# ---- adc_stat_engine_flat ----
adc_stat_engine_flat, logic cells by family:
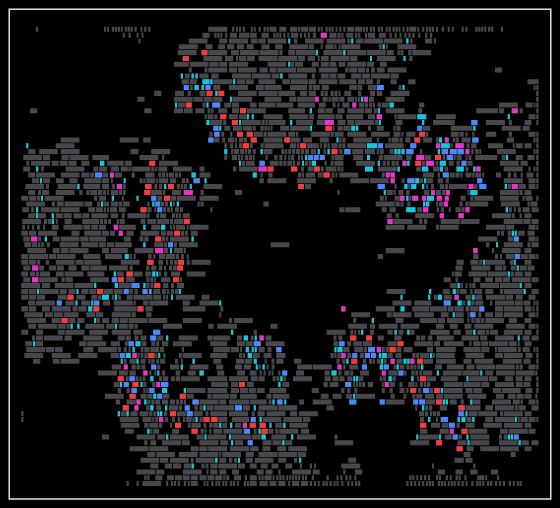

File: src/rtl/const_pack.sv
// const_pack: constants and the FSM state type shared by the ADC statistics
// engine, its per-lane datapath and its interface.
package const_pack;

    localparam int Nadc     = 8;   // signed ADC sample width
    localparam int Nrange   = 5;   // width of window / bin / dead-zone controls
    localparam int Nti      = 4;   // main-bank lane count
    localparam int Nti_rep  = 2;   // replica-bank lane count
    localparam int SUM_W    = 24;  // window sum width
    localparam int NAVG_MAX = 16;  // largest usable window exponent

    typedef enum logic [1:0] {
        IDLE    = 2'd0,
        ACCUM   = 2'd1,
        PUBLISH = 2'd2
    } adc_stat_state_t;

    // Window exponents above 16 are treated as 16, so 2^16 samples of a
    // 7-bit magnitude always fit in the 24-bit sum.
    function automatic logic [4:0] clamp_navg(input logic [Nrange-1:0] n);
        return (n > Nrange'(NAVG_MAX)) ? 5'(NAVG_MAX) : 5'(n);
    endfunction

endpackage

File: src/rtl/adc_stat_engine_if.sv
// adc_stat_engine_if: debug-configuration inputs and per-lane statistics
// outputs of one ADC statistics engine instance.
interface adc_stat_engine_if
    import const_pack::*;
#(
    parameter int Nlanes = const_pack::Nti,
    parameter int Nadc   = const_pack::Nadc,
    parameter int Nrange = const_pack::Nrange
);

    logic signed [Nadc-1:0]   din                [Nlanes];
    logic                     din_vld;
    logic [Nrange-1:0]        Navg_adc;
    logic [Nrange-1:0]        Nbin_adc;
    logic [Nrange-1:0]        DZ_hist_adc;
    logic                     en_pfd_cal;
    logic                     en_ext_pfd_offset;
    logic signed [Nadc-1:0]   ext_pfd_offset     [Nlanes];

    logic signed [Nadc-1:0]   adcout_avg         [Nlanes];
    logic signed [SUM_W-1:0]  adcout_sum         [Nlanes];
    logic [2**Nrange-1:0]     adcout_hist_center [Nlanes];
    logic [2**Nrange-1:0]     adcout_hist_side   [Nlanes];
    logic signed [Nadc-1:0]   pfd_offset         [Nlanes];
    logic                     stat_upd;

    // Configuration / sample side (JTAG debug block, ADC front end).
    modport master (
        output din, din_vld, Navg_adc, Nbin_adc, DZ_hist_adc,
               en_pfd_cal, en_ext_pfd_offset, ext_pfd_offset,
        input  adcout_avg, adcout_sum, adcout_hist_center, adcout_hist_side,
               pfd_offset, stat_upd
    );

    // Statistics engine side.
    modport slave (
        input  din, din_vld, Navg_adc, Nbin_adc, DZ_hist_adc,
               en_pfd_cal, en_ext_pfd_offset, ext_pfd_offset,
        output adcout_avg, adcout_sum, adcout_hist_center, adcout_hist_side,
               pfd_offset, stat_upd
    );

endinterface

File: src/rtl/adc_stat_lane.sv
// adc_stat_lane: one lane of the ADC statistics engine -- window accumulator,
// published sum/average, optional histogram counters and the PFD offset.
// Histogram logic is compiled in only when ADC_STAT_HIST_EN is defined.
module adc_stat_lane
    import const_pack::*;
#(
    parameter int Nadc   = const_pack::Nadc,
    parameter int Nrange = const_pack::Nrange
) (
    input  logic                    clk,
    input  logic                    rstb,
    input  logic                    clr_i,      // restart window (IDLE / PUBLISH)
    input  logic                    acc_en_i,   // valid sample inside a window
    input  logic                    pub_i,      // publish cycle
    input  logic [4:0]              navg_i,     // clamped window exponent
    input  logic [Nrange-1:0]       dz_i,
    input  logic [Nrange-1:0]       nbin_i,
    input  logic signed [Nadc-1:0]  din_i,
    input  logic                    cal_en_i,
    input  logic                    ext_en_i,
    input  logic signed [Nadc-1:0]  ext_off_i,
    output logic signed [Nadc-1:0]  avg_o,
    output logic signed [SUM_W-1:0] sum_o,
    output logic [2**Nrange-1:0]    hist_c_o,
    output logic [2**Nrange-1:0]    hist_s_o,
    output logic signed [Nadc-1:0]  pfd_o
);

    localparam int HW = 2**Nrange;

    logic signed [SUM_W-1:0] acc_q, acc_d;
    logic signed [SUM_W-1:0] acc_shr;
    logic signed [Nadc-1:0]  avg_new;
    logic signed [SUM_W-1:0] sum_q;
    logic signed [Nadc-1:0]  avg_q;
    logic signed [Nadc-1:0]  pfd_q;

    // Arithmetic shift floors toward minus infinity; result truncated to Nadc.
    assign acc_shr = acc_q >>> navg_i;
    assign avg_new = acc_shr[Nadc-1:0];

    // Next accumulator value: cleared between windows, sign-extended add on valid.
    always_comb begin
        // NOTE: assign a default before any branch so no path leaves acc_d unassigned (no latch).
        acc_d = acc_q;
        if (clr_i)
            acc_d = '0;
        else if (acc_en_i)
            acc_d = acc_q + SUM_W'(din_i);
    end

    // Accumulator register and the published sum/average.
    always_ff @(posedge clk or negedge rstb) begin
        // NOTE: sequential state uses non-blocking assignments so all registers sample the same edge.
        if (!rstb) begin
            acc_q <= '0;
            sum_q <= '0;
            avg_q <= '0;
        end else begin
            acc_q <= acc_d;
            if (pub_i) begin
                sum_q <= acc_q;
                avg_q <= avg_new;
            end
        end
    end

    // Active PFD offset: external override every cycle, else calibrate at publish.
    always_ff @(posedge clk or negedge rstb) begin
        if (!rstb)
            pfd_q <= '0;
        else if (ext_en_i)
            pfd_q <= ext_off_i;
        else if (pub_i && cal_en_i)
            pfd_q <= avg_new;
    end

`ifdef ADC_STAT_HIST_EN
    localparam int CW = ((Nadc > Nrange) ? Nadc : Nrange) + 1;

    logic signed [Nadc:0] diff;
    logic [Nadc:0]        dist;
    logic [CW-1:0]        dist_x, dz_x, hi_x;
    logic                 in_center, in_side;
    logic [HW-1:0]        hc_q, hs_q, hc_pub_q, hs_pub_q;

    // Distance from the previously published average, one bit wider than a sample.
    assign diff      = (Nadc+1)'(din_i) - (Nadc+1)'(avg_q);
    assign dist      = diff[Nadc] ? $unsigned(-diff) : $unsigned(diff);
    assign dist_x    = CW'(dist);
    assign dz_x      = CW'(dz_i);
    assign hi_x      = CW'(dz_i) + CW'(nbin_i);
    assign in_center = (dist_x < dz_x);
    assign in_side   = !in_center && (dist_x < hi_x);

    // Saturating center/side counters, published alongside the sum.
    always_ff @(posedge clk or negedge rstb) begin
        if (!rstb) begin
            hc_q     <= '0;
            hs_q     <= '0;
            hc_pub_q <= '0;
            hs_pub_q <= '0;
        end else begin
            if (clr_i) begin
                hc_q <= '0;
                hs_q <= '0;
            end else if (acc_en_i) begin
                if (in_center && (hc_q != '1)) hc_q <= hc_q + HW'(1);
                if (in_side   && (hs_q != '1)) hs_q <= hs_q + HW'(1);
            end
            if (pub_i) begin
                hc_pub_q <= hc_q;
                hs_pub_q <= hs_q;
            end
        end
    end

    assign hist_c_o = hc_pub_q;
    assign hist_s_o = hs_pub_q;
`else
    logic unused_hist_cfg;
    assign unused_hist_cfg = ^{dz_i, nbin_i};
    assign hist_c_o = '0;
    assign hist_s_o = '0;
`endif

    assign avg_o = avg_q;
    assign sum_o = sum_q;
    assign pfd_o = pfd_q;

endmodule

File: src/rtl/adc_stat_engine.sv
// adc_stat_engine: ADC statistics and PFD-offset calibration for one ADC bank.
// Shared window FSM, sample counter and config shadows; one adc_stat_lane per
// lane. Define ADC_STAT_HIST_EN to compile in the histogram datapath.
module adc_stat_engine
    import const_pack::*;
#(
    parameter int Nlanes = const_pack::Nti,
    parameter int Nadc   = const_pack::Nadc,
    parameter int Nrange = const_pack::Nrange
) (
    input  logic             clk,
    input  logic             rstb,
    adc_stat_engine_if.slave bus
);

    adc_stat_state_t   state_q;
    logic [4:0]        navg_q;
    logic [15:0]       cnt_q;
    logic              stat_upd_q;
    logic [15:0]       win_last;
    logic              acc_en, clr, pub;
    logic [Nrange-1:0] dz_lane, nbin_lane;

    assign win_last = 16'((17'd1 << navg_q) - 17'd1);
    assign acc_en   = (state_q == ACCUM) && bus.din_vld;
    assign clr      = (state_q != ACCUM);
    assign pub      = (state_q == PUBLISH);

`ifdef ADC_STAT_HIST_EN
    logic [Nrange-1:0] nbin_q, dz_q;

    // Histogram shadows, latched on every entry into ACCUM.
    always_ff @(posedge clk or negedge rstb) begin
        if (!rstb) begin
            nbin_q <= '0;
            dz_q   <= '0;
        end else if (state_q != ACCUM) begin
            nbin_q <= bus.Nbin_adc;
            dz_q   <= bus.DZ_hist_adc;
        end
    end

    assign dz_lane   = dz_q;
    assign nbin_lane = nbin_q;
`else
    logic unused_hist_in;
    assign unused_hist_in = ^{bus.Nbin_adc, bus.DZ_hist_adc};
    assign dz_lane   = '0;
    assign nbin_lane = '0;
`endif

    // Window sequencer IDLE -> ACCUM -> PUBLISH -> ACCUM with registered stat_upd.
    always_ff @(posedge clk or negedge rstb) begin
        if (!rstb) begin
            state_q    <= IDLE;
            navg_q     <= '0;
            cnt_q      <= '0;
            stat_upd_q <= 1'b0;
        end else begin
            unique case (state_q)
                IDLE, PUBLISH: begin
                    state_q    <= ACCUM;
                    navg_q     <= clamp_navg(bus.Navg_adc);
                    cnt_q      <= '0;
                    stat_upd_q <= (state_q == PUBLISH);
                end
                ACCUM: begin
                    stat_upd_q <= 1'b0;
                    if (bus.din_vld) begin
                        if (cnt_q == win_last)
                            state_q <= PUBLISH;
                        else
                            cnt_q <= cnt_q + 16'd1;
                    end
                end
                default: begin
                    state_q    <= IDLE;
                    stat_upd_q <= 1'b0;
                end
            endcase
        end
    end

    for (genvar g = 0; g < Nlanes; g++) begin : g_lane
        adc_stat_lane #(
            .Nadc   (Nadc),
            .Nrange (Nrange)
        ) u_lane (
            .clk       (clk),
            .rstb      (rstb),
            .clr_i     (clr),
            .acc_en_i  (acc_en),
            .pub_i     (pub),
            .navg_i    (navg_q),
            .dz_i      (dz_lane),
            .nbin_i    (nbin_lane),
            .din_i     (bus.din[g]),
            .cal_en_i  (bus.en_pfd_cal),
            .ext_en_i  (bus.en_ext_pfd_offset),
            .ext_off_i (bus.ext_pfd_offset[g]),
            .avg_o     (bus.adcout_avg[g]),
            .sum_o     (bus.adcout_sum[g]),
            .hist_c_o  (bus.adcout_hist_center[g]),
            .hist_s_o  (bus.adcout_hist_side[g]),
            .pfd_o     (bus.pfd_offset[g])
        );
    end

    assign bus.stat_upd = stat_upd_q;

endmodule
File: src/flat_wrapper.sv
// flat-port wrapper written by rule: the top's interface ports become plain ports
module adc_stat_engine_flat import const_pack::*;
#(
    parameter int Nlanes = const_pack::Nti,
    parameter int Nadc   = const_pack::Nadc,
    parameter int Nrange = const_pack::Nrange
)
  (clk, rstb, bus_din, bus_din_vld, bus_Navg_adc, bus_Nbin_adc, bus_DZ_hist_adc, bus_en_pfd_cal, bus_en_ext_pfd_offset, bus_ext_pfd_offset, bus_adcout_avg, bus_adcout_sum, bus_adcout_hist_center, bus_adcout_hist_side, bus_pfd_offset, bus_stat_upd);
  adc_stat_engine_if #(.Nlanes(Nlanes), .Nadc(Nadc), .Nrange(Nrange)) bus_i ();
  input  logic clk;
  input  logic rstb;
  input wire logic [$bits(bus_i.din)-1:0] bus_din;
  input wire logic [$bits(bus_i.din_vld)-1:0] bus_din_vld;
  input wire logic [$bits(bus_i.Navg_adc)-1:0] bus_Navg_adc;
  input wire logic [$bits(bus_i.Nbin_adc)-1:0] bus_Nbin_adc;
  input wire logic [$bits(bus_i.DZ_hist_adc)-1:0] bus_DZ_hist_adc;
  input wire logic [$bits(bus_i.en_pfd_cal)-1:0] bus_en_pfd_cal;
  input wire logic [$bits(bus_i.en_ext_pfd_offset)-1:0] bus_en_ext_pfd_offset;
  input wire logic [$bits(bus_i.ext_pfd_offset)-1:0] bus_ext_pfd_offset;
  output wire logic [$bits(bus_i.adcout_avg)-1:0] bus_adcout_avg;
  output wire logic [$bits(bus_i.adcout_sum)-1:0] bus_adcout_sum;
  output wire logic [$bits(bus_i.adcout_hist_center)-1:0] bus_adcout_hist_center;
  output wire logic [$bits(bus_i.adcout_hist_side)-1:0] bus_adcout_hist_side;
  output wire logic [$bits(bus_i.pfd_offset)-1:0] bus_pfd_offset;
  output wire logic [$bits(bus_i.stat_upd)-1:0] bus_stat_upd;
  assign bus_i.din = {>>{bus_din}};
  assign bus_i.din_vld = bus_din_vld;
  assign bus_i.Navg_adc = bus_Navg_adc;
  assign bus_i.Nbin_adc = bus_Nbin_adc;
  assign bus_i.DZ_hist_adc = bus_DZ_hist_adc;
  assign bus_i.en_pfd_cal = bus_en_pfd_cal;
  assign bus_i.en_ext_pfd_offset = bus_en_ext_pfd_offset;
  assign bus_i.ext_pfd_offset = {>>{bus_ext_pfd_offset}};
  assign bus_adcout_avg = {>>{bus_i.adcout_avg}};
  assign bus_adcout_sum = {>>{bus_i.adcout_sum}};
  assign bus_adcout_hist_center = {>>{bus_i.adcout_hist_center}};
  assign bus_adcout_hist_side = {>>{bus_i.adcout_hist_side}};
  assign bus_pfd_offset = {>>{bus_i.pfd_offset}};
  assign bus_stat_upd = bus_i.stat_upd;
  adc_stat_engine #(.Nlanes(Nlanes), .Nadc(Nadc), .Nrange(Nrange)) u_core (.clk(clk), .rstb(rstb), .bus(bus_i));
endmodule
File: config.mk
export PLATFORM = sky130hd
export DESIGN_NAME = adc_stat_engine_flat
export DESIGN_NICKNAME = d
export VERILOG_FILES = /design/src/rtl/const_pack.sv /design/src/rtl/adc_stat_engine_if.sv /design/src/rtl/adc_stat_lane.sv /design/src/rtl/adc_stat_engine.sv /design/src/flat_wrapper.sv
export SDC_FILE = /design/constraint.sdc
export NUM_CORES = 1
export LEC_CHECK = 0
export CAP_MARGIN = 20
export CORE_ASPECT_RATIO = 0.9
export CORE_MARGIN = 5
export CORE_UTILIZATION = 42
export DETAILED_ROUTE_END_ITERATION = 10
export GPL_ROUTABILITY_DRIVEN = 0
export PLACE_DENSITY = 0.79
export SYNTH_ARGS = -nofsm -noshare
export SYNTH_HDL_FRONTEND = slang
export SYNTH_HIERARCHICAL = 1
export SYNTH_SLANG_ARGS = --single-unit
File: constraint.sdc
create_clock -name clk -period 5.7 [get_ports clk]
set_clock_uncertainty 0.05 [all_clocks]
set_input_delay 0.57 -clock clk [delete_from_list [all_inputs] [get_ports clk]]
set_output_delay 0.57 -clock clk [all_outputs]
set_load 0.02 [all_outputs]
# ---- sync ----
<file path="src/rtl/sync_tff.sv">
// sync_tff: single T flip-flop with asynchronous active-high clear.
//   clock : rising-edge clock
//   clear : asynchronous clear, forces q to 0 while high
//   t     : toggle enable, q inverts on a rising edge when 1
//   q     : registered state
module sync_tff (
    input  logic clock,
    input  logic clear,
    input  logic t,
    output logic q
);

    logic q_d;
    logic q_q;

    always_comb begin
        q_d = q_q ^ t;
    end

    always_ff @(posedge clock or posedge clear) begin
        if (clear) begin
            q_q <= 1'b0;
        end else begin
            q_q <= q_d;
        end
    end

    assign q = q_q;

endmodule

</file>
<file path="src/rtl/sync.sv">
// sync: 3-bit synchronous binary counter built from three T flip-flops.
//   Y0..Y2 : registered count bits, Y0 is the LSB
//   clock  : rising-edge clock shared by all bits
//   clear  : asynchronous active-high clear, count forced to 000
//   enable : 1 = step on the rising edge, 0 = hold
//   DOWN   : 0 = count up, 1 = count down (fixed at elaboration)
// Port order is relied on by positional instantiations; keep it as is.
module sync #(
    parameter int DOWN = 0
) (
    output logic Y0,
    output logic Y1,
    output logic Y2,
    input  logic clock,
    input  logic clear,
    input  logic enable
);

    localparam int WIDTH = 3;

    logic [WIDTH-1:0] q;
    logic [WIDTH-1:0] t;

    // A bit toggles when every lower bit is at its carry value:
    // all ones when counting up, all zeros when counting down.
    generate
        if (DOWN != 0) begin : g_down
            assign t[0] = enable;
            assign t[1] = enable & ~q[0];
            assign t[2] = enable & ~q[0] & ~q[1];
        end else begin : g_up
            assign t[0] = enable;
            assign t[1] = enable & q[0];
            assign t[2] = enable & q[0] & q[1];
        end
    endgenerate

    generate
        for (genvar i = 0; i < WIDTH; i++) begin : g_bit
            sync_tff u_tff (
                .clock (clock),
                .clear (clear),
                .t     (t[i]),
                .q     (q[i])
            );
        end
    endgenerate

    assign Y0 = q[0];
    assign Y1 = q[1];
    assign Y2 = q[2];

endmodule

</file>
<file path="config.mk">
export PLATFORM = sky130hd
export DESIGN_NAME = sync
export DESIGN_NICKNAME = d
export VERILOG_FILES = /design/src/rtl/sync_tff.sv /design/src/rtl/sync.sv
export SDC_FILE = /design/constraint.sdc
export NUM_CORES = 1
export LEC_CHECK = 0
export CAP_MARGIN = 40
export CORE_AREA = 2 2 39 41
export DETAILED_ROUTE_END_ITERATION = 16
export DIE_AREA = 0 0 41 43
export GPL_TIMING_DRIVEN = 1
export PLACE_DENSITY = 0.3
export RECOVER_POWER = 25
export SYNTH_ARGS = -nofsm -noshare
export SYNTH_HDL_FRONTEND = slang
export SYNTH_HIERARCHICAL = 1
export SYNTH_SLANG_ARGS = --single-unit
export TNS_END_PERCENT = 5
</file>
<file path="constraint.sdc">
create_clock -name clock -period 0.8 [get_ports clock]
set_input_delay 0.08 -clock clock [delete_from_list [all_inputs] [get_ports clock]]
set_output_delay 0.08 -clock clock [all_outputs]
set_load 0.005 [all_outputs]
</file>
adc_stat_engine_flat, register map, names as in the netlist:
The bar under the picture is 100 um long. Other sequential cells in the stronger gray, the rest of the logic in the fainter gray.
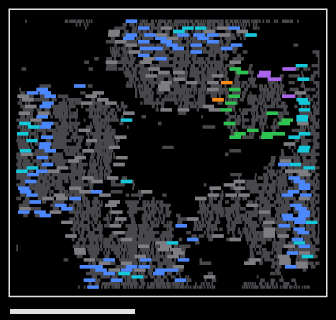
[u_core/g_lane.u_lane/sum_o] blue | placed flops: 96 | where: widely spread
[u_core/state_q] orange | placed flops: 2
[u_core/navg_q] purple | placed flops: 5 | where: north-east
[u_core/g_lane.u_lane/pfd_o] cyan | placed flops: 32 | where: widely spread
[u_core/cnt_q] green | placed flops: 16 | where: east

About 'logic cells by family' of adc_stat_engine_flat:
[nor cells] cyan | cells: 257 | most used: nor2_1 | where: widely spread
[and/or cells] magenta | cells: 63 | most used: and2_1
[non-inverting ao/oa cells] blue | cells: 86 | most used: a21o_1
[xor and xnor cells] red | cells: 76 | most used: xor2_1

==> results.txt, adc_stat_engine_flat <==
Implementation status.

- The gate family responsible for the most delay along the worst path is simple AND/OR/NAND/NOR gates.
- The number of DRC violations after detailed-routing iteration 0 is 1464.
- The cell area after layout is around 0.025 mm^2.
- Looking at the worst setup and hold paths, the clock pins of their registers show a slew of ~0.06 ns.
- The count of nets after finishing is between 2000 and 3000.
- The layout report lists the multi-input gate area as 0.0135 mm^2.
- The script reports the combined buffer and inverter count of the critical path as 0.
- The maximum clock insertion buffer count is 3.
- The minimum clock period after layout is 3.92 ns.
- The layout clock buffer count is between 40 and 50.
- The placement stage leaves a total instance area of between 0.02 and 0.025 mm^2.
- The share of final-layout standard cells stronger than drive strength 1 is 0.122.
- The total I/O pin count is 501.
- The detailed-router iteration count before antenna repair is 7.
- The via count is about 18000.
- The normalized max-slew margin is 0.406.
- The fraction of met1 tracks used by global routing is 0.269.
- Dividing the detail-routed via count by the number of cells gives 5.72.
- The number of setup buffers added after CTS is 0.
- Per the layout area report, the sequential fraction of cell area is 0.281.
- For this run, the top clock speed supported by timing is 0.255 GHz.
- The portion of total power attributed to sequential cells is 0.306.
- Listed in order, past its start point the critical path passes nor4_2 > nand2_1 > ha_1 > or3_1 > a211o_1 > o211a_1 > nor4b_1 > and4_4 > nor2_1 > a311o_1.
- The antenna violation net count after detailed routing is 0.
- The number of filler instances in the final layout is roughly 4700.
- The number of stages on the worst setup path is 10.
- In the global route stage, met3 resource usage came out at 0.0426.
- Pins over their slew limit in the final report were tallied at 0.
- Setup repair after global routing left no endpoint under its margin.
- The Yosys step of the flow raised 6 warnings.
- The net switching share of the total power is 0.442.
- The worst hold-check path type is in2async.
- The cell with the largest stage delay on the worst path is dfrtp_4.
- The flow ran to the end, and the final reports show no timing, DRC or antenna violations.
- The final-report setup violation count is 0.
- Per the detail_route report, DRC violations left total 0.
- The clock buffer count from CTS is 31.
- On the critical path the data arrives at approximately 4.3 ns.
- Per the cell usage report, the commonest logic cell in the layout is dfrtp_1.
- For this block, wires on met1 add up to roughly 25000 um.
- After floorplanning, the core was sized to cover around 0.052 mm^2.
- The via count of the first global-routing pass is roughly 18000.
sync, metal layers overlaid:
The bar under the picture is 10 um long. Two of the layers only.
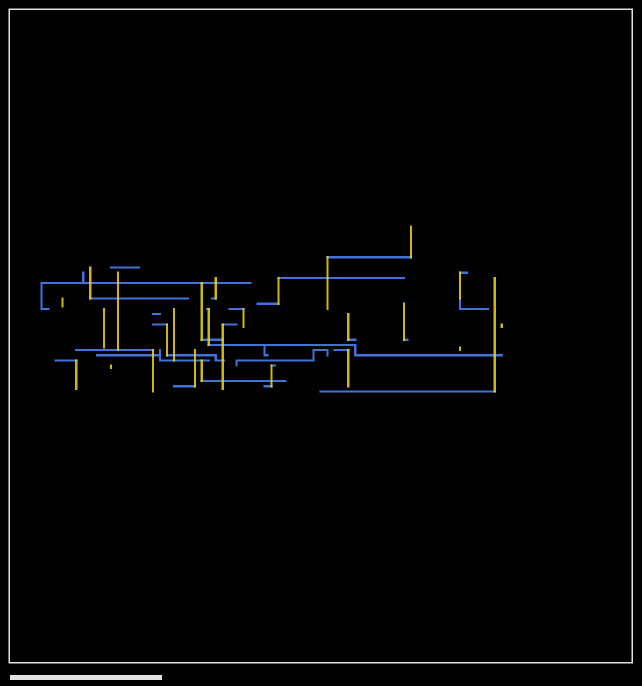
[M2] yellow | wire length: 61.5 um
[M1] blue | wire length: 116 um

==> results.txt, sync <==
Implementation status.

- The total count of max-transition violations in the final report is 0.
- The tally of OpenROAD warnings is 29.
- In this run the count of I/O pins placed on the die edge is 6.
- For this design, Yosys synthesis ends with a cell count of 11.
- The met3 wire length is between 50 and 60 um.
- The most used flip-flop cell is dfrtp_1.
- Ranked by total area, the top cell class in this layout is registers.
- Counting the fill cells in the layout gives 158.
- The share of flip-flops with an asynchronous set or reset is 1.00.
- The detailed router finished its first iteration with 0 violations.
- According to the finish report, the design has a final net count of 26.
- After detailed routing, the number of remaining DRC violations is 0.
- The inverter count of the layout excluding clock inverters is 3.
- The sum of negative setup slack is -0.158 ns.
- The floorplan step defined a core boundary enclosing around 0.0014 mm^2.
- Of the total power, the share spent switching nets is 0.276.
- The checks that failed: negative setup slack.
- The flip-flop count of the largest register after layout is 3.
- The simple logic cell fraction of the synthesized area is 0.100.
- The combined buffer and inverter count along the critical path is 1.
- The total count of hold-check failures in the final report is 0.
- Of the total power, registers draw 0.345.
- The via count of the first global-routing pass is about 100.
- The layout summary lists the proportion of cells stronger than drive strength 1 as 0.364.
- Derived from the worst setup path, the maximum achievable clock frequency is 1.18 GHz.
- All stages included, the depth of the critical timing path comes to 1.
- The post-CTS clock slew at the launch and capture registers of the worst setup and hold paths is approximately 0.040 ns.
- The horizontal die dimension is about 41 um.
- The largest power group is combinational logic.
- The dominant non-sequential cell family after synthesis is XOR/XNOR gates.
- Looking at the clock tree report, the H-tree level count equals 1.
- The static leakage is between 0.1 and 0.15 nW.
- The die is around 43 um tall.
- The sequential fraction of total cell area is 0.328.
- Ranked by instance count, the synthesized netlist is headed by dfrtp_1 (3), inv_1 (3), xor2_1 (3).
- In this run the tightest slew margin relative to its limit is 0.921.
- The critical path data arrival time is a little under 0.8 ns.
- The flow ran to the end, but the final reports show violations.
- The number of warnings printed during yosys synthesis is 6.
- The clock network power share is 0.307.
- The final-report setup violation count is 5.
- The met2 layer wire length in the routed design is just over 60 um.
- The post-synth count of flops with an enable pin is 0.
- Ranked by total cell area, the synthesized netlist is headed by dfrtp_1 (60%), xor2_1 (21%), inv_1 (9.0%).
- The library cells used most frequently in the layout, excluding fill and tap cells, are clkbuf_4 (3), xor2_1 (3), inv_1 (3), dfrtp_1 (3), buf_2 (3).
- The worst register-to-register path depth is 2.
- Once routing completed, OpenROAD measured the worst setup slack at -0.0450 ns.

# ---- sc_regbank_acc ----
sc_regbank_acc, signal wires on met2:
The bar under the picture is 50 um long.
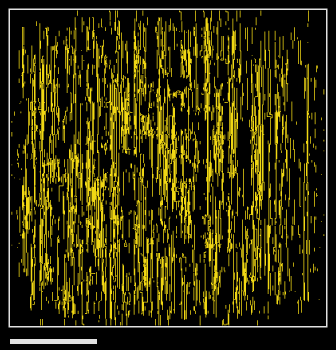

**src/rtl/sc_regbank_pkg.sv**
```systemverilog
// Shared definitions for the accumulating register bank: the operation encodings
// used by the write port.
package sc_regbank_pkg;

  typedef enum logic [1:0] {
    OP_HOLD = 2'b00,
    OP_LOAD = 2'b01,
    OP_ADD  = 2'b10,
    OP_SUB  = 2'b11
  } op_t;

endpackage

```
**src/rtl/sc_satadd.sv**
```systemverilog
// Signed add/subtract with overflow detect; on overflow either clamps to the
// signed extreme or keeps the low bits, selected by SATURATE.
module sc_satadd #(
  parameter int DATAWIDTH = 32,
  parameter int SATURATE  = 1
) (
  input  logic [DATAWIDTH-1:0] a,
  input  logic [DATAWIDTH-1:0] b,
  input  logic                 sub,
  output logic [DATAWIDTH-1:0] result,
  output logic                 ovf
);

  logic [DATAWIDTH:0] ext_a;
  logic [DATAWIDTH:0] ext_b;
  logic [DATAWIDTH:0] sum;

  always_comb begin
    ext_a  = {a[DATAWIDTH-1], a};
    ext_b  = {b[DATAWIDTH-1], b};
    sum    = sub ? (ext_a - ext_b) : (ext_a + ext_b);
    // The extra sign bit disagrees with the DATAWIDTH sign bit exactly when the
    // true result does not fit.
    ovf    = sum[DATAWIDTH] ^ sum[DATAWIDTH-1];
    result = sum[DATAWIDTH-1:0];
    if ((SATURATE != 0) && ovf) begin
      result = sum[DATAWIDTH] ? {1'b1, {(DATAWIDTH-1){1'b0}}}
                              : {1'b0, {(DATAWIDTH-1){1'b1}}};
    end
  end

endmodule

```
**src/rtl/sc_regbank_acc.sv**
```systemverilog
// Multi-channel accumulating register bank with a shadow bank captured on commit
// and a per-channel sticky overflow flag.
module sc_regbank_acc
  import sc_regbank_pkg::*;
#(
  parameter int DATAWIDTH     = 32,
  parameter int CHANNELS      = 4,
  parameter int INITIAL_VALUE = 0,
  parameter int SATURATE      = 1,
  localparam int CHSEL        = $clog2(CHANNELS)
) (
  input  logic                 SC_REGBANK_ACC_CLOCK_50,
  input  logic                 SC_REGBANK_ACC_RESET_InLow,
  input  logic                 SC_REGBANK_ACC_clear_InLow,
  input  logic                 SC_REGBANK_ACC_write_InLow,
  input  logic [1:0]           SC_REGBANK_ACC_op_InBUS,
  input  logic [CHSEL-1:0]     SC_REGBANK_ACC_chsel_InBUS,
  input  logic [DATAWIDTH-1:0] SC_REGBANK_ACC_data_InBUS,
  input  logic                 SC_REGBANK_ACC_commit_InLow,
  input  logic [CHSEL-1:0]     SC_REGBANK_ACC_rdsel_InBUS,
  output logic [DATAWIDTH-1:0] SC_REGBANK_ACC_data_OutBUS,
  output logic [CHANNELS-1:0]  SC_REGBANK_ACC_ovf_OutBUS,
  output logic                 SC_REGBANK_ACC_ack_OutHigh
);

  localparam logic [DATAWIDTH-1:0] INIT = DATAWIDTH'(INITIAL_VALUE);

  logic [DATAWIDTH-1:0] working [CHANNELS];
  logic [DATAWIDTH-1:0] shadow  [CHANNELS];
  logic [CHANNELS-1:0]  ovf;
  logic                 ack;

  logic [DATAWIDTH-1:0] alu_result;
  logic                 alu_ovf;
  op_t                  op;

  assign op = op_t'(SC_REGBANK_ACC_op_InBUS);

  sc_satadd #(
    .DATAWIDTH (DATAWIDTH),
    .SATURATE  (SATURATE)
  ) u_satadd (
    .a      (working[SC_REGBANK_ACC_chsel_InBUS]),
    .b      (SC_REGBANK_ACC_data_InBUS),
    .sub    (op == OP_SUB),
    .result (alu_result),
    .ovf    (alu_ovf)
  );

  // Write handshake: a write is accepted on any edge where write_InLow is low,
  // clear_InLow is high and reset is released; there is no back-pressure, and
  // ack_OutHigh is high for exactly the cycle following each accepted write.
  always_ff @(posedge SC_REGBANK_ACC_CLOCK_50) begin
    if (!SC_REGBANK_ACC_RESET_InLow) begin
      for (int i = 0; i < CHANNELS; i++) begin
        working[i] <= INIT;
        shadow[i]  <= INIT;
      end
      ovf <= '0;
      ack <= 1'b0;
    end else begin
      ack <= 1'b0;
      // Commit samples pre-edge working values, so it is unaffected by a
      // clear or write on the same edge.
      if (!SC_REGBANK_ACC_commit_InLow) begin
        for (int i = 0; i < CHANNELS; i++) shadow[i] <= working[i];
      end
      if (!SC_REGBANK_ACC_clear_InLow) begin
        for (int i = 0; i < CHANNELS; i++) working[i] <= INIT;
        ovf <= '0;
      end else if (!SC_REGBANK_ACC_write_InLow) begin
        ack <= 1'b1;
        case (op)
          OP_LOAD: begin
            working[SC_REGBANK_ACC_chsel_InBUS] <= SC_REGBANK_ACC_data_InBUS;
            ovf[SC_REGBANK_ACC_chsel_InBUS]     <= 1'b0;
          end
          OP_ADD, OP_SUB: begin
            working[SC_REGBANK_ACC_chsel_InBUS] <= alu_result;
            if (alu_ovf) ovf[SC_REGBANK_ACC_chsel_InBUS] <= 1'b1;
          end
          default: ;
        endcase
      end
    end
  end

  assign SC_REGBANK_ACC_data_OutBUS = shadow[SC_REGBANK_ACC_rdsel_InBUS];
  assign SC_REGBANK_ACC_ovf_OutBUS  = ovf;
  assign SC_REGBANK_ACC_ack_OutHigh = ack;

endmodule

```
**config.mk**
```make
export PLATFORM = sky130hd
export DESIGN_NAME = sc_regbank_acc
export DESIGN_NICKNAME = d
export VERILOG_FILES = /design/src/rtl/sc_regbank_pkg.sv /design/src/rtl/sc_satadd.sv /design/src/rtl/sc_regbank_acc.sv
export SDC_FILE = /design/constraint.sdc
export NUM_CORES = 1
export LEC_CHECK = 0
export CELL_PAD_IN_SITES_DETAIL_PLACEMENT = 0
export CELL_PAD_IN_SITES_GLOBAL_PLACEMENT = 2
export CORE_MARGIN = 2
export CORE_UTILIZATION = 45
export CTS_CLUSTER_DIAMETER = 150
export DETAILED_ROUTE_END_ITERATION = 10
export PLACE_DENSITY_LB_ADDON = 0.15
export REMOVE_ABC_BUFFERS = 1
export SYNTH_ARGS = -nofsm -noshare
export SYNTH_HDL_FRONTEND = slang
export SYNTH_SLANG_ARGS = --single-unit
```
**constraint.sdc**
```tcl
create_clock -name SC_REGBANK_ACC_CLOCK_50 -period 10.6 [get_ports SC_REGBANK_ACC_CLOCK_50]
set_clock_uncertainty 0.05 [all_clocks]
set_input_delay 2.12 -clock SC_REGBANK_ACC_CLOCK_50 [delete_from_list [all_inputs] [get_ports SC_REGBANK_ACC_CLOCK_50]]
set_output_delay 2.12 -clock SC_REGBANK_ACC_CLOCK_50 [all_outputs]
set_load 0.005 [all_outputs]
```
# ---- sad_divider_flat ----
==> src/rtl/sad_divider_pkg.sv <==
// Shared definitions for the shift-subtract divider and its companion multiplier:
// FSM state encoding and default operand width.
package sad_divider_pkg;

  localparam int unsigned DEF_WIDTH = 8;

  typedef enum logic [1:0] {
    IDLE = 2'd0,
    CALC = 2'd1,
    DONE = 2'd2
  } state_e;

endpackage

==> src/rtl/sad_divider_if.sv <==
// Request/result bundle for sad_divider; signal prefixes are from the divider's view.
interface sad_divider_if
  import sad_divider_pkg::*;
#(
  parameter int unsigned WIDTH = DEF_WIDTH
);

  logic                   i_start;
  logic [2*WIDTH-1:0]     i_dividend;
  logic [WIDTH-1:0]       i_divisor;
  logic [2*WIDTH-1:0]     o_quotient;
  logic [WIDTH-1:0]       o_remainder;
  logic                   o_done;
  logic                   o_div_by_zero;

  modport master (
    output i_start, i_dividend, i_divisor,
    input  o_quotient, o_remainder, o_done, o_div_by_zero
  );

  modport slave (
    input  i_start, i_dividend, i_divisor,
    output o_quotient, o_remainder, o_done, o_div_by_zero
  );

endinterface

==> src/rtl/sad_divider_step.sv <==
// One restoring-division iteration: shift the next dividend bit into the partial
// remainder, subtract the divisor when it fits, and shift the quotient bit in.
module sad_div_step
  import sad_divider_pkg::*;
#(
  parameter int unsigned WIDTH = DEF_WIDTH
) (
  input  logic [WIDTH-1:0]   i_r,
  input  logic [2*WIDTH-1:0] i_q,
  input  logic [WIDTH-1:0]   i_divisor,
  output logic [WIDTH-1:0]   o_r,
  output logic [2*WIDTH-1:0] o_q
);

  logic [WIDTH:0] w_t;
  logic [WIDTH:0] w_diff;
  logic           w_fits;

  // The partial remainder is always below the divisor, so its top bit of the
  // W+1-bit form is zero and only W bits are carried between iterations.
  assign w_t    = {i_r, i_q[2*WIDTH-1]};
  assign w_fits = (w_t >= {1'b0, i_divisor});
  assign w_diff = w_t - {1'b0, i_divisor};

  always_comb begin
    o_r = w_t[WIDTH-1:0];
    o_q = {i_q[2*WIDTH-2:0], 1'b0};
    if (w_fits) begin
      o_r = w_diff[WIDTH-1:0];
      o_q = {i_q[2*WIDTH-2:0], 1'b1};
    end
  end

endmodule

==> src/rtl/sad_divider.sv <==
// Sequential restoring unsigned divider: 2W-bit dividend / W-bit divisor,
// 2W iterations after the accepting edge; divide-by-zero resolves on capture.
module sad_divider
  import sad_divider_pkg::*;
#(
  parameter int unsigned WIDTH = DEF_WIDTH
) (
  input  logic         i_clk,
  input  logic         i_rst_n,
  sad_divider_if.slave io_bus
);

  localparam int unsigned CW = $clog2(2*WIDTH+1);

  state_e               r_state;
  state_e               w_state_nxt;
  logic [2*WIDTH-1:0]   r_q;
  logic [WIDTH-1:0]     r_r;
  logic [WIDTH-1:0]     r_div;
  logic [CW-1:0]        r_cnt;
  logic [2*WIDTH-1:0]   r_quot;
  logic [WIDTH-1:0]     r_rem;
  logic                 r_done;
  logic                 r_dbz;

  logic [2*WIDTH-1:0]   w_q_nxt;
  logic [WIDTH-1:0]     w_r_nxt;
  logic                 w_accept;
  logic                 w_div_zero;
  logic                 w_last;

  assign w_accept   = io_bus.i_start && (r_state != CALC);
  assign w_div_zero = (io_bus.i_divisor == '0);
  assign w_last     = (r_cnt == CW'(1));

  sad_div_step #(.WIDTH(WIDTH)) u_step (
    .i_r       (r_r),
    .i_q       (r_q),
    .i_divisor (r_div),
    .o_r       (w_r_nxt),
    .o_q       (w_q_nxt)
  );

  always_ff @(posedge i_clk or negedge i_rst_n) begin
    if (!i_rst_n) r_state <= IDLE;
    else          r_state <= w_state_nxt;
  end

  always_comb begin
    w_state_nxt = r_state;
    unique case (r_state)
      IDLE, DONE: if (w_accept) w_state_nxt = w_div_zero ? DONE : CALC;
      CALC:       if (w_last)   w_state_nxt = DONE;
      default:    w_state_nxt = IDLE;
    endcase
  end

  always_ff @(posedge i_clk or negedge i_rst_n) begin
    if (!i_rst_n) begin
      r_q    <= '0;
      r_r    <= '0;
      r_div  <= '0;
      r_cnt  <= '0;
      r_quot <= '0;
      r_rem  <= '0;
      r_done <= 1'b0;
      r_dbz  <= 1'b0;
    end else if (w_accept) begin
      r_q    <= io_bus.i_dividend;
      r_r    <= '0;
      r_div  <= io_bus.i_divisor;
      r_cnt  <= CW'(2*WIDTH);
      r_done <= 1'b0;
      r_dbz  <= 1'b0;
      if (w_div_zero) begin
        r_done <= 1'b1;
        r_dbz  <= 1'b1;
        r_quot <= '1;
        r_rem  <= io_bus.i_dividend[WIDTH-1:0];
      end
    end else if (r_state == CALC) begin
      r_q   <= w_q_nxt;
      r_r   <= w_r_nxt;
      r_cnt <= r_cnt - CW'(1);
      if (w_last) begin
        r_quot <= w_q_nxt;
        r_rem  <= w_r_nxt;
        r_done <= 1'b1;
      end
    end
  end

  assign io_bus.o_quotient    = r_quot;
  assign io_bus.o_remainder   = r_rem;
  assign io_bus.o_done        = r_done;
  assign io_bus.o_div_by_zero = r_dbz;

endmodule

==> src/flat_wrapper.sv <==
// flat-port wrapper written by rule: the top's interface ports become plain ports
module sad_divider_flat import sad_divider_pkg::*;
#(
  parameter int unsigned WIDTH = DEF_WIDTH
)
  (i_clk, i_rst_n, io_bus_i_start, io_bus_i_dividend, io_bus_i_divisor, io_bus_o_quotient, io_bus_o_remainder, io_bus_o_done, io_bus_o_div_by_zero);
  sad_divider_if #(.WIDTH(WIDTH)) io_bus_i ();
  input  logic i_clk;
  input  logic i_rst_n;
  input wire logic [$bits(io_bus_i.i_start)-1:0] io_bus_i_start;
  input wire logic [$bits(io_bus_i.i_dividend)-1:0] io_bus_i_dividend;
  input wire logic [$bits(io_bus_i.i_divisor)-1:0] io_bus_i_divisor;
  output wire logic [$bits(io_bus_i.o_quotient)-1:0] io_bus_o_quotient;
  output wire logic [$bits(io_bus_i.o_remainder)-1:0] io_bus_o_remainder;
  output wire logic [$bits(io_bus_i.o_done)-1:0] io_bus_o_done;
  output wire logic [$bits(io_bus_i.o_div_by_zero)-1:0] io_bus_o_div_by_zero;
  assign io_bus_i.i_start = io_bus_i_start;
  assign io_bus_i.i_dividend = io_bus_i_dividend;
  assign io_bus_i.i_divisor = io_bus_i_divisor;
  assign io_bus_o_quotient = io_bus_i.o_quotient;
  assign io_bus_o_remainder = io_bus_i.o_remainder;
  assign io_bus_o_done = io_bus_i.o_done;
  assign io_bus_o_div_by_zero = io_bus_i.o_div_by_zero;
  sad_divider #(.WIDTH(WIDTH)) u_core (.i_clk(i_clk), .i_rst_n(i_rst_n), .io_bus(io_bus_i));
endmodule
==> config.mk <==
export PLATFORM = sky130hd
export DESIGN_NAME = sad_divider_flat
export DESIGN_NICKNAME = d
export VERILOG_FILES = /design/src/rtl/sad_divider_pkg.sv /design/src/rtl/sad_divider_if.sv /design/src/rtl/sad_divider_step.sv /design/src/rtl/sad_divider.sv /design/src/flat_wrapper.sv
export SDC_FILE = /design/constraint.sdc
export NUM_CORES = 1
export LEC_CHECK = 0
export CORE_MARGIN = 2
export CORE_UTILIZATION = 47
export DETAILED_ROUTE_END_ITERATION = 6
export GPL_ROUTABILITY_DRIVEN = 0
export PLACE_DENSITY_LB_ADDON = 0.08
export SLEW_MARGIN = 0
export SYNTH_ARGS = -nofsm -noshare
export SYNTH_HDL_FRONTEND = slang
export SYNTH_SLANG_ARGS = --single-unit
==> constraint.sdc <==
create_clock -name i_clk -period 3.1 [get_ports i_clk]
set_input_delay 0.62 -clock i_clk [delete_from_list [all_inputs] [get_ports i_clk]]
set_output_delay 0.62 -clock i_clk [all_outputs]
set_load 0.05 [all_outputs]
# ---- complex_mult_axis_flat ----
**src/rtl/complex_mult_axis_pkg.sv**
```systemverilog
// Shared definitions for the complex multiplier datapath.
//   CMULT_MIN_PIPE     : fewest pipeline stages the multiplier supports
//   round_mode_t       : encoding of the per-sample round_en bit
//   cmult_delay_stages : number of pure delay stages behind stage 4
package complex_mult_axis_pkg;

   localparam int CMULT_MIN_PIPE = 4;

   typedef enum logic {
      RND_TRUNC   = 1'b0,
      RND_HALF_UP = 1'b1
   } round_mode_t;

   function automatic int cmult_delay_stages(input int pipe_num);
      return (pipe_num > CMULT_MIN_PIPE) ? (pipe_num - CMULT_MIN_PIPE) : 0;
   endfunction

endpackage

```
**src/rtl/complex_mult_axis_if.sv**
```systemverilog
// Stream bundle for the complex multiplier: input sample channel (s_*),
// operands and per-sample controls, and the result channel (m_*).
//   slave  : the multiplier's view (consumes s_*, produces m_*)
//   master : the driver/sink view (produces s_*, consumes m_*)
interface complex_mult_axis_if #(
   parameter int A_W   = 16,
   parameter int B_W   = 16,
   parameter int OUT_W = 16
);
   logic                    s_valid;
   logic                    s_ready;
   logic                    s_last;
   logic signed [A_W-1:0]   a_re;
   logic signed [A_W-1:0]   a_im;
   logic signed [B_W-1:0]   b_re;
   logic signed [B_W-1:0]   b_im;
   logic                    conj_b;
   logic                    round_en;
   logic                    m_valid;
   logic                    m_ready;
   logic                    m_last;
   logic signed [OUT_W-1:0] z_re;
   logic signed [OUT_W-1:0] z_im;
   logic                    z_ovf;

   modport slave (
      input  s_valid, s_last, a_re, a_im, b_re, b_im, conj_b, round_en, m_ready,
      output s_ready, m_valid, m_last, z_re, z_im, z_ovf
   );

   modport master (
      output s_valid, s_last, a_re, a_im, b_re, b_im, conj_b, round_en, m_ready,
      input  s_ready, m_valid, m_last, z_re, z_im, z_ovf
   );

endinterface

```
**src/rtl/complex_mult_axis_round_sat.sv**
```systemverilog
// cplx_round_sat: combinational round / arithmetic-shift / saturate for one
// component of the full-precision complex product.
//   val_i      : P_W-bit signed full-precision value
//   round_en_i : 1 = add half an LSB before shifting, 0 = truncate (floor)
//   val_o      : OUT_W-bit signed saturated result
//   ovf_o      : result was clipped to the output range
module cplx_round_sat #(
   parameter int P_W        = 33,
   parameter int OUT_W      = 16,
   parameter int FRAC_SHIFT = 15
) (
   input  logic signed [P_W-1:0]   val_i,
   input  logic                    round_en_i,
   output logic signed [OUT_W-1:0] val_o,
   output logic                    ovf_o
);

   // One guard bit so the rounding bias can never wrap the maximum input.
   localparam int W = P_W + 1;

   localparam logic signed [W-1:0] SAT_MAX =
      $signed({{(W-OUT_W+1){1'b0}}, {(OUT_W-1){1'b1}}});
   localparam logic signed [W-1:0] SAT_MIN =
      $signed({{(W-OUT_W+1){1'b1}}, {(OUT_W-1){1'b0}}});

   logic signed [W-1:0] ext;
   logic signed [W-1:0] biased;
   logic signed [W-1:0] shifted;

   assign ext = W'(val_i);

   generate
      if (FRAC_SHIFT > 0) begin : g_round
         localparam logic [W-1:0] HALF = {{(W-1){1'b0}}, 1'b1} << (FRAC_SHIFT - 1);
         assign biased = round_en_i ? (ext + $signed(HALF)) : ext;
      end else begin : g_no_round
         assign biased = ext;
      end
   endgenerate

   assign shifted = biased >>> FRAC_SHIFT;

   always_comb begin
      val_o = shifted[OUT_W-1:0];
      ovf_o = 1'b0;
      if (shifted > SAT_MAX) begin
         val_o = SAT_MAX[OUT_W-1:0];
         ovf_o = 1'b1;
      end else if (shifted < SAT_MIN) begin
         val_o = SAT_MIN[OUT_W-1:0];
         ovf_o = 1'b1;
      end
   end

endmodule

```
**src/rtl/complex_mult_axis.sv**
```systemverilog
// Pipelined complex multiplier z = a * b (or a * conj(b)) with stream
// handshake, full backpressure, per-sample rounding and output saturation.
//   clk : clock, rising edge
//   rst : synchronous active-high reset, flushes every stage
//   bus : complex_mult_axis_if.slave (s_* input channel, m_* result channel)
// Stages: 1 operand register, 2 products, 3 sum/difference,
// 4 round/saturate, 5..PIPE_NUM delay. The whole pipe stalls together when
// the output holds an unaccepted result; bubbles are not compacted.
// PIPE_NUM below CMULT_MIN_PIPE behaves as CMULT_MIN_PIPE.
module complex_mult_axis
   import complex_mult_axis_pkg::*;
#(
   parameter int A_W        = 16,
   parameter int B_W        = 16,
   parameter int OUT_W      = 16,
   parameter int FRAC_SHIFT = 15,
   parameter int PIPE_NUM   = 4
) (
   input  logic                 clk,
   input  logic                 rst,
   complex_mult_axis_if.slave   bus
);

   localparam int PROD_W = A_W + B_W;
   localparam int P_W    = PROD_W + 1;
   localparam int DLY    = cmult_delay_stages(PIPE_NUM);

   logic adv;
   logic in_xfer;

   assign adv         = ~bus.m_valid | bus.m_ready;
   assign bus.s_ready = adv;
   assign in_xfer     = bus.s_valid & adv;

   // stage 1
   logic                  v1_q, conj1_q, rnd1_q, last1_q;
   logic signed [A_W-1:0] ar1_q, ai1_q;
   logic signed [B_W-1:0] br1_q, bi1_q;

   // stage 2
   logic                     v2_q, rnd2_q, last2_q;
   logic signed [PROD_W-1:0] p_rr_q, p_ii_q, p_ri_q, p_ir_q;
   logic signed [PROD_W-1:0] p_rr_d, p_ii_d, p_ri_d, p_ir_d;
   logic signed [B_W:0]      bi_ext, bi_eff_d;

   // stage 3
   logic                  v3_q, rnd3_q, last3_q;
   logic signed [P_W-1:0] re3_q, im3_q;

   // stage 4 and delay chain; index DLY drives the outputs
   logic signed [OUT_W-1:0] re4_d, im4_d;
   logic                    ovf_re_d, ovf_im_d;
   logic                    ov_q    [DLY+1];
   logic                    olast_q [DLY+1];
   logic                    oovf_q  [DLY+1];
   logic signed [OUT_W-1:0] ore_q   [DLY+1];
   logic signed [OUT_W-1:0] oim_q   [DLY+1];

   // Negating b_im needs one extra bit for the most-negative code; the
   // product width still holds the result since |a| * |b| <= 2^(PROD_W-2).
   assign bi_ext   = (B_W+1)'(bi1_q);
   assign bi_eff_d = conj1_q ? -bi_ext : bi_ext;

   assign p_rr_d = PROD_W'(ar1_q) * PROD_W'(br1_q);
   assign p_ii_d = PROD_W'(ai1_q) * PROD_W'(bi_eff_d);
   assign p_ri_d = PROD_W'(ar1_q) * PROD_W'(bi_eff_d);
   assign p_ir_d = PROD_W'(ai1_q) * PROD_W'(br1_q);

   cplx_round_sat #(.P_W(P_W), .OUT_W(OUT_W), .FRAC_SHIFT(FRAC_SHIFT)) u_rs_re (
      .val_i      (re3_q),
      .round_en_i (rnd3_q),
      .val_o      (re4_d),
      .ovf_o      (ovf_re_d)
   );

   cplx_round_sat #(.P_W(P_W), .OUT_W(OUT_W), .FRAC_SHIFT(FRAC_SHIFT)) u_rs_im (
      .val_i      (im3_q),
      .round_en_i (rnd3_q),
      .val_o      (im4_d),
      .ovf_o      (ovf_im_d)
   );

   always_ff @(posedge clk) begin
      if (rst) begin
         v1_q    <= 1'b0;
         conj1_q <= 1'b0;
         rnd1_q  <= 1'b0;
         last1_q <= 1'b0;
         ar1_q   <= '0;
         ai1_q   <= '0;
         br1_q   <= '0;
         bi1_q   <= '0;
         v2_q    <= 1'b0;
         rnd2_q  <= 1'b0;
         last2_q <= 1'b0;
         p_rr_q  <= '0;
         p_ii_q  <= '0;
         p_ri_q  <= '0;
         p_ir_q  <= '0;
         v3_q    <= 1'b0;
         rnd3_q  <= 1'b0;
         last3_q <= 1'b0;
         re3_q   <= '0;
         im3_q   <= '0;
         for (int i = 0; i <= DLY; i++) begin
            ov_q[i]    <= 1'b0;
            olast_q[i] <= 1'b0;
            oovf_q[i]  <= 1'b0;
            ore_q[i]   <= '0;
            oim_q[i]   <= '0;
         end
      end else if (adv) begin
         v1_q    <= in_xfer;
         conj1_q <= bus.conj_b;
         rnd1_q  <= bus.round_en;
         last1_q <= bus.s_last;
         ar1_q   <= bus.a_re;
         ai1_q   <= bus.a_im;
         br1_q   <= bus.b_re;
         bi1_q   <= bus.b_im;

         v2_q    <= v1_q;
         rnd2_q  <= rnd1_q;
         last2_q <= last1_q;
         p_rr_q  <= p_rr_d;
         p_ii_q  <= p_ii_d;
         p_ri_q  <= p_ri_d;
         p_ir_q  <= p_ir_d;

         v3_q    <= v2_q;
         rnd3_q  <= rnd2_q;
         last3_q <= last2_q;
         re3_q   <= P_W'(p_rr_q) - P_W'(p_ii_q);
         im3_q   <= P_W'(p_ri_q) + P_W'(p_ir_q);

         ov_q[0]    <= v3_q;
         olast_q[0] <= last3_q;
         oovf_q[0]  <= ovf_re_d | ovf_im_d;
         ore_q[0]   <= re4_d;
         oim_q[0]   <= im4_d;
         for (int i = 1; i <= DLY; i++) begin
            ov_q[i]    <= ov_q[i-1];
            olast_q[i] <= olast_q[i-1];
            oovf_q[i]  <= oovf_q[i-1];
            ore_q[i]   <= ore_q[i-1];
            oim_q[i]   <= oim_q[i-1];
         end
      end
   end

   assign bus.m_valid = ov_q[DLY];
   assign bus.m_last  = olast_q[DLY];
   assign bus.z_ovf   = oovf_q[DLY];
   assign bus.z_re    = ore_q[DLY];
   assign bus.z_im    = oim_q[DLY];

endmodule

```
**src/flat_wrapper.sv**
```systemverilog
// flat-port wrapper written by rule: the top's interface ports become plain ports
module complex_mult_axis_flat import complex_mult_axis_pkg::*;
#(
   parameter int A_W        = 16,
   parameter int B_W        = 16,
   parameter int OUT_W      = 16,
   parameter int FRAC_SHIFT = 15,
   parameter int PIPE_NUM   = 4
)
  (clk, rst, bus_s_valid, bus_s_last, bus_a_re, bus_a_im, bus_b_re, bus_b_im, bus_conj_b, bus_round_en, bus_m_ready, bus_s_ready, bus_m_valid, bus_m_last, bus_z_re, bus_z_im, bus_z_ovf);
  complex_mult_axis_if #(.A_W(A_W), .B_W(B_W), .OUT_W(OUT_W)) bus_i ();
  input  logic clk;
  input  logic rst;
  input wire logic [$bits(bus_i.s_valid)-1:0] bus_s_valid;
  input wire logic [$bits(bus_i.s_last)-1:0] bus_s_last;
  input wire logic [$bits(bus_i.a_re)-1:0] bus_a_re;
  input wire logic [$bits(bus_i.a_im)-1:0] bus_a_im;
  input wire logic [$bits(bus_i.b_re)-1:0] bus_b_re;
  input wire logic [$bits(bus_i.b_im)-1:0] bus_b_im;
  input wire logic [$bits(bus_i.conj_b)-1:0] bus_conj_b;
  input wire logic [$bits(bus_i.round_en)-1:0] bus_round_en;
  input wire logic [$bits(bus_i.m_ready)-1:0] bus_m_ready;
  output wire logic [$bits(bus_i.s_ready)-1:0] bus_s_ready;
  output wire logic [$bits(bus_i.m_valid)-1:0] bus_m_valid;
  output wire logic [$bits(bus_i.m_last)-1:0] bus_m_last;
  output wire logic [$bits(bus_i.z_re)-1:0] bus_z_re;
  output wire logic [$bits(bus_i.z_im)-1:0] bus_z_im;
  output wire logic [$bits(bus_i.z_ovf)-1:0] bus_z_ovf;
  assign bus_i.s_valid = bus_s_valid;
  assign bus_i.s_last = bus_s_last;
  assign bus_i.a_re = bus_a_re;
  assign bus_i.a_im = bus_a_im;
  assign bus_i.b_re = bus_b_re;
  assign bus_i.b_im = bus_b_im;
  assign bus_i.conj_b = bus_conj_b;
  assign bus_i.round_en = bus_round_en;
  assign bus_i.m_ready = bus_m_ready;
  assign bus_s_ready = bus_i.s_ready;
  assign bus_m_valid = bus_i.m_valid;
  assign bus_m_last = bus_i.m_last;
  assign bus_z_re = bus_i.z_re;
  assign bus_z_im = bus_i.z_im;
  assign bus_z_ovf = bus_i.z_ovf;
  complex_mult_axis #(.A_W(A_W), .B_W(B_W), .OUT_W(OUT_W), .FRAC_SHIFT(FRAC_SHIFT), .PIPE_NUM(PIPE_NUM)) u_core (.clk(clk), .rst(rst), .bus(bus_i));
endmodule
```
**config.mk**
```make
export PLATFORM = sky130hd
export DESIGN_NAME = complex_mult_axis_flat
export DESIGN_NICKNAME = d
export VERILOG_FILES = /design/src/rtl/complex_mult_axis_pkg.sv /design/src/rtl/complex_mult_axis_if.sv /design/src/rtl/complex_mult_axis_round_sat.sv /design/src/rtl/complex_mult_axis.sv /design/src/flat_wrapper.sv
export SDC_FILE = /design/constraint.sdc
export NUM_CORES = 2
export LEC_CHECK = 0
export ABC_AREA = 1
export CORE_MARGIN = 10
export CORE_UTILIZATION = 35
export CTS_CLUSTER_SIZE = 10
export DETAILED_ROUTE_END_ITERATION = 8
export HOLD_SLACK_MARGIN = 0.08
export PLACE_DENSITY = 0.59
export SKIP_LAST_GASP = 1
export SYNTH_ARGS = -nofsm -noshare
export SYNTH_HDL_FRONTEND = slang
export SYNTH_SLANG_ARGS = --single-unit
```
**constraint.sdc**
```tcl
create_clock -name clk -period 8.3 [get_ports clk]
set_input_delay 1.245 -clock clk [delete_from_list [all_inputs] [get_ports clk]]
set_output_delay 1.245 -clock clk [all_outputs]
set_load 0.01 [all_outputs]
```
complex_mult_axis_flat, congestion heat map:
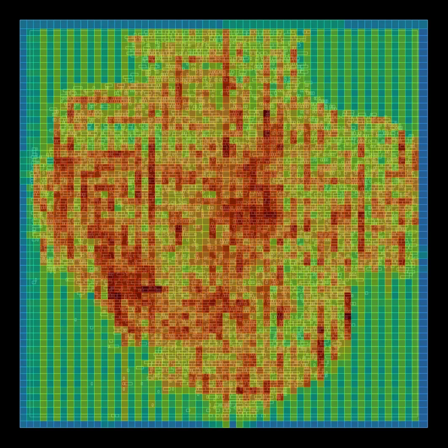
GRT Max-Usage Layer: met2
met1 layer usage reported by global route: 0.284
met3 track utilization from global routing: 0.0293
final core utilization: 0.383
all-layer global routing usage: 0.218

==> results.txt, complex_mult_axis_flat <==
Implementation status.

- The most frequent logic cell in the layout is inv_1.
- Grouping non-sequential cells by family puts the most area in adder cells.
- The run finished with clean final reports.
- Yosys instantiated no cell more often than inv_1.
- In this run, distinct cell masters in the synthesized netlist total 55.
- Setup repair after global routing left no endpoint under its margin.
- The horizontal die dimension is approximately 420 um.
- Counting every net in the synthesized netlist gives 8687.
- The minimum clock period after layout is between 7 and 8 ns.
- In the global route stage, met2 resource usage came out at 0.365.
- The sum of negative setup slack is 0 ns.
- The dominant kind of cell is multi-input combinational cells.
- Per STA, the worst path is made up of inv_1 > nor2_1 > inv_1 > fa_1 > inv_1 > fa_1 > inv_1 > fa_1 > inv_1 > fa_1 > fa_1 > inv_1 > fa_1 > inv_1 > ha_1 > nand2_1 > inv_1 > a221oi_1 > o21ai_0 > a21oi_1 > nand2_1 > a21oi_1 > o21ai_0 > nand2_1.
- During tapcell insertion the tool placed just over 2000 well taps.
- The antenna violation net count after detailed routing is 0.
- According to the cell report, flip-flops and latches in the layout number about 280.
- The worst path setup slack after routing is approximately 1 ns.
- The most common logic cells in the final layout are inv_1 (1811), nand2_1 (1647), fa_1 (1064).
- The pre-CTS setup check shows a worst slack of ~1.1 ns.
- The root buffer cell is clkbuf_16.
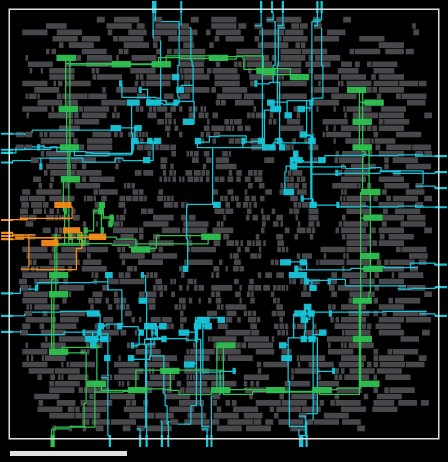
sc_regbank_acc: nets reached from selected ports
The bar under the picture is 50 um long.
[SC_REGBANK_ACC_ovf_OutBUS] orange | bits: 4 | direction: output | end cells: 4 | buffers: 4 | wire: 175 um
[SC_REGBANK_ACC_data_InBUS] cyan | bits: 32 | direction: input | end cells: 99 | buffers: 32 | wire: 2510 um
[SC_REGBANK_ACC_chsel_InBUS] green | bits: 2 | direction: input | end cells: 43 | buffers: 4 | wire: 1360 um

About 'signal wires on met2' of sc_regbank_acc:
longest straight run: 83.3 um
share of all routed wire: 46%
wire length on this layer: 17000 um

==> results.txt, sc_regbank_acc <==
Implementation status.

- The number of combinational gates with multiple inputs is 826.
- The top cell types in the final layout, fill and taps aside, are edfxtp_1 (256), and2_1 (132), nor2_1 (131).
- The design has between 200 and 300 sequential cells.
- Measured along the y axis, the die boundary spans approximately 180 um.
- The number of hold buffers added after CTS was 0.
- The number of register bits inferred by synthesis is approximately 260.
- The number of gates given a new drive strength after cts is 0.
- Hold analysis shows the worst path with a depth of 2.
- The total power is between 2 and 3 mW.
- The largest net degree at the start of global routing is approximately 130.
- In this run the worst setup path begins at SC_REGBANK_ACC_data_InBUS[2].
- The number of instances in the synthesized netlist is between 1000 and 1500.
- The share of flip-flops with an asynchronous set or reset is 0.
- The area fraction of clock buffers and clock inverters is 0.0556.
- The fraction of cell area in multi-input combinational cells is reported as 0.378.
- The power density over cell area is about 160 mW/mm^2.
- In this run, CTS created clock tree buffers numbering 28.
- The total net switching power is between 0.7 and 0.8 mW.
- The violation tally recorded at the end of detailed-routing iteration 0 is about 780.
- The highest achievable clock rate is ~0.12 GHz.
- After synthesis, the largest family of logic cells by area is simple AND/OR/NAND/NOR gates.
- The clock group total power is 0.958 mW.
- The total congestion overflow is 0.
- The row count is about 65.
- The total routing resource utilization after global routing is 0.223.
- The share of final layout cell area taken by non-clock buffers is 0.0559.
- The number of placed cells counting well taps is between 1500 and 2000.
- The worst hold-check path type is reg2reg.
- The number of filler instances in the final layout is 2710.
- The via count normalized by instance count is between 5 and 6.
- The slew of the pin with the lowest slew margin is 1.03 ns.
- The run finished with clean final reports.
- The number of warnings printed during yosys synthesis is 0.
- Across the VDD grid, the largest voltage drop is around 0.10 mV.
- The CTS tree is built.
- The share of synthesized area in the top cell type comes to 0.538.
- The share of final-layout standard cells stronger than drive strength 1 is 0.125.
- The post-route utilization of the core is recorded as 0.521.
- Summed over all layers, the routed wires come to 36600 um.
- The adder-cell area share of the yosys netlist is 0.0332.
sad_divider_flat, logic cells by family:
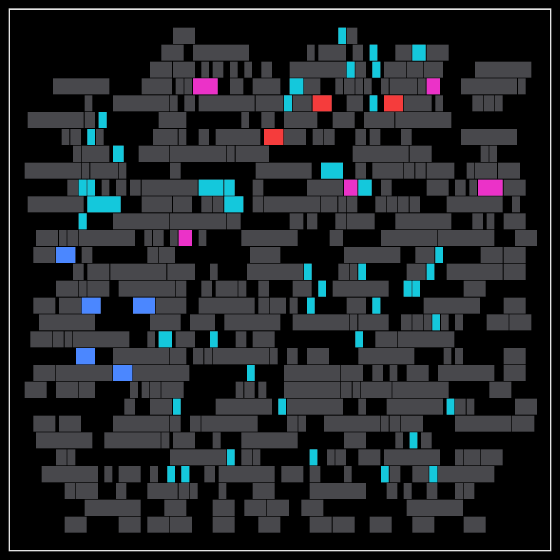
[nor cells] cyan | cells: 44 | most used: nor2_1
[non-inverting ao/oa cells] blue | cells: 5 | most used: o22a_1 | where: west
[xor and xnor cells] red | cells: 3 | most used: xnor2_1
[and/or cells] magenta | cells: 5

sad_divider_flat, congestion heat map:
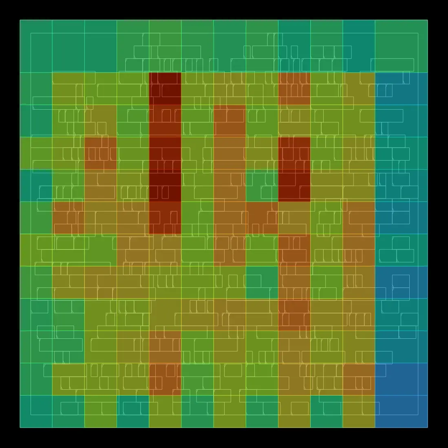
GR met2 Demand/Resource: 0.321
met1 layer usage reported by global route: 0.293
per-cell routed wire length: 14.9 um
met3 track utilization from global routing: 0.0313

==> results.txt, sad_divider_flat <==
Implementation status.

- Per the OpenROAD power report, leakage power amounts to about 1.8 nW.
- The total overflow left after global routing is 0.
- The path depth of the worst reg2reg path is 9.
- In this run the power density over the cells is 1200 mW/mm^2.
- The area figure in the yosys stat output is between 0.003 and 0.004 mm^2.
- Of the available clock period, the critical path in the final layout requires 0.744.
- The normalized max-slew margin is 0.403.
- The gate family responsible for the most delay along the worst path is adder cells.
- The number of filler instances in the final layout is between 600 and 700.
- The total length of routed wires is roughly 7200 um.
- STA puts the critical path data required time at between 3 and 4 ns.
- Per the area breakdown, the dominant cell category is registers.
- The flow ran to the end, and the final reports show no timing, DRC or antenna violations.
- The combinational power reported by the tool is between 2 and 3 mW.
- The layout clock buffer count is 13.
- The script computed the net switching share of total power as 0.460.
- In the Yosys stats the netlist draws on 45 distinct library cells.
- The total I/O pin count is around 53.
- The largest net degree at the start of global routing is 34.
- The post-CTS setup repair buffer count is 0.
- The register-to-register path setup slack is between 0.7 and 0.8 ns.
- The share of final-layout standard cells stronger than drive strength 1 is 0.0952.
- The global-route wire length before repair is 12200 um.
- The stage delay of the slowest cell on the critical path is ~0.4 ns.
- The final-report setup violation count is 0.
- The adder-cell area share of the yosys netlist is 0.0447.
- The worst hold-check path type is in2async.
- Measured on the final layout, buffering overhead outside the clock network stands at 0.140.
- The number of register bits inferred by synthesis is ~65.
- Leaving out buffers and inverters, the combinational logic in the layout accounts for 0.00149 mm^2.
- The signal on the critical path passes through inv_1 > ha_1 > fa_1 > nand2b_1 > a21oi_1 > mux2i_1 > o2111ai_1 > mux2i_1 > a221oi_1.
- The post-CTS clock slew at the launch and capture registers of the worst setup and hold paths is about 0.07 ns.
- The parity-gate share of the synthesized area counting xor and xnor cells is 0.00809.
- The overall chip area is around 0.0076 mm^2.
- In the log, the iteration count for the first detailed-route pass is 4.
- The share of total power dissipated in combinational logic is 0.553.
- The synthesis run identifies the leading combinational cell family as simple AND/OR/NAND/NOR gates.
- The via count of the first global-routing pass came to 2463.
- The script extracted a net switching power of between 2 and 2.5 mW.
- The total power is roughly 4.8 mW.
- The worst path setup slack after routing is slightly below 0.8 ns.
- The tree built by TritonCTS fans out to around 65 sinks.
- The largest driver fanout on the critical path is 2.
- The cell that appears most often on the critical path is mux2i_1.
- The cell with the largest stage delay on the worst path is fa_1.
- Per the final report, max-transition violations number 0.
- The met3 wire length is approximately 230 um.

# ---- mem_burst_serializer_flat ----
mem_burst_serializer_flat, logic cells by family:
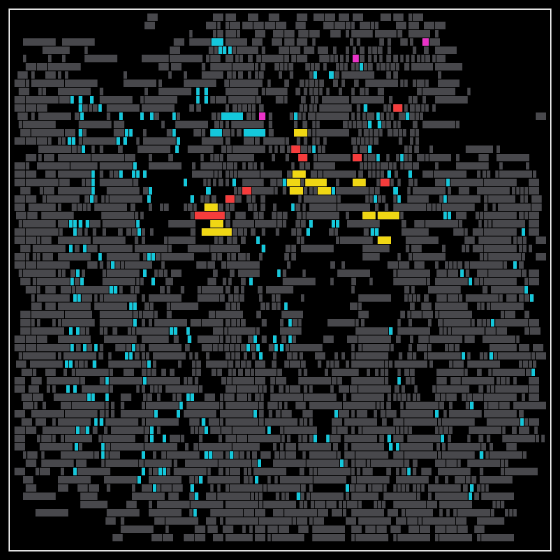

[src/rtl/mem_burst_serializer_pkg.sv]
// Shared definitions for the burst serializer: FSM states, default sizing and
// the index helpers that fix which element opens and closes a burst.
package mem_pkg;

  localparam int DATA_W_DEF = 16;
  localparam int DEPTH_DEF  = 16;
  localparam int ADDR_W_DEF = 16;

  typedef enum logic {
    IDLE = 1'b0,
    SEND = 1'b1
  } state_t;

  function automatic int unsigned first_index(input logic desc, input int unsigned depth);
    return desc ? depth - 1 : 0;
  endfunction

  function automatic int unsigned final_index(input logic desc, input int unsigned depth);
    return desc ? 0 : depth - 1;
  endfunction

endpackage

[src/rtl/mem_burst_serializer_if.sv]
// Burst-in / word-out bus of the serializer. The slave side is the serializer,
// the master side is whoever feeds bursts and drains words.
interface mem_burst_serializer_if import mem_pkg::*; #(
  parameter int DATA_W = DATA_W_DEF,
  parameter int DEPTH  = DEPTH_DEF,
  parameter int ADDR_W = ADDR_W_DEF
) ();

  logic                           in_valid;
  logic                           in_ready;
  logic [DEPTH-1:0][DATA_W-1:0]   in_data;
  logic [ADDR_W-1:0]              in_base_addr;
  logic                           in_desc;
  logic                           out_valid;
  logic                           out_ready;
  logic [DATA_W-1:0]              out_data;
  logic [ADDR_W-1:0]              out_addr;
  logic                           out_last;
  logic                           done;

  modport master (
    output in_valid, in_data, in_base_addr, in_desc, out_ready,
    input  in_ready, out_valid, out_data, out_addr, out_last, done
  );

  modport slave (
    input  in_valid, in_data, in_base_addr, in_desc, out_ready,
    output in_ready, out_valid, out_data, out_addr, out_last, done
  );

endinterface

[src/rtl/mem_burst_serializer.sv]
// Captures a DEPTH-word burst and replays it one word per accepted beat with
// its memory address, ascending or descending. All state moves on the falling edge.
//
//   state | meaning
//   IDLE  | waiting for a burst, in_ready high
//   SEND  | replaying captured burst, one word per out_ready beat
module mem_burst_serializer import mem_pkg::*; #(
  parameter int DATA_W = DATA_W_DEF,
  parameter int DEPTH  = DEPTH_DEF,
  parameter int ADDR_W = ADDR_W_DEF
) (
  input logic                   clk,
  input logic                   rst,
  mem_burst_serializer_if.slave bus
);

  localparam int IDX_W = $clog2(DEPTH);
  typedef logic [IDX_W-1:0] idx_t;

  state_t state_q;
  state_t state_d;

  logic [DEPTH-1:0][DATA_W-1:0] vec_q;
  logic [ADDR_W-1:0]            base_q;
  logic                         desc_q;

  idx_t              idx_q;
  idx_t              idx_first;
  idx_t              idx_nxt;
  logic              nxt_is_last;
  logic              out_valid_q;
  logic              out_last_q;
  logic              done_q;
  logic [DATA_W-1:0] out_data_q;
  logic [ADDR_W-1:0] out_addr_q;

  logic accept;
  logic beat;
  logic finish;

  always_ff @(negedge clk) begin
    if (rst) begin
      state_q <= IDLE;
    end else begin
      state_q <= state_d;
    end
  end

  always_comb begin
    state_d = state_q;
    accept  = 1'b0;
    beat    = 1'b0;
    finish  = 1'b0;
    case (state_q)
      IDLE: begin
        if (bus.in_valid) begin
          accept  = 1'b1;
          state_d = SEND;
        end
      end
      SEND: begin
        if (bus.out_ready) begin
          beat = 1'b1;
          if (out_last_q) begin
            finish  = 1'b1;
            state_d = IDLE;
          end
        end
      end
      default: state_d = IDLE;
    endcase
  end

  always_comb begin
    bus.in_ready  = (state_q == IDLE);
    bus.out_valid = out_valid_q;
    bus.out_data  = out_data_q;
    bus.out_addr  = out_addr_q;
    bus.out_last  = out_last_q;
    bus.done      = done_q;
  end

  always_comb begin
    idx_first   = idx_t'(first_index(bus.in_desc, DEPTH));
    idx_nxt     = desc_q ? idx_q - idx_t'(1) : idx_q + idx_t'(1);
    nxt_is_last = (idx_nxt == idx_t'(final_index(desc_q, DEPTH)));
  end

  // Burst snapshot: only loaded on accept, so input changes during SEND are invisible.
  always_ff @(negedge clk) begin
    if (accept && !rst) begin
      vec_q  <= bus.in_data;
      base_q <= bus.in_base_addr;
      desc_q <= bus.in_desc;
    end
  end

  always_ff @(negedge clk) begin
    if (rst) begin
      idx_q       <= '0;
      out_valid_q <= 1'b0;
      out_last_q  <= 1'b0;
      done_q      <= 1'b0;
      out_data_q  <= '0;
      out_addr_q  <= '0;
    end else begin
      done_q <= finish;
      if (accept) begin
        // First word comes straight from the inputs so it is valid right after the accept edge.
        idx_q       <= idx_first;
        out_data_q  <= bus.in_data[idx_first];
        out_addr_q  <= bus.in_base_addr + ADDR_W'(idx_first);
        out_last_q  <= 1'b0;
        out_valid_q <= 1'b1;
      end else if (finish) begin
        out_valid_q <= 1'b0;
        out_last_q  <= 1'b0;
      end else if (beat) begin
        idx_q      <= idx_nxt;
        out_data_q <= vec_q[idx_nxt];
        out_addr_q <= base_q + ADDR_W'(idx_nxt);
        out_last_q <= nxt_is_last;
      end
    end
  end

endmodule

[src/flat_wrapper.sv]
// flat-port wrapper written by rule: the top's interface ports become plain ports
module mem_burst_serializer_flat import mem_pkg::*;
#(
  parameter int DATA_W = DATA_W_DEF,
  parameter int DEPTH  = DEPTH_DEF,
  parameter int ADDR_W = ADDR_W_DEF
)
  (clk, rst, bus_in_valid, bus_in_data, bus_in_base_addr, bus_in_desc, bus_out_ready, bus_in_ready, bus_out_valid, bus_out_data, bus_out_addr, bus_out_last, bus_done);
  mem_burst_serializer_if #(.DATA_W(DATA_W), .DEPTH(DEPTH), .ADDR_W(ADDR_W)) bus_i ();
  input logic clk;
  input logic rst;
  input wire logic [$bits(bus_i.in_valid)-1:0] bus_in_valid;
  input wire logic [$bits(bus_i.in_data)-1:0] bus_in_data;
  input wire logic [$bits(bus_i.in_base_addr)-1:0] bus_in_base_addr;
  input wire logic [$bits(bus_i.in_desc)-1:0] bus_in_desc;
  input wire logic [$bits(bus_i.out_ready)-1:0] bus_out_ready;
  output wire logic [$bits(bus_i.in_ready)-1:0] bus_in_ready;
  output wire logic [$bits(bus_i.out_valid)-1:0] bus_out_valid;
  output wire logic [$bits(bus_i.out_data)-1:0] bus_out_data;
  output wire logic [$bits(bus_i.out_addr)-1:0] bus_out_addr;
  output wire logic [$bits(bus_i.out_last)-1:0] bus_out_last;
  output wire logic [$bits(bus_i.done)-1:0] bus_done;
  assign bus_i.in_valid = bus_in_valid;
  assign bus_i.in_data = bus_in_data;
  assign bus_i.in_base_addr = bus_in_base_addr;
  assign bus_i.in_desc = bus_in_desc;
  assign bus_i.out_ready = bus_out_ready;
  assign bus_in_ready = bus_i.in_ready;
  assign bus_out_valid = bus_i.out_valid;
  assign bus_out_data = bus_i.out_data;
  assign bus_out_addr = bus_i.out_addr;
  assign bus_out_last = bus_i.out_last;
  assign bus_done = bus_i.done;
  mem_burst_serializer #(.DATA_W(DATA_W), .DEPTH(DEPTH), .ADDR_W(ADDR_W)) u_core (.clk(clk), .rst(rst), .bus(bus_i));
endmodule
[config.mk]
export PLATFORM = sky130hd
export DESIGN_NAME = mem_burst_serializer_flat
export DESIGN_NICKNAME = d
export VERILOG_FILES = /design/src/rtl/mem_burst_serializer_pkg.sv /design/src/rtl/mem_burst_serializer_if.sv /design/src/rtl/mem_burst_serializer.sv /design/src/flat_wrapper.sv
export SDC_FILE = /design/constraint.sdc
export NUM_CORES = 1
export LEC_CHECK = 0
export ABC_AREA = 1
export CAP_MARGIN = 25
export CORE_UTILIZATION = 45
export CTS_CLUSTER_SIZE = 12
export DETAILED_ROUTE_END_ITERATION = 8
export PLACE_DENSITY = 0.73
export SLEW_MARGIN = 25
export SYNTH_ARGS = -nofsm -noshare
export SYNTH_HDL_FRONTEND = slang
export SYNTH_SLANG_ARGS = --single-unit
[constraint.sdc]
create_clock -name clk -period 41.8 [get_ports clk]
set_clock_uncertainty 0.2 [all_clocks]
set_input_delay 6.27 -clock clk [delete_from_list [all_inputs] [get_ports clk]]
set_output_delay 6.27 -clock clk [all_outputs]
set_load 0.005 [all_outputs]
# ---- fnd_scan_controller ----
===== config.mk =====
export PLATFORM = sky130hd
export DESIGN_NAME = fnd_scan_controller
export DESIGN_NICKNAME = d
export VERILOG_FILES = /design/src/rtl/fnd_scan_controller.sv
export SDC_FILE = /design/constraint.sdc
export NUM_CORES = 1
export LEC_CHECK = 0
export CORE_MARGIN = 2
export CORE_UTILIZATION = 49
export DETAILED_ROUTE_END_ITERATION = 8
export GPL_TIMING_DRIVEN = 0
export PLACE_DENSITY = 0.75
export SLEW_MARGIN = 20
export SYNTH_ARGS = -nofsm -noshare
export SYNTH_HDL_FRONTEND = slang
export SYNTH_SLANG_ARGS = --single-unit

===== constraint.sdc =====
create_clock -name i_clk -period 2.1 [get_ports i_clk]
set_clock_uncertainty 0.1 [all_clocks]
set_input_delay 0.315 -clock i_clk [delete_from_list [all_inputs] [get_ports i_clk]]
set_output_delay 0.315 -clock i_clk [all_outputs]
set_load 0.02 [all_outputs]

===== src/rtl/fnd_scan_controller.sv =====
// rtl/fnd_scan_controller.sv - four-digit FND scan controller sharing one BCD-to-FND decoder
// Optional leading-zero blanking is compiled in with `define FND_LZ_BLANK_EN.
module fnd_scan_controller #(
  parameter int SCAN_DIV     = 100000,
  parameter int BLANK_CYCLES = 16
) (
  input  logic        i_clk,
  input  logic        i_reset,
  input  logic [15:0] i_bcd,
  input  logic        i_load,
  input  logic        i_lz_en,
  output logic [3:0]  o_dec_value,
  output logic        o_dec_en,
  output logic [3:0]  o_fnd_com,
  output logic        o_frame
);

  localparam int CW = $clog2(SCAN_DIV);
  localparam logic [CW-1:0] GAP_LAST  = CW'(BLANK_CYCLES - 1);
  localparam logic [CW-1:0] SLOT_LAST = CW'(SCAN_DIV - 1);

  typedef enum logic {GAP, SHOW} state_t;

  state_t        state_q, state_d;
  logic [15:0]   shadow_q, shadow_d;
  logic [1:0]    idx_q, idx_d;
  logic [CW-1:0] cnt_q, cnt_d;
  logic [3:0]    value_q, value_d;
  logic          en_q, en_d;
  logic [3:0]    com_q, com_d;
  logic          frame_q, frame_d;

  logic [3:0]    cur_nib;
  logic          blank;

  assign cur_nib = shadow_q[{idx_q, 2'b00} +: 4];

`ifdef FND_LZ_BLANK_EN
  logic [15:0] upper_digits;
  assign upper_digits = shadow_q >> {idx_q, 2'b00};
  // Digit 0 always shows so an all-zero result still reads "0".
  assign blank = i_lz_en && (idx_q != 2'd0) && (upper_digits == 16'h0000);
`else
  logic unused_lz_en;
  assign unused_lz_en = i_lz_en;
  assign blank        = 1'b0;
`endif

  always_comb begin
    state_d  = state_q;
    idx_d    = idx_q;
    cnt_d    = cnt_q;
    value_d  = value_q;
    en_d     = en_q;
    com_d    = com_q;
    shadow_d = i_load ? i_bcd : shadow_q;

    case (state_q)
      GAP: begin
        cnt_d = cnt_q + 1'b1;
        if (cnt_q == GAP_LAST) begin
          state_d = SHOW;
          value_d = cur_nib;
          en_d    = blank;
          com_d   = blank ? 4'b1111 : ~(4'b0001 << idx_q);
        end
      end
      SHOW: begin
        if (cnt_q == SLOT_LAST) begin
          state_d = GAP;
          cnt_d   = '0;
          idx_d   = idx_q + 2'd1;
          en_d    = 1'b1;
          com_d   = 4'b1111;
        end else begin
          cnt_d = cnt_q + 1'b1;
        end
      end
      default: begin
        state_d = GAP;
      end
    endcase

    // Registered so it lands exactly on the last SHOW cycle of digit 3.
    frame_d = (state_d == SHOW) && (idx_d == 2'd3) && (cnt_d == SLOT_LAST);
  end

  always_ff @(posedge i_clk) begin
    if (i_reset) begin
      state_q  <= GAP;
      shadow_q <= '0;
      idx_q    <= '0;
      cnt_q    <= '0;
      value_q  <= '0;
      en_q     <= 1'b1;
      com_q    <= 4'b1111;
      frame_q  <= 1'b0;
    end else begin
      state_q  <= state_d;
      shadow_q <= shadow_d;
      idx_q    <= idx_d;
      cnt_q    <= cnt_d;
      value_q  <= value_d;
      en_q     <= en_d;
      com_q    <= com_d;
      frame_q  <= frame_d;
    end
  end

  assign o_dec_value = value_q;
  assign o_dec_en    = en_q;
  assign o_fnd_com   = com_q;
  assign o_frame     = frame_q;

endmodule


mem_burst_serializer_flat, register map, names as in the netlist:
The bar under the picture is 50 um long. Other sequential cells in the stronger gray, the rest of the logic in the fainter gray.
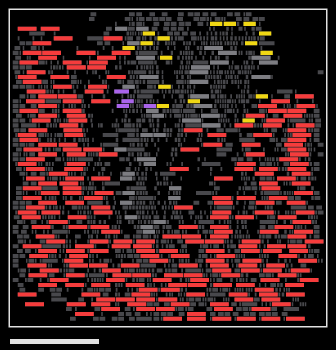
[u_core.bus.out_addr] yellow | placed flops: 16
[u_core.idx_q] purple | placed flops: 4
[u_core.vec_q] red | placed flops: 256 | where: widely spread
not colored: 37

Notes on 'logic cells by family' of mem_burst_serializer_flat above:
[and/or cells] magenta | cells: 3 | most used: or2_2
[xor and xnor cells] red | cells: 8 | most used: xor2_1
[nor cells] cyan | cells: 204 | most used: nor2_1 | where: widely spread
[fa/ha/maj cells] yellow | cells: 13 | most used: ha_1

==> results.txt, mem_burst_serializer_flat <==
Implementation status.

- The area fraction of clock buffers and clock inverters is 0.121.
- The post-detailed-placement half-perimeter wirelength is between 20000 and 30000 um.
- The sequential element share of the synthesized area is 0.647.
- The run finished with clean final reports.
- The count of nets after finishing is ~2300.
- The minimum setup slack after placement is around 11 ns.
- Logic depth along the worst register-to-register path is recorded as 12.
- For this run, the share of the core covered by cells in the final layout is 0.642.
- For this design the top-level I/O count stands at 313.
- STA classifies the critical path endpoint as a register.
- The number of instances in the synthesized netlist is around 1400.
- The reg-to-reg startpoint is u_core.idx_q[0]$_SDFFE_NP0P_.
- The insertion delay at the late pin of the worst-skew pair is around 0.58 ns.
- After clock tree synthesis, the flow added hold-fix buffers numbering 0.
- The detailed-router iteration count before antenna repair is 6.
- The static leakage is slightly below 9 nW.
- The via count of the first global-routing pass was 12700.
- By instance count after routing, the leading logic cell types are inv_1 (401), nand2_1 (340), clkdlybuf4s50_1 (312).
- In this run the number of H-tree levels came out at 2.
- The number of standard cells reported by yosys is 1383.
- The fraction of met1 tracks used by global routing is 0.321.
- The number of placed cells counting well taps is ~2000.
- By area, registers come first.
fnd_scan_controller, congestion heat map:
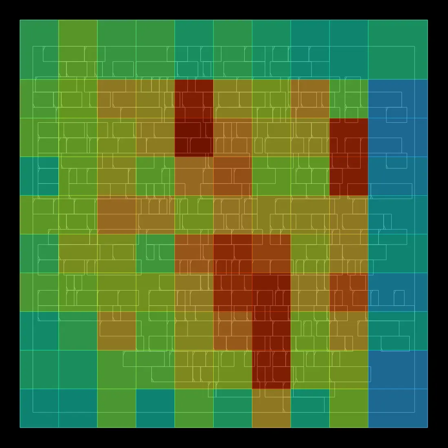
GR met2 Demand/Resource: 0.342
GRT Max-Usage Layer: met2
all-layer global routing usage: 0.209
per-cell routed wire length: 14.6 um
met1 layer usage reported by global route: 0.270

==> results.txt, fnd_scan_controller <==
Implementation status.

- The flow ran to the end, and the final reports show no timing, DRC or antenna violations.
- The share of the final layout cell area in multi-input gates is 0.450.
- The via count of the first global-routing pass is 1793.
- The post-CTS setup repair buffer count is 3.
- The static leakage is 1.05 nW.
- In this run, power in the clock network comes to about 0.56 mW.
- The cell area after layout is ~0.0028 mm^2.
- The portion of total power attributed to sequential cells is 0.573.
- The worst path setup slack after routing is about 0.085 ns.
- The sequential element share of the synthesized area is 0.398.
- According to the timing report, the data required time at the worst endpoint equals ~2.2 ns.
- The layout clock buffer count is 5.
- The layout has 393 filler cells.
- The largest power group is sequential cells.
- The synthesized netlist occupies a cell area of around 0.0023 mm^2.
- The share of flip-flops with an asynchronous set or reset is 0.
- The total congestion overflow is 0.
- The origin of the worst min-delay path is o_dec_en$_SDFFE_PP1P_.
- The die is between 70 and 80 um tall.
- The violation tally recorded at the end of detailed-routing iteration 0 is between 150 and 200.
- The adder-cell area share of the yosys netlist is 0.0271.
- Setup repair after global routing could not meet its margin everywhere.
- Per the run report, area growth between synthesis and finish was 20.1%.
- The number of buffers inserted by hold repair at cts is 0.
- The layout report lists the combined flip-flop and latch area as 927 um^2.
- Leaving out buffers and inverters, the combinational logic in the layout accounts for between 0.001 and 0.0015 mm^2.
- The number of antenna violations at the first check in global routing came to 0.
- The parity-gate share of the synthesized area counting xor and xnor cells is 0.0530.
- The post-CTS clock slew at the launch and capture registers of the worst setup and hold paths is around 0.090 ns.
- Counting the warning lines in the Yosys log gives 0.
- The number of standard cells reported by yosys is ~240.
- For the pin with the worst max-slew slack, the measured transition is approximately 0.74 ns.
- The dominant kind of cell is multi-input combinational cells.
- Of the post-synthesis cell area, the dominant cell type holds 0.398.
- The highest achievable clock rate is about 0.50 GHz.
- Per report_power, the Sequential row totals a little over 0.9 mW.
- The worst hold-check path type is reg2reg.
- Among logic cells in the layout, the one with the most instances is dfxtp_1.
- The internal portion of the total power is 1.20 mW.
- Walking the critical path from launch to capture passes 5 cell instances.

# ---- timer_ctrl_flat ----
## src/rtl/timer_ctrl_pkg.sv

```systemverilog
// Shared constants and types for the countdown timer controller:
// register map, CTRL field layout, timer modes and FSM state encoding.
package timer_ctrl_pkg;

    localparam logic [1:0] ADDR_CTRL   = 2'd0;
    localparam logic [1:0] ADDR_PRESET = 2'd1;
    localparam logic [1:0] ADDR_COUNT  = 2'd2;

    localparam logic [1:0] MODE_ONESHOT = 2'd0;
    localparam logic [1:0] MODE_RELOAD  = 2'd1;

    localparam int CTRL_EN_BIT   = 0;
    localparam int CTRL_MODE_LSB = 1;
    localparam int CTRL_MODE_MSB = 2;
    localparam int CTRL_IM_BIT   = 3;
    localparam int CTRL_BITS     = 4;

    typedef enum logic [1:0] {
        IDLE = 2'd0,
        LOAD = 2'd1,
        CNT  = 2'd2,
        INT  = 2'd3
    } state_t;

    typedef struct packed {
        logic       im;
        logic [1:0] mode;
        logic       en;
    } ctrl_t;

    // Modes 2 and 3 fall back to one-shot behaviour.
    function automatic logic is_reload(input ctrl_t c);
        return (c.mode == MODE_RELOAD);
    endfunction

endpackage

```

## src/rtl/timer_ctrl_if.sv

```systemverilog
// Processor bus seen by the timer: single-cycle writes, combinational reads,
// plus the interrupt line back to the CPU.
interface timer_ctrl_if #(parameter int WIDTH = 32);
    logic             we;
    logic [1:0]       addr;
    logic [WIDTH-1:0] wdata;
    logic [WIDTH-1:0] rdata;
    logic             irq;

    modport master (output we, addr, wdata, input rdata, irq);
    modport slave  (input we, addr, wdata, output rdata, irq);
endinterface

```

## src/rtl/timer_ctrl_counter.sv

```systemverilog
// WIDTH-bit loadable down-counter; a decrement at zero holds zero.
module timer_counter #(
    parameter int WIDTH = 32
) (
    input  logic             clk,
    input  logic             reset,
    input  logic             load,
    input  logic             dec,
    input  logic [WIDTH-1:0] d,
    output logic [WIDTH-1:0] q
);

    localparam logic [WIDTH-1:0] ZERO = {WIDTH{1'b0}};
    localparam logic [WIDTH-1:0] ONE  = {{(WIDTH-1){1'b0}}, 1'b1};

    // Count register: load has priority over decrement.
    always_ff @(posedge clk) begin
        if (reset) begin
            q <= ZERO;
        end else if (load) begin
            q <= d;
        end else if (dec && (q != ZERO)) begin
            q <= q - ONE;
        end else begin
            q <= q;
        end
    end

endmodule

```

## src/rtl/timer_ctrl.sv

```systemverilog
// Memory-mapped countdown timer: CTRL/PRESET/COUNT registers, sequencing FSM
// and interrupt flag around a loadable down-counter.
module timer_ctrl
    import timer_ctrl_pkg::*;
#(
    parameter int WIDTH = 32
) (
    input  logic         clk,
    input  logic         reset,
    timer_ctrl_if.slave  bus
);

    localparam logic [WIDTH-1:0] ZERO = {WIDTH{1'b0}};
    localparam logic [WIDTH-1:0] ONE  = {{(WIDTH-1){1'b0}}, 1'b1};

    state_t           state_r;
    ctrl_t            ctrl_r;
    logic [WIDTH-1:0] preset_r;
    logic             flag_r;

    logic [WIDTH-1:0] count_s;
    logic [WIDTH-1:0] load_val_s;
    logic             load_s;
    logic             dec_s;
    logic             ctrl_wr_s;
    logic             preset_wr_s;
    logic             expire_s;

    // Bus write decode and expiry detection.
    always_comb begin
        ctrl_wr_s   = bus.we && (bus.addr == ADDR_CTRL);
        preset_wr_s = bus.we && (bus.addr == ADDR_PRESET);
        expire_s    = (state_r == CNT) && ctrl_r.en && (count_s <= ONE);
    end

    // Counter controls: LOAD copies PRESET, expiry forces zero, else count down.
    always_comb begin
        load_s     = 1'b0;
        dec_s      = 1'b0;
        load_val_s = ZERO;
        case (state_r)
            LOAD: begin
                load_s     = 1'b1;
                load_val_s = preset_r;
            end
            CNT: begin
                if (expire_s) begin
                    load_s = 1'b1;
                end else if (ctrl_r.en) begin
                    dec_s = 1'b1;
                end else begin
                    dec_s = 1'b0;
                end
            end
            default: begin
                load_s = 1'b0;
            end
        endcase
    end

    timer_counter #(.WIDTH(WIDTH)) u_counter (
        .clk   (clk),
        .reset (reset),
        .load  (load_s),
        .dec   (dec_s),
        .d     (load_val_s),
        .q     (count_s)
    );

    // FSM, CTRL/PRESET registers and interrupt flag; a CTRL write beats any
    // same-cycle flag set or end-of-run EN clear.
    always_ff @(posedge clk) begin
        if (reset) begin
            state_r  <= IDLE;
            ctrl_r   <= '{im: 1'b0, mode: 2'b00, en: 1'b0};
            preset_r <= ZERO;
            flag_r   <= 1'b0;
        end else begin
            case (state_r)
                IDLE:    state_r <= ctrl_r.en ? LOAD : IDLE;
                LOAD:    state_r <= CNT;
                CNT: begin
                    if (!ctrl_r.en) begin
                        state_r <= IDLE;
                    end else if (expire_s) begin
                        state_r <= INT;
                    end else begin
                        state_r <= CNT;
                    end
                end
                INT:     state_r <= IDLE;
                default: state_r <= IDLE;
            endcase

            if (ctrl_wr_s) begin
                ctrl_r <= ctrl_t'(bus.wdata[CTRL_BITS-1:0]);
                flag_r <= 1'b0;
            end else if (state_r == INT) begin
                if (is_reload(ctrl_r)) begin
                    flag_r <= 1'b0;
                end else begin
                    ctrl_r.en <= 1'b0;
                end
            end else if (expire_s) begin
                flag_r <= 1'b1;
            end else begin
                flag_r <= flag_r;
            end

            if (preset_wr_s) begin
                preset_r <= bus.wdata;
            end else begin
                preset_r <= preset_r;
            end
        end
    end

    // Combinational read mux; unused CTRL bits and the reserved slot read 0.
    always_comb begin
        case (bus.addr)
            ADDR_CTRL:   bus.rdata = {{(WIDTH-CTRL_BITS){1'b0}}, ctrl_r};
            ADDR_PRESET: bus.rdata = preset_r;
            ADDR_COUNT:  bus.rdata = count_s;
            default:     bus.rdata = ZERO;
        endcase
    end

    assign bus.irq = ctrl_r.im & flag_r;

endmodule

```

## src/flat_wrapper.sv

```systemverilog
// flat-port wrapper written by rule: the top's interface ports become plain ports
module timer_ctrl_flat import timer_ctrl_pkg::*;
#(
    parameter int WIDTH = 32
)
  (clk, reset, bus_we, bus_addr, bus_wdata, bus_rdata, bus_irq);
  timer_ctrl_if #(.WIDTH(WIDTH)) bus_i ();
  input  logic clk;
  input  logic reset;
  input wire logic [$bits(bus_i.we)-1:0] bus_we;
  input wire logic [$bits(bus_i.addr)-1:0] bus_addr;
  input wire logic [$bits(bus_i.wdata)-1:0] bus_wdata;
  output wire logic [$bits(bus_i.rdata)-1:0] bus_rdata;
  output wire logic [$bits(bus_i.irq)-1:0] bus_irq;
  assign bus_i.we = bus_we;
  assign bus_i.addr = bus_addr;
  assign bus_i.wdata = bus_wdata;
  assign bus_rdata = bus_i.rdata;
  assign bus_irq = bus_i.irq;
  timer_ctrl #(.WIDTH(WIDTH)) u_core (.clk(clk), .reset(reset), .bus(bus_i));
endmodule
```

## config.mk

```make
export PLATFORM = sky130hd
export DESIGN_NAME = timer_ctrl_flat
export DESIGN_NICKNAME = d
export VERILOG_FILES = /design/src/rtl/timer_ctrl_pkg.sv /design/src/rtl/timer_ctrl_if.sv /design/src/rtl/timer_ctrl_counter.sv /design/src/rtl/timer_ctrl.sv /design/src/flat_wrapper.sv
export SDC_FILE = /design/constraint.sdc
export NUM_CORES = 1
export LEC_CHECK = 0
export ABC_AREA = 1
export CAP_MARGIN = 0
export CORE_MARGIN = 3
export CORE_UTILIZATION = 29
export CTS_CLUSTER_DIAMETER = 50
export CTS_CLUSTER_SIZE = 14
export DETAILED_ROUTE_END_ITERATION = 16
export GPL_ROUTABILITY_DRIVEN = 0
export GPL_TIMING_DRIVEN = 0
export PLACE_DENSITY = 0.56
export SYNTH_ARGS = -nofsm -noshare
export SYNTH_HDL_FRONTEND = slang
export SYNTH_SLANG_ARGS = --single-unit
```

## constraint.sdc

```tcl
create_clock -name clk -period 5 [get_ports clk]
set_input_delay 1 -clock clk [delete_from_list [all_inputs] [get_ports clk]]
set_output_delay 1 -clock clk [all_outputs]
set_load 0.01 [all_outputs]
```

# ---- cache_arbiter ----
`src/rtl/cache_arbiter.sv`:
```
// Two-requester round-robin sequencer in front of the CacheModel data port.
// Define CACHE_ARB_STATS_EN to build the saturating per-requester grant counters.
module cache_arbiter #(
  parameter int ADDR_W    = 8,
  parameter int DATA_W    = 32,
  parameter int CACHE_LAT = 1
) (
  input  logic              clk,
  input  logic              rst,
  input  logic              req0,
  input  logic              req1,
  input  logic              we0,
  input  logic              we1,
  input  logic [ADDR_W-1:0] addr0,
  input  logic [ADDR_W-1:0] addr1,
  input  logic [DATA_W-1:0] wdata0,
  input  logic [DATA_W-1:0] wdata1,
  output logic              done0,
  output logic              done1,
  output logic [DATA_W-1:0] rdata0,
  output logic [DATA_W-1:0] rdata1,
  input  logic              report_i,
  output logic              cache_write_en,
  output logic [ADDR_W-1:0] cache_address,
  output logic [DATA_W-1:0] cache_write_data,
  output logic              cache_report,
  input  logic [DATA_W-1:0] cache_read_data,
  output logic [15:0]       gnt_cnt0,
  output logic [15:0]       gnt_cnt1
);

  typedef enum logic [1:0] {
    IDLE   = 2'd0,
    ACCESS = 2'd1,
    DONE   = 2'd2
  } state_t;

  localparam logic [3:0] CNT_INIT = 4'(CACHE_LAT - 1);

  state_t            state_q, state_d;
  logic              last_grant_q, last_grant_d;
  logic              we_q, we_d;
  logic [ADDR_W-1:0] addr_q, addr_d;
  logic [DATA_W-1:0] wdata_q, wdata_d;
  logic [3:0]        cnt_q, cnt_d;
  logic [DATA_W-1:0] rdata0_q, rdata0_d;
  logic [DATA_W-1:0] rdata1_q, rdata1_d;
  logic              report_pend_q, report_pend_d;
  logic              grant0, grant1;

  always_comb begin
    state_d        = state_q;
    last_grant_d   = last_grant_q;
    we_d           = we_q;
    addr_d         = addr_q;
    wdata_d        = wdata_q;
    cnt_d          = cnt_q;
    rdata0_d       = rdata0_q;
    rdata1_d       = rdata1_q;
    grant0         = 1'b0;
    grant1         = 1'b0;
    done0          = 1'b0;
    done1          = 1'b0;
    cache_write_en = 1'b0;
    // A report_i arriving in the clearing cycle still leaves the flag set.
    cache_report   = (state_q == IDLE) && report_pend_q;
    report_pend_d  = report_i || (report_pend_q && (state_q != IDLE));

    case (state_q)
      IDLE: begin
        grant0 = req0 && (!req1 || last_grant_q);
        grant1 = req1 && (!req0 || !last_grant_q);
        if (grant0 || grant1) begin
          last_grant_d = grant1;
          we_d         = grant1 ? we1 : we0;
          addr_d       = grant1 ? addr1 : addr0;
          wdata_d      = grant1 ? wdata1 : wdata0;
          cnt_d        = CNT_INIT;
          state_d      = ACCESS;
        end
      end
      ACCESS: begin
        // cnt starts at CNT_INIT, so that value marks the first access cycle.
        cache_write_en = we_q && (cnt_q == CNT_INIT);
        if (cnt_q == 4'd0) begin
          if (last_grant_q) rdata1_d = cache_read_data;
          else              rdata0_d = cache_read_data;
          state_d = DONE;
        end else begin
          cnt_d = cnt_q - 4'd1;
        end
      end
      DONE: begin
        done0   = !last_grant_q;
        done1   = last_grant_q;
        state_d = IDLE;
      end
      default: state_d = IDLE;
    endcase
  end

  always_ff @(posedge clk) begin
    if (rst) begin
      state_q       <= IDLE;
      last_grant_q  <= 1'b1;
      we_q          <= 1'b0;
      addr_q        <= '0;
      wdata_q       <= '0;
      cnt_q         <= 4'd0;
      rdata0_q      <= '0;
      rdata1_q      <= '0;
      report_pend_q <= 1'b0;
    end else begin
      state_q       <= state_d;
      last_grant_q  <= last_grant_d;
      we_q          <= we_d;
      addr_q        <= addr_d;
      wdata_q       <= wdata_d;
      cnt_q         <= cnt_d;
      rdata0_q      <= rdata0_d;
      rdata1_q      <= rdata1_d;
      report_pend_q <= report_pend_d;
    end
  end

  assign cache_address    = addr_q;
  assign cache_write_data = wdata_q;
  assign rdata0           = rdata0_q;
  assign rdata1           = rdata1_q;

`ifdef CACHE_ARB_STATS_EN
  logic [15:0] gnt_cnt0_q, gnt_cnt0_d;
  logic [15:0] gnt_cnt1_q, gnt_cnt1_d;

  always_comb begin
    gnt_cnt0_d = gnt_cnt0_q;
    gnt_cnt1_d = gnt_cnt1_q;
    if (grant0 && (gnt_cnt0_q != 16'hFFFF)) gnt_cnt0_d = gnt_cnt0_q + 16'd1;
    if (grant1 && (gnt_cnt1_q != 16'hFFFF)) gnt_cnt1_d = gnt_cnt1_q + 16'd1;
  end

  always_ff @(posedge clk) begin
    if (rst) begin
      gnt_cnt0_q <= 16'd0;
      gnt_cnt1_q <= 16'd0;
    end else begin
      gnt_cnt0_q <= gnt_cnt0_d;
      gnt_cnt1_q <= gnt_cnt1_d;
    end
  end

  assign gnt_cnt0 = gnt_cnt0_q;
  assign gnt_cnt1 = gnt_cnt1_q;
`else
  assign gnt_cnt0 = 16'd0;
  assign gnt_cnt1 = 16'd0;
`endif

endmodule

```
`config.mk`:
```
export PLATFORM = sky130hd
export DESIGN_NAME = cache_arbiter
export DESIGN_NICKNAME = d
export VERILOG_FILES = /design/src/rtl/cache_arbiter.sv
export SDC_FILE = /design/constraint.sdc
export NUM_CORES = 1
export LEC_CHECK = 0
export CAP_MARGIN = 20
export CORE_MARGIN = 8
export CORE_UTILIZATION = 36
export CTS_CLUSTER_DIAMETER = 40
export DETAILED_ROUTE_END_ITERATION = 7
export GPL_TIMING_DRIVEN = 0
export PLACE_DENSITY = 0.83
export SLEW_MARGIN = 40
export SYNTH_ARGS = -nofsm -noshare
export SYNTH_HDL_FRONTEND = slang
export SYNTH_SLANG_ARGS = --single-unit
```
`constraint.sdc`:
```
create_clock -name clk -period 1.5 [get_ports clk]
set_clock_uncertainty 0.1 [all_clocks]
set_input_delay 0.3 -clock clk [delete_from_list [all_inputs] [get_ports clk]]
set_output_delay 0.3 -clock clk [all_outputs]
set_load 0.1 [all_outputs]
```
# ---- cube_face_raster ----
`src/rtl/cube_pkg.sv`:
```
// Shared types and defaults for the isometric cube rasteriser.
package cube_pkg;

    localparam int unsigned CUBE_X_W = 11;
    localparam int unsigned CUBE_Y_W = 10;

    typedef enum logic [1:0] {
        S_IDLE   = 2'd0,
        S_STEP   = 2'd1,
        S_ACTIVE = 2'd2
    } state_t;

    localparam int unsigned TOP_UR = 0;
    localparam int unsigned TOP_UL = 1;
    localparam int unsigned TOP_LR = 2;
    localparam int unsigned TOP_LL = 3;

endpackage

```
`src/rtl/cube_slope_dda.sv`:
```
// Incremental slope s(d)=floor(d*XDIAG/YDIAG), one row per step pulse, saturating at XDIAG.
module cube_slope_dda
    import cube_pkg::*;
#(
    parameter int unsigned      X_W   = CUBE_X_W,
    parameter int unsigned      Y_W   = CUBE_Y_W,
    parameter logic [X_W-1:0]   XDIAG = X_W'(50),
    parameter logic [Y_W-1:0]   YDIAG = Y_W'(90)
) (
    input  logic             clk,
    input  logic             reset,
    input  logic             clear,
    input  logic             step,
    output logic [X_W-1:0]   s,
    output logic             busy
);

    localparam int unsigned E_W = X_W + 1;

    logic [E_W-1:0] err;
    logic           sat_c;

    assign sat_c = (s == XDIAG);
    assign busy  = (err >= E_W'(YDIAG)) && !sat_c;

    // Accumulate XDIAG per row, then retire one YDIAG per cycle until err < YDIAG.
    always_ff @(posedge clk) begin
        if (reset || clear) begin
            s   <= '0;
            err <= '0;
        end else if (step && !sat_c) begin
            err <= err + E_W'(XDIAG);
        end else if (busy) begin
            err <= err - E_W'(YDIAG);
            s   <= s + X_W'(1);
        end
    end

endmodule

```
`src/rtl/cube_face_raster.sv`:
```
// Per-pixel face membership for one isometric cube at a frame-latched offset.
// Optional QBERT_HIT_EN adds a landing hit detector toggling cube_state.
module cube_face_raster
    import cube_pkg::*;
#(
    parameter int unsigned      X_W   = CUBE_X_W,
    parameter int unsigned      Y_W   = CUBE_Y_W,
    parameter logic [X_W-1:0]   XDIAG = X_W'(50),
    parameter logic [Y_W-1:0]   YDIAG = Y_W'(90),
    parameter logic [Y_W-1:0]   YLEN  = Y_W'(120)
) (
    input  logic             clk,
    input  logic             reset,
    input  logic [X_W-1:0]   x_cnt,
    input  logic [Y_W-1:0]   y_cnt,
    input  logic [X_W-1:0]   x_offset,
    input  logic [Y_W-1:0]   y_offset,
    output logic [3:0]       top_face,
    output logic             left_face,
    output logic             right_face
`ifdef QBERT_HIT_EN
    ,
    input  logic [X_W-1:0]   qbert_x,
    input  logic [Y_W-1:0]   qbert_y,
    input  logic             qbert_land,
    output logic             cube_state
`endif
);

    localparam int unsigned D_W = Y_W + 3;
    localparam int unsigned C_W = X_W + 3;

    localparam logic signed [D_W-1:0] D_ZERO  = '0;
    localparam logic signed [D_W-1:0] DY_TOP  = D_W'(YDIAG);
    localparam logic signed [D_W-1:0] DY_LOW  = D_W'(2 * int'(YDIAG));
    localparam logic signed [D_W-1:0] DY_BOT  = D_W'(2 * int'(YDIAG) + int'(YLEN));
    localparam logic signed [D_W-1:0] DY_LEN  = D_W'(YLEN);
    localparam logic signed [C_W-1:0] X_ONE   = C_W'(1);
    localparam logic signed [C_W-1:0] X_DIAG  = C_W'(XDIAG);

    state_t         state, state_d;
    logic [X_W-1:0] xo, xo_nxt_c;
    logic [Y_W-1:0] yo, yo_nxt_c, y_prev;
    logic           go_step_c, frame_start_c, active_c;

    logic [2:0]     dda_clear_c, dda_step_c, dda_busy;
    logic [X_W-1:0] s_a, s_b, s_c;

    // FSM next state: re-step the DDAs whenever the scanline changes.
    always_comb begin
        state_d   = state;
        go_step_c = 1'b0;
        case (state)
            S_IDLE: begin
                if (y_cnt == '0) begin
                    go_step_c = 1'b1;
                    state_d   = S_STEP;
                end
            end
            S_STEP: begin
                if (!(|dda_busy)) state_d = S_ACTIVE;
            end
            S_ACTIVE: begin
                if (y_cnt != y_prev) begin
                    go_step_c = 1'b1;
                    state_d   = S_STEP;
                end
            end
            default: state_d = S_IDLE;
        endcase
    end

    assign frame_start_c = go_step_c && (y_cnt == '0);
    assign xo_nxt_c      = frame_start_c ? x_offset : xo;
    assign yo_nxt_c      = frame_start_c ? y_offset : yo;

    always_ff @(posedge clk) begin
        if (reset) begin
            state  <= S_IDLE;
            xo     <= '0;
            yo     <= '0;
            y_prev <= '0;
        end else begin
            state <= state_d;
            xo    <= xo_nxt_c;
            yo    <= yo_nxt_c;
            if (go_step_c) y_prev <= y_cnt;
        end
    end

    // Row distances for the upcoming scanline; non-positive rows reset their DDA.
    logic signed [D_W-1:0] da_n_c, db_n_c, dc_n_c;
    assign da_n_c = $signed(D_W'(y_cnt)) - $signed(D_W'(yo_nxt_c));
    assign db_n_c = da_n_c - DY_TOP;
    assign dc_n_c = db_n_c - DY_LEN;

    always_comb begin
        dda_clear_c = '0;
        dda_step_c  = '0;
        if (go_step_c) begin
            dda_clear_c = {dc_n_c <= D_ZERO, db_n_c <= D_ZERO, da_n_c <= D_ZERO};
            dda_step_c  = ~dda_clear_c;
        end
    end

    cube_slope_dda #(.X_W(X_W), .Y_W(Y_W), .XDIAG(XDIAG), .YDIAG(YDIAG)) u_dda_a (
        .clk(clk), .reset(reset), .clear(dda_clear_c[0]), .step(dda_step_c[0]),
        .s(s_a), .busy(dda_busy[0])
    );
    cube_slope_dda #(.X_W(X_W), .Y_W(Y_W), .XDIAG(XDIAG), .YDIAG(YDIAG)) u_dda_b (
        .clk(clk), .reset(reset), .clear(dda_clear_c[1]), .step(dda_step_c[1]),
        .s(s_b), .busy(dda_busy[1])
    );
    cube_slope_dda #(.X_W(X_W), .Y_W(Y_W), .XDIAG(XDIAG), .YDIAG(YDIAG)) u_dda_c (
        .clk(clk), .reset(reset), .clear(dda_clear_c[2]), .step(dda_step_c[2]),
        .s(s_c), .busy(dda_busy[2])
    );

    // Span tests in signed space so off-screen bounds never wrap.
    logic signed [D_W-1:0] dy_c;
    logic signed [C_W-1:0] xs_c, xos_c, sa_c, sb_c, sc_c, hw_c, left_hi_c;
    logic                  in_up_c, in_up_open_c, in_low_c, in_side_c;
    logic [3:0]            top_c;
    logic                  left_c, right_c;

    always_comb begin
        dy_c         = $signed(D_W'(y_cnt)) - $signed(D_W'(yo));
        xs_c         = $signed(C_W'(x_cnt));
        xos_c        = $signed(C_W'(xo));
        sa_c         = $signed(C_W'(s_a));
        sb_c         = $signed(C_W'(s_b));
        sc_c         = $signed(C_W'(s_c));
        hw_c         = (dy_c <= DY_TOP) ? sa_c : X_DIAG - sb_c;
        in_up_c      = (dy_c >= D_ZERO) && (dy_c <= DY_TOP);
        in_up_open_c = (dy_c >  D_ZERO) && (dy_c <= DY_TOP);
        in_low_c     = (dy_c >= DY_TOP) && (dy_c <= DY_LOW);
        in_side_c    = (dy_c >= DY_TOP) && (dy_c <= DY_BOT);
        left_hi_c    = ((xos_c - X_DIAG + sb_c) < (xos_c - X_ONE)) ?
                       (xos_c - X_DIAG + sb_c) : (xos_c - X_ONE);

        top_c         = '0;
        top_c[TOP_UR] = in_up_c      && (xs_c >= xos_c) && (xs_c <= xos_c + hw_c);
        top_c[TOP_UL] = in_up_open_c && (xs_c >= xos_c - hw_c) && (xs_c < xos_c);
        top_c[TOP_LR] = in_low_c     && (xs_c >= xos_c) && (xs_c <= xos_c + hw_c);
        top_c[TOP_LL] = in_low_c     && (xs_c >= xos_c - hw_c) && (xs_c <= xos_c);

        left_c  = in_side_c && (xs_c >= xos_c - X_DIAG + sc_c) && (xs_c <= left_hi_c);
        right_c = in_side_c && (xs_c >= xos_c + X_DIAG - sb_c) && (xs_c <= xos_c + X_DIAG - sc_c);
    end

    assign active_c = (state == S_ACTIVE) && !go_step_c;

    always_ff @(posedge clk) begin
        if (reset) begin
            top_face   <= '0;
            left_face  <= 1'b0;
            right_face <= 1'b0;
        end else begin
            top_face   <= active_c ? top_c : 4'b0000;
            left_face  <= active_c && left_c  && !(|top_c);
            right_face <= active_c && right_c && !(|top_c);
        end
    end

`ifdef QBERT_HIT_EN
    // Landing zone uses the offset in effect after any same-cycle frame latch.
    logic signed [C_W-1:0] qdx_c;
    logic signed [D_W-1:0] qy_c, qyo_c;
    logic                  hit_c;

    always_comb begin
        qdx_c = $signed(C_W'(qbert_x)) - $signed(C_W'(xo_nxt_c));
        qy_c  = $signed(D_W'(qbert_y));
        qyo_c = $signed(D_W'(yo_nxt_c));
        hit_c = qbert_land && (qdx_c > -X_DIAG) && (qdx_c < X_DIAG) &&
                (qy_c > qyo_c) && (qy_c < qyo_c + DY_LOW);
    end

    always_ff @(posedge clk) begin
        if (reset)      cube_state <= 1'b0;
        else if (hit_c) cube_state <= ~cube_state;
    end
`endif

endmodule

```
`config.mk`:
```
export PLATFORM = sky130hd
export DESIGN_NAME = cube_face_raster
export DESIGN_NICKNAME = d
export VERILOG_FILES = /design/src/rtl/cube_pkg.sv /design/src/rtl/cube_slope_dda.sv /design/src/rtl/cube_face_raster.sv
export SDC_FILE = /design/constraint.sdc
export NUM_CORES = 1
export LEC_CHECK = 0
export CAP_MARGIN = 20
export CELL_PAD_IN_SITES_DETAIL_PLACEMENT = 0
export CELL_PAD_IN_SITES_GLOBAL_PLACEMENT = 1
export CORE_ASPECT_RATIO = 0.8
export CORE_MARGIN = 2
export CORE_UTILIZATION = 48
export DETAILED_ROUTE_END_ITERATION = 8
export GPL_TIMING_DRIVEN = 0
export PLACE_DENSITY_LB_ADDON = 0.1
export SYNTH_ARGS = -nofsm -noshare
export SYNTH_HDL_FRONTEND = slang
export SYNTH_HIERARCHICAL = 1
export SYNTH_SLANG_ARGS = --single-unit
```
`constraint.sdc`:
```
create_clock -name clk -period 8.55 [get_ports clk]
set_input_delay 1.71 -clock clk [delete_from_list [all_inputs] [get_ports clk]]
set_output_delay 1.71 -clock clk [all_outputs]
set_load 0.01 [all_outputs]
```
cube_face_raster, signal wires on met2:
The bar under the picture is 50 um long.
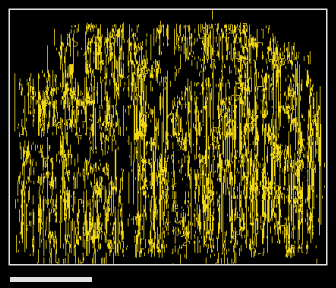
nets with wire on the layer: 1615
share of all routed wire: 43%
longest straight run: 60.9 um
wire length on this layer: 17200 um

==> results.txt, cube_face_raster <==
Implementation status.

- The total net switching power is 1.13 mW.
- The combined buffer and inverter count along the critical path is 4.
- Hold timing on the final database bottoms out at a slack of around 0.52 ns.
- The power report lists the combinational group at 1.46 mW.
- For this run, the number of standard cells in the final layout without fillers is roughly 2100.
- After its last routability iteration, the placer logged a weighted congestion of 0.934.
- The minimum setup slack after placement is -1.54 ns.
- The static leakage is about 6 nW.
- Yosys reports the multiplexer fraction of the synthesized area as 0.0431.
- The number of filler instances in the final layout is around 2700.
- The fraction of the mapped netlist area in compound gates is 0.237.
- The number of placed cells counting well taps is 2121.
- The synthesis stats list as the most numerous cell ha_1.
- In this run the maximum-capacitance check reported violations numbering 0.
- Setup repair after global routing left no endpoint under its margin.
- The placement-stage cell area is 0.0145 mm^2.
- For this run, the register share of the synthesized area comes to 0.156.
- The number of instances in the synthesized netlist is about 1700.
- The H-tree depth reported by CTS is 3.
- The area fraction of clock buffers and clock inverters is 0.0201.
- Counting instances in the post-synthesis netlist gives the leading cell types as ha_1 (198), nor2_1 (163), inv_1 (115).
- In this run, the synthesized area fraction spent on and/or/nand/nor cells is recorded as 0.231.
- The share of flip-flops with an asynchronous set or reset is 0.
- After layout, the inverter instance count without clock inverters stands at roughly 120.
- The met3 wire length is ~2000 um.
- In this run, the number of DRC markers left after iteration 0 of detailed routing was 930.
- The clock arrives with 0.0149 ns of skew.
- The flow ran to the end, and the final reports show no timing, DRC or antenna violations.
- In the final layout, flip-flops and latches occupy 0.00210 mm^2.
- Of the total standard cell area in the layout, the sequential portion is 0.141.
- According to the timing report, the critical path is launched from y_cnt[0].
- The worst-case IR drop observed on VDD is around 0.14 mV.
- The number of sequential storage elements is between 100 and 150.
- Per the finish-stage timing summary, setup violations number 0.
- The total count of max-transition violations in the final report is 0.
- The synthesized design contains 105 register bits.
- The count of library flops with an enable pin is 0.
- The setup check on the worst reg-to-reg path leaves a slack of ~0.95 ns.
- The net switching share of the total power is 0.436.
- Measured along the x axis, the die boundary spans around 190 um.
- The layer with the highest usage is met2.
- The post-CTS setup repair buffer count is 2.
- The highest achievable clock rate is around 0.12 GHz.
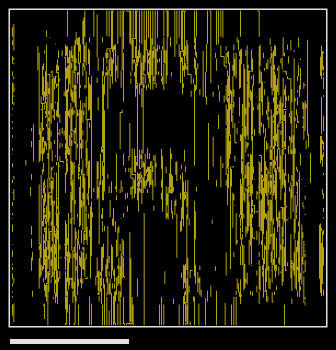
cache_arbiter: signal wires on met2
The bar under the picture is 50 um long.
share of all routed wire: 49%
main direction: vertical
wire length on this layer: 9150 um
nets with wire on the layer: 845
longest straight run: 53.7 um

==> results.txt, cache_arbiter <==
Implementation status.

- The run finished, with violations left.
- The final reports fail on negative setup slack.
- The length of routed wiring on met1 is between 7000 and 8000 um.
- Of the total synthesized cell area, the portion taken by AND, OR, NAND and NOR gates is 0.177.
- Per the placement report, the placed cell count is 996.
- The count of plain and timing-repair buffers in the layout is approximately 340.
- The share of the final layout cell area in multi-input gates is 0.288.
- Per the synthesis report, the adder-cell share of the synthesized area is 0.00510.
- Post-synth the commonest register cell is dfxtp_1.
- The combined buffer and inverter count along the critical path is 2.
- The number of gates given a new drive strength after cts is 206.
- The highest metal layer carrying signal wires in the routed design is met4.
- Hold is met by 0.358 ns.
- Setup slack on the critical path of the routed design comes to -0.351 ns.
- The cell type that accounts for the most area after synthesis is dfxtp_1.
- The number of combinational gates with multiple inputs is 401.
- STA classifies the critical path endpoint as an output pin.
- The largest cell class by area is buffers.
- The internal power of the cells totals 6.87 mW.
- The stage delay of the slowest cell on the critical path is roughly 0.35 ns.
- In the final report, the number of endpoints failing setup comes to slightly above 100.
- Setup repair after global routing could not meet its margin everywhere.
- For this run, the number of standard cells in the final layout without fillers is around 1100.
- The total routing resource utilization after global routing is 0.204.
- The total count of hold-check failures in the final report is 0.
- Averaged over all synthesized cells, the footprint is ~8.7 um^2.
- The number of DRC violations after detailed routing is 0.
- The synthesis report lists the Yosys warning total as 0.
- The register area is 0.00227 mm^2.
- Per the STA report, the cell with the highest stage delay on the worst path is dfxtp_2.
- In the final layout, the clock buffer count is 17.
- Post-synthesis, Yosys gives the total cell area as between 0.004 and 0.005 mm^2.
- Max-slew check failures listed in the final report amount to 0.
- The met3 usage is 0.0973.
- The number of standard cells reported by yosys is around 560.
- The die boundary height is approximately 130 um.
- The biggest slice of the total power is consumed by combinational logic.
- Measured along the x axis, the die boundary spans between 100 and 150 um.
- Of the synthesized area, sequential elements account for 0.461.
- The number of antenna violations at the first check in global routing came to 0.
- The area of the core is about 0.013 mm^2.
timer_ctrl_flat, logic cells by family:
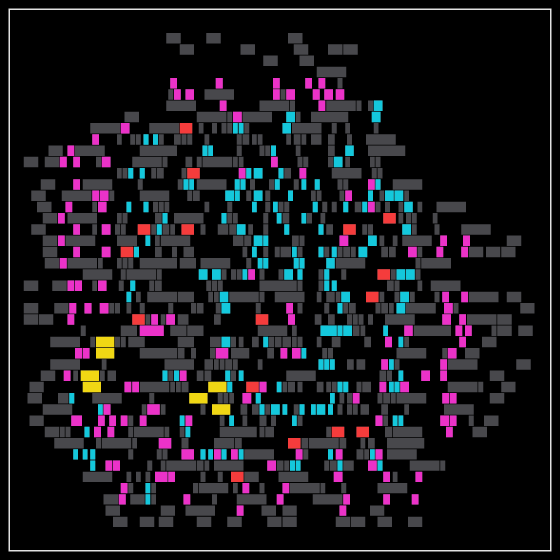
[fa/ha/maj cells] yellow | cells: 7 | most used: ha_1
[aoi and oai cells] magenta | cells: 130 | most used: a21oi_1 | where: widely spread
[nor cells] cyan | cells: 140 | most used: nor2_1
[xor and xnor cells] red | cells: 16 | most used: xor2_1

timer_ctrl_flat, signal wires on met2:
The bar under the picture is 50 um long.
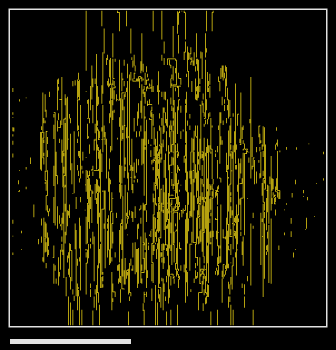
share of all routed wire: 43%
main direction: vertical
wire length on this layer: 6630 um

==> results.txt, timer_ctrl_flat <==
Implementation status.

- The sum of negative setup slack is 0 ns.
- The timing report shows the most common cell along the critical path to be clkdlybuf4s50_1.
- Setup slack on the worst path after placement came out at between 0.9 and 1 ns.
- Once the clock tree was built, the resizer swapped 0 gates to a different size.
- The flow ran to the end, and the final reports show no timing, DRC or antenna violations.
- In this design, the stage delay of the slowest critical-path cell is 0.64 ns.
- The simple logic cell fraction of the synthesized area is 0.358.
- For this run, design rule violations remaining after detail routing come to 0.
- The share of total power dissipated in the clock network is 0.422.
- The tap cell instance count is about 180.
- Measured on the finished design, the core utilization comes to 0.384.
- Of the total power, registers draw 0.404.
- After detailed routing, the met3 layer carries around 990 um of wire.
- The total internal power is approximately 1.0 mW.
- The maximum clock insertion buffer count is 2.
- The final route contains roughly 4700 vias.
- The path depth of the worst reg2reg path is 12.

## Gallery

Congestion heat map.
panel A
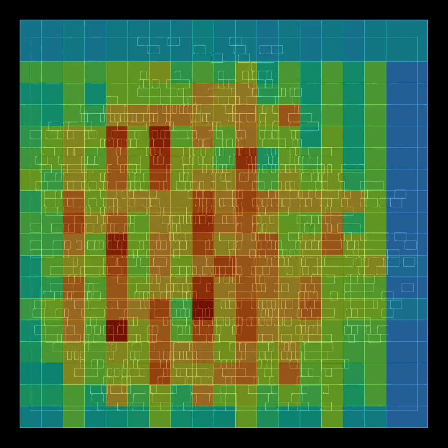
panel B
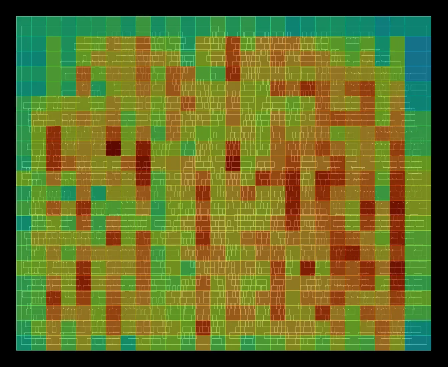
panel C
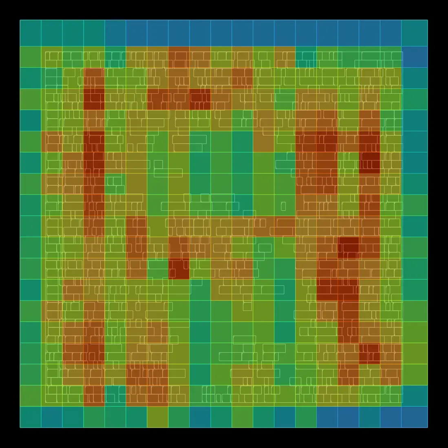
For cache_arbiter, see panel C.
For cube_face_raster, see panel B.
For timer_ctrl_flat, see panel A.
Of these, lowest utilization: panel A
Of these, highest track usage: panel B



==> notes/layouts.md <==
Pictures saved along the way, in no particular order.

Metal 3.
Plate I
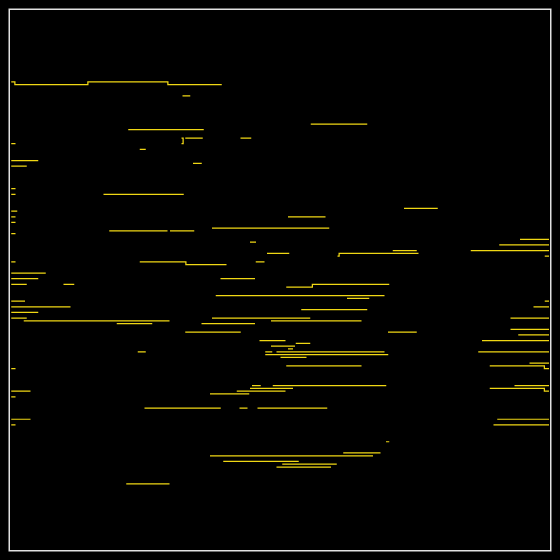
Plate II
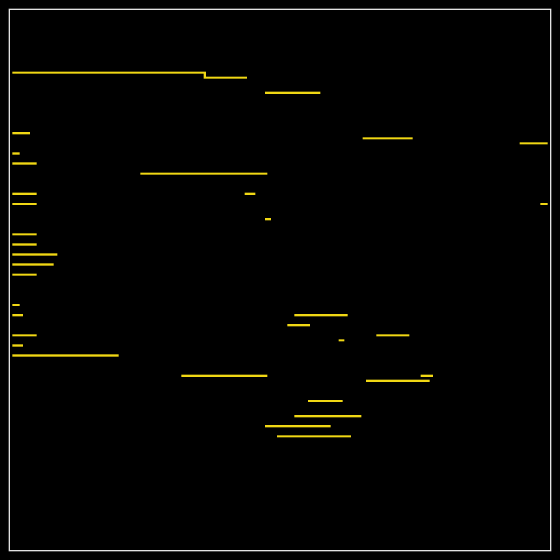
Plate III
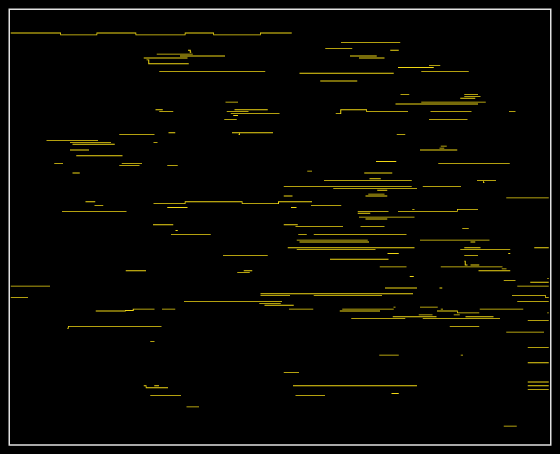
Plate IV
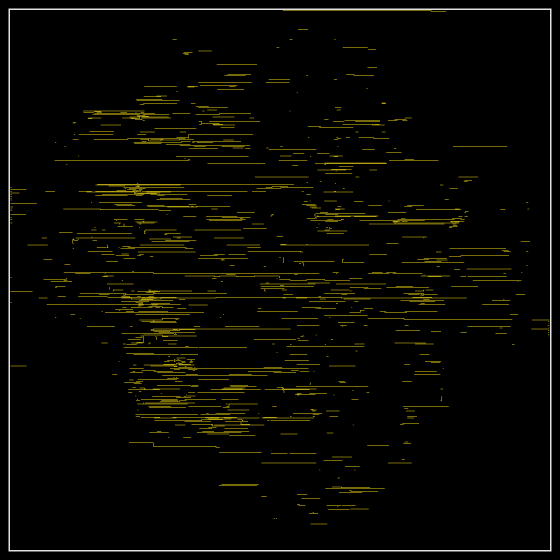
Plate V
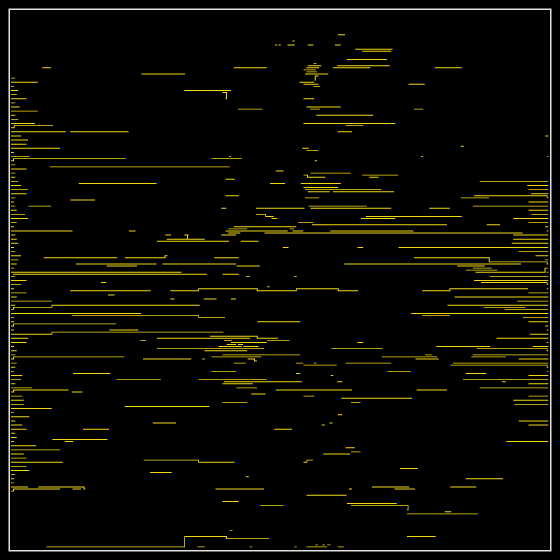
Plate VI
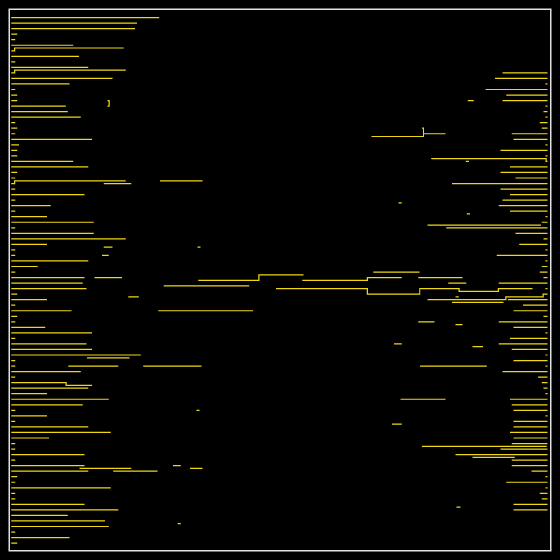
Plate I comes from timer_ctrl_flat.
Plate V comes from mem_burst_serializer_flat.
Plate II comes from fnd_scan_controller.
Plate VI comes from cache_arbiter.
Plate III comes from cube_face_raster.
Plate IV comes from complex_mult_axis_flat.


==> notes/layouts.md <==
Pictures saved along the way, in no particular order.

Register map, names as in the netlist.
(a)
The bar under the picture is 20 um long. Other sequential cells in the stronger gray, the rest of the logic in the fainter gray.
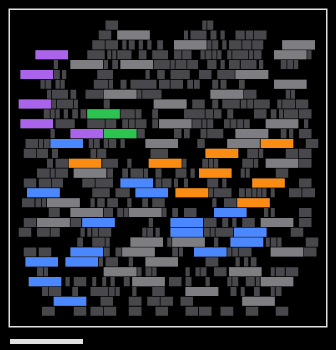
(b)
The bar under the picture is 50 um long. Other sequential cells in the stronger gray, the rest of the logic in the fainter gray.
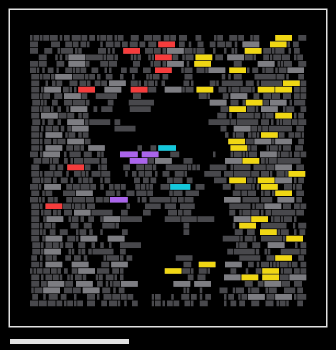
(c)
The bar under the picture is 50 um long. Other sequential cells in the stronger gray, the rest of the logic in the fainter gray.
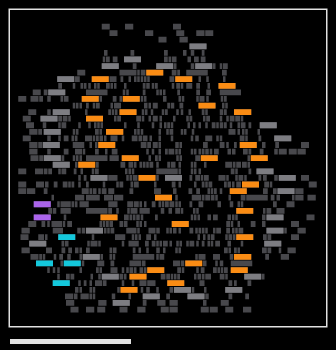
(d)
The bar under the picture is 20 um long. Other sequential cells in the stronger gray, the rest of the logic in the fainter gray.
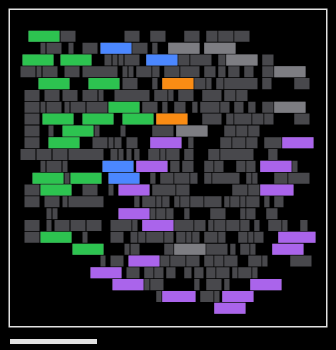
(e)
The bar under the picture is 50 um long. Other sequential cells in the stronger gray, the rest of the logic in the fainter gray.
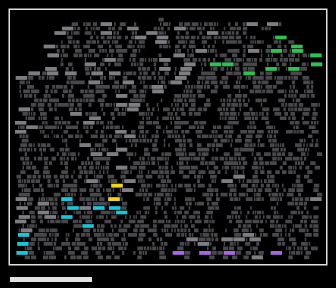
The one with the smallest die is (d).
The one with the fewest sequential cells is (d).
- fnd_scan_controller = (d)
- cache_arbiter = (b)
- sad_divider_flat = (a)
- cube_face_raster = (e)
- timer_ctrl_flat = (c)

Key to (d):
[shadow_q] green | placed flops: 16
[cnt_q] purple | placed flops: 17
[idx_q] orange | placed flops: 2
[o_dec_value] blue | placed flops: 4
not colored: 7

Power figures rest on the tool's default switching activity, not on a simulated workload.
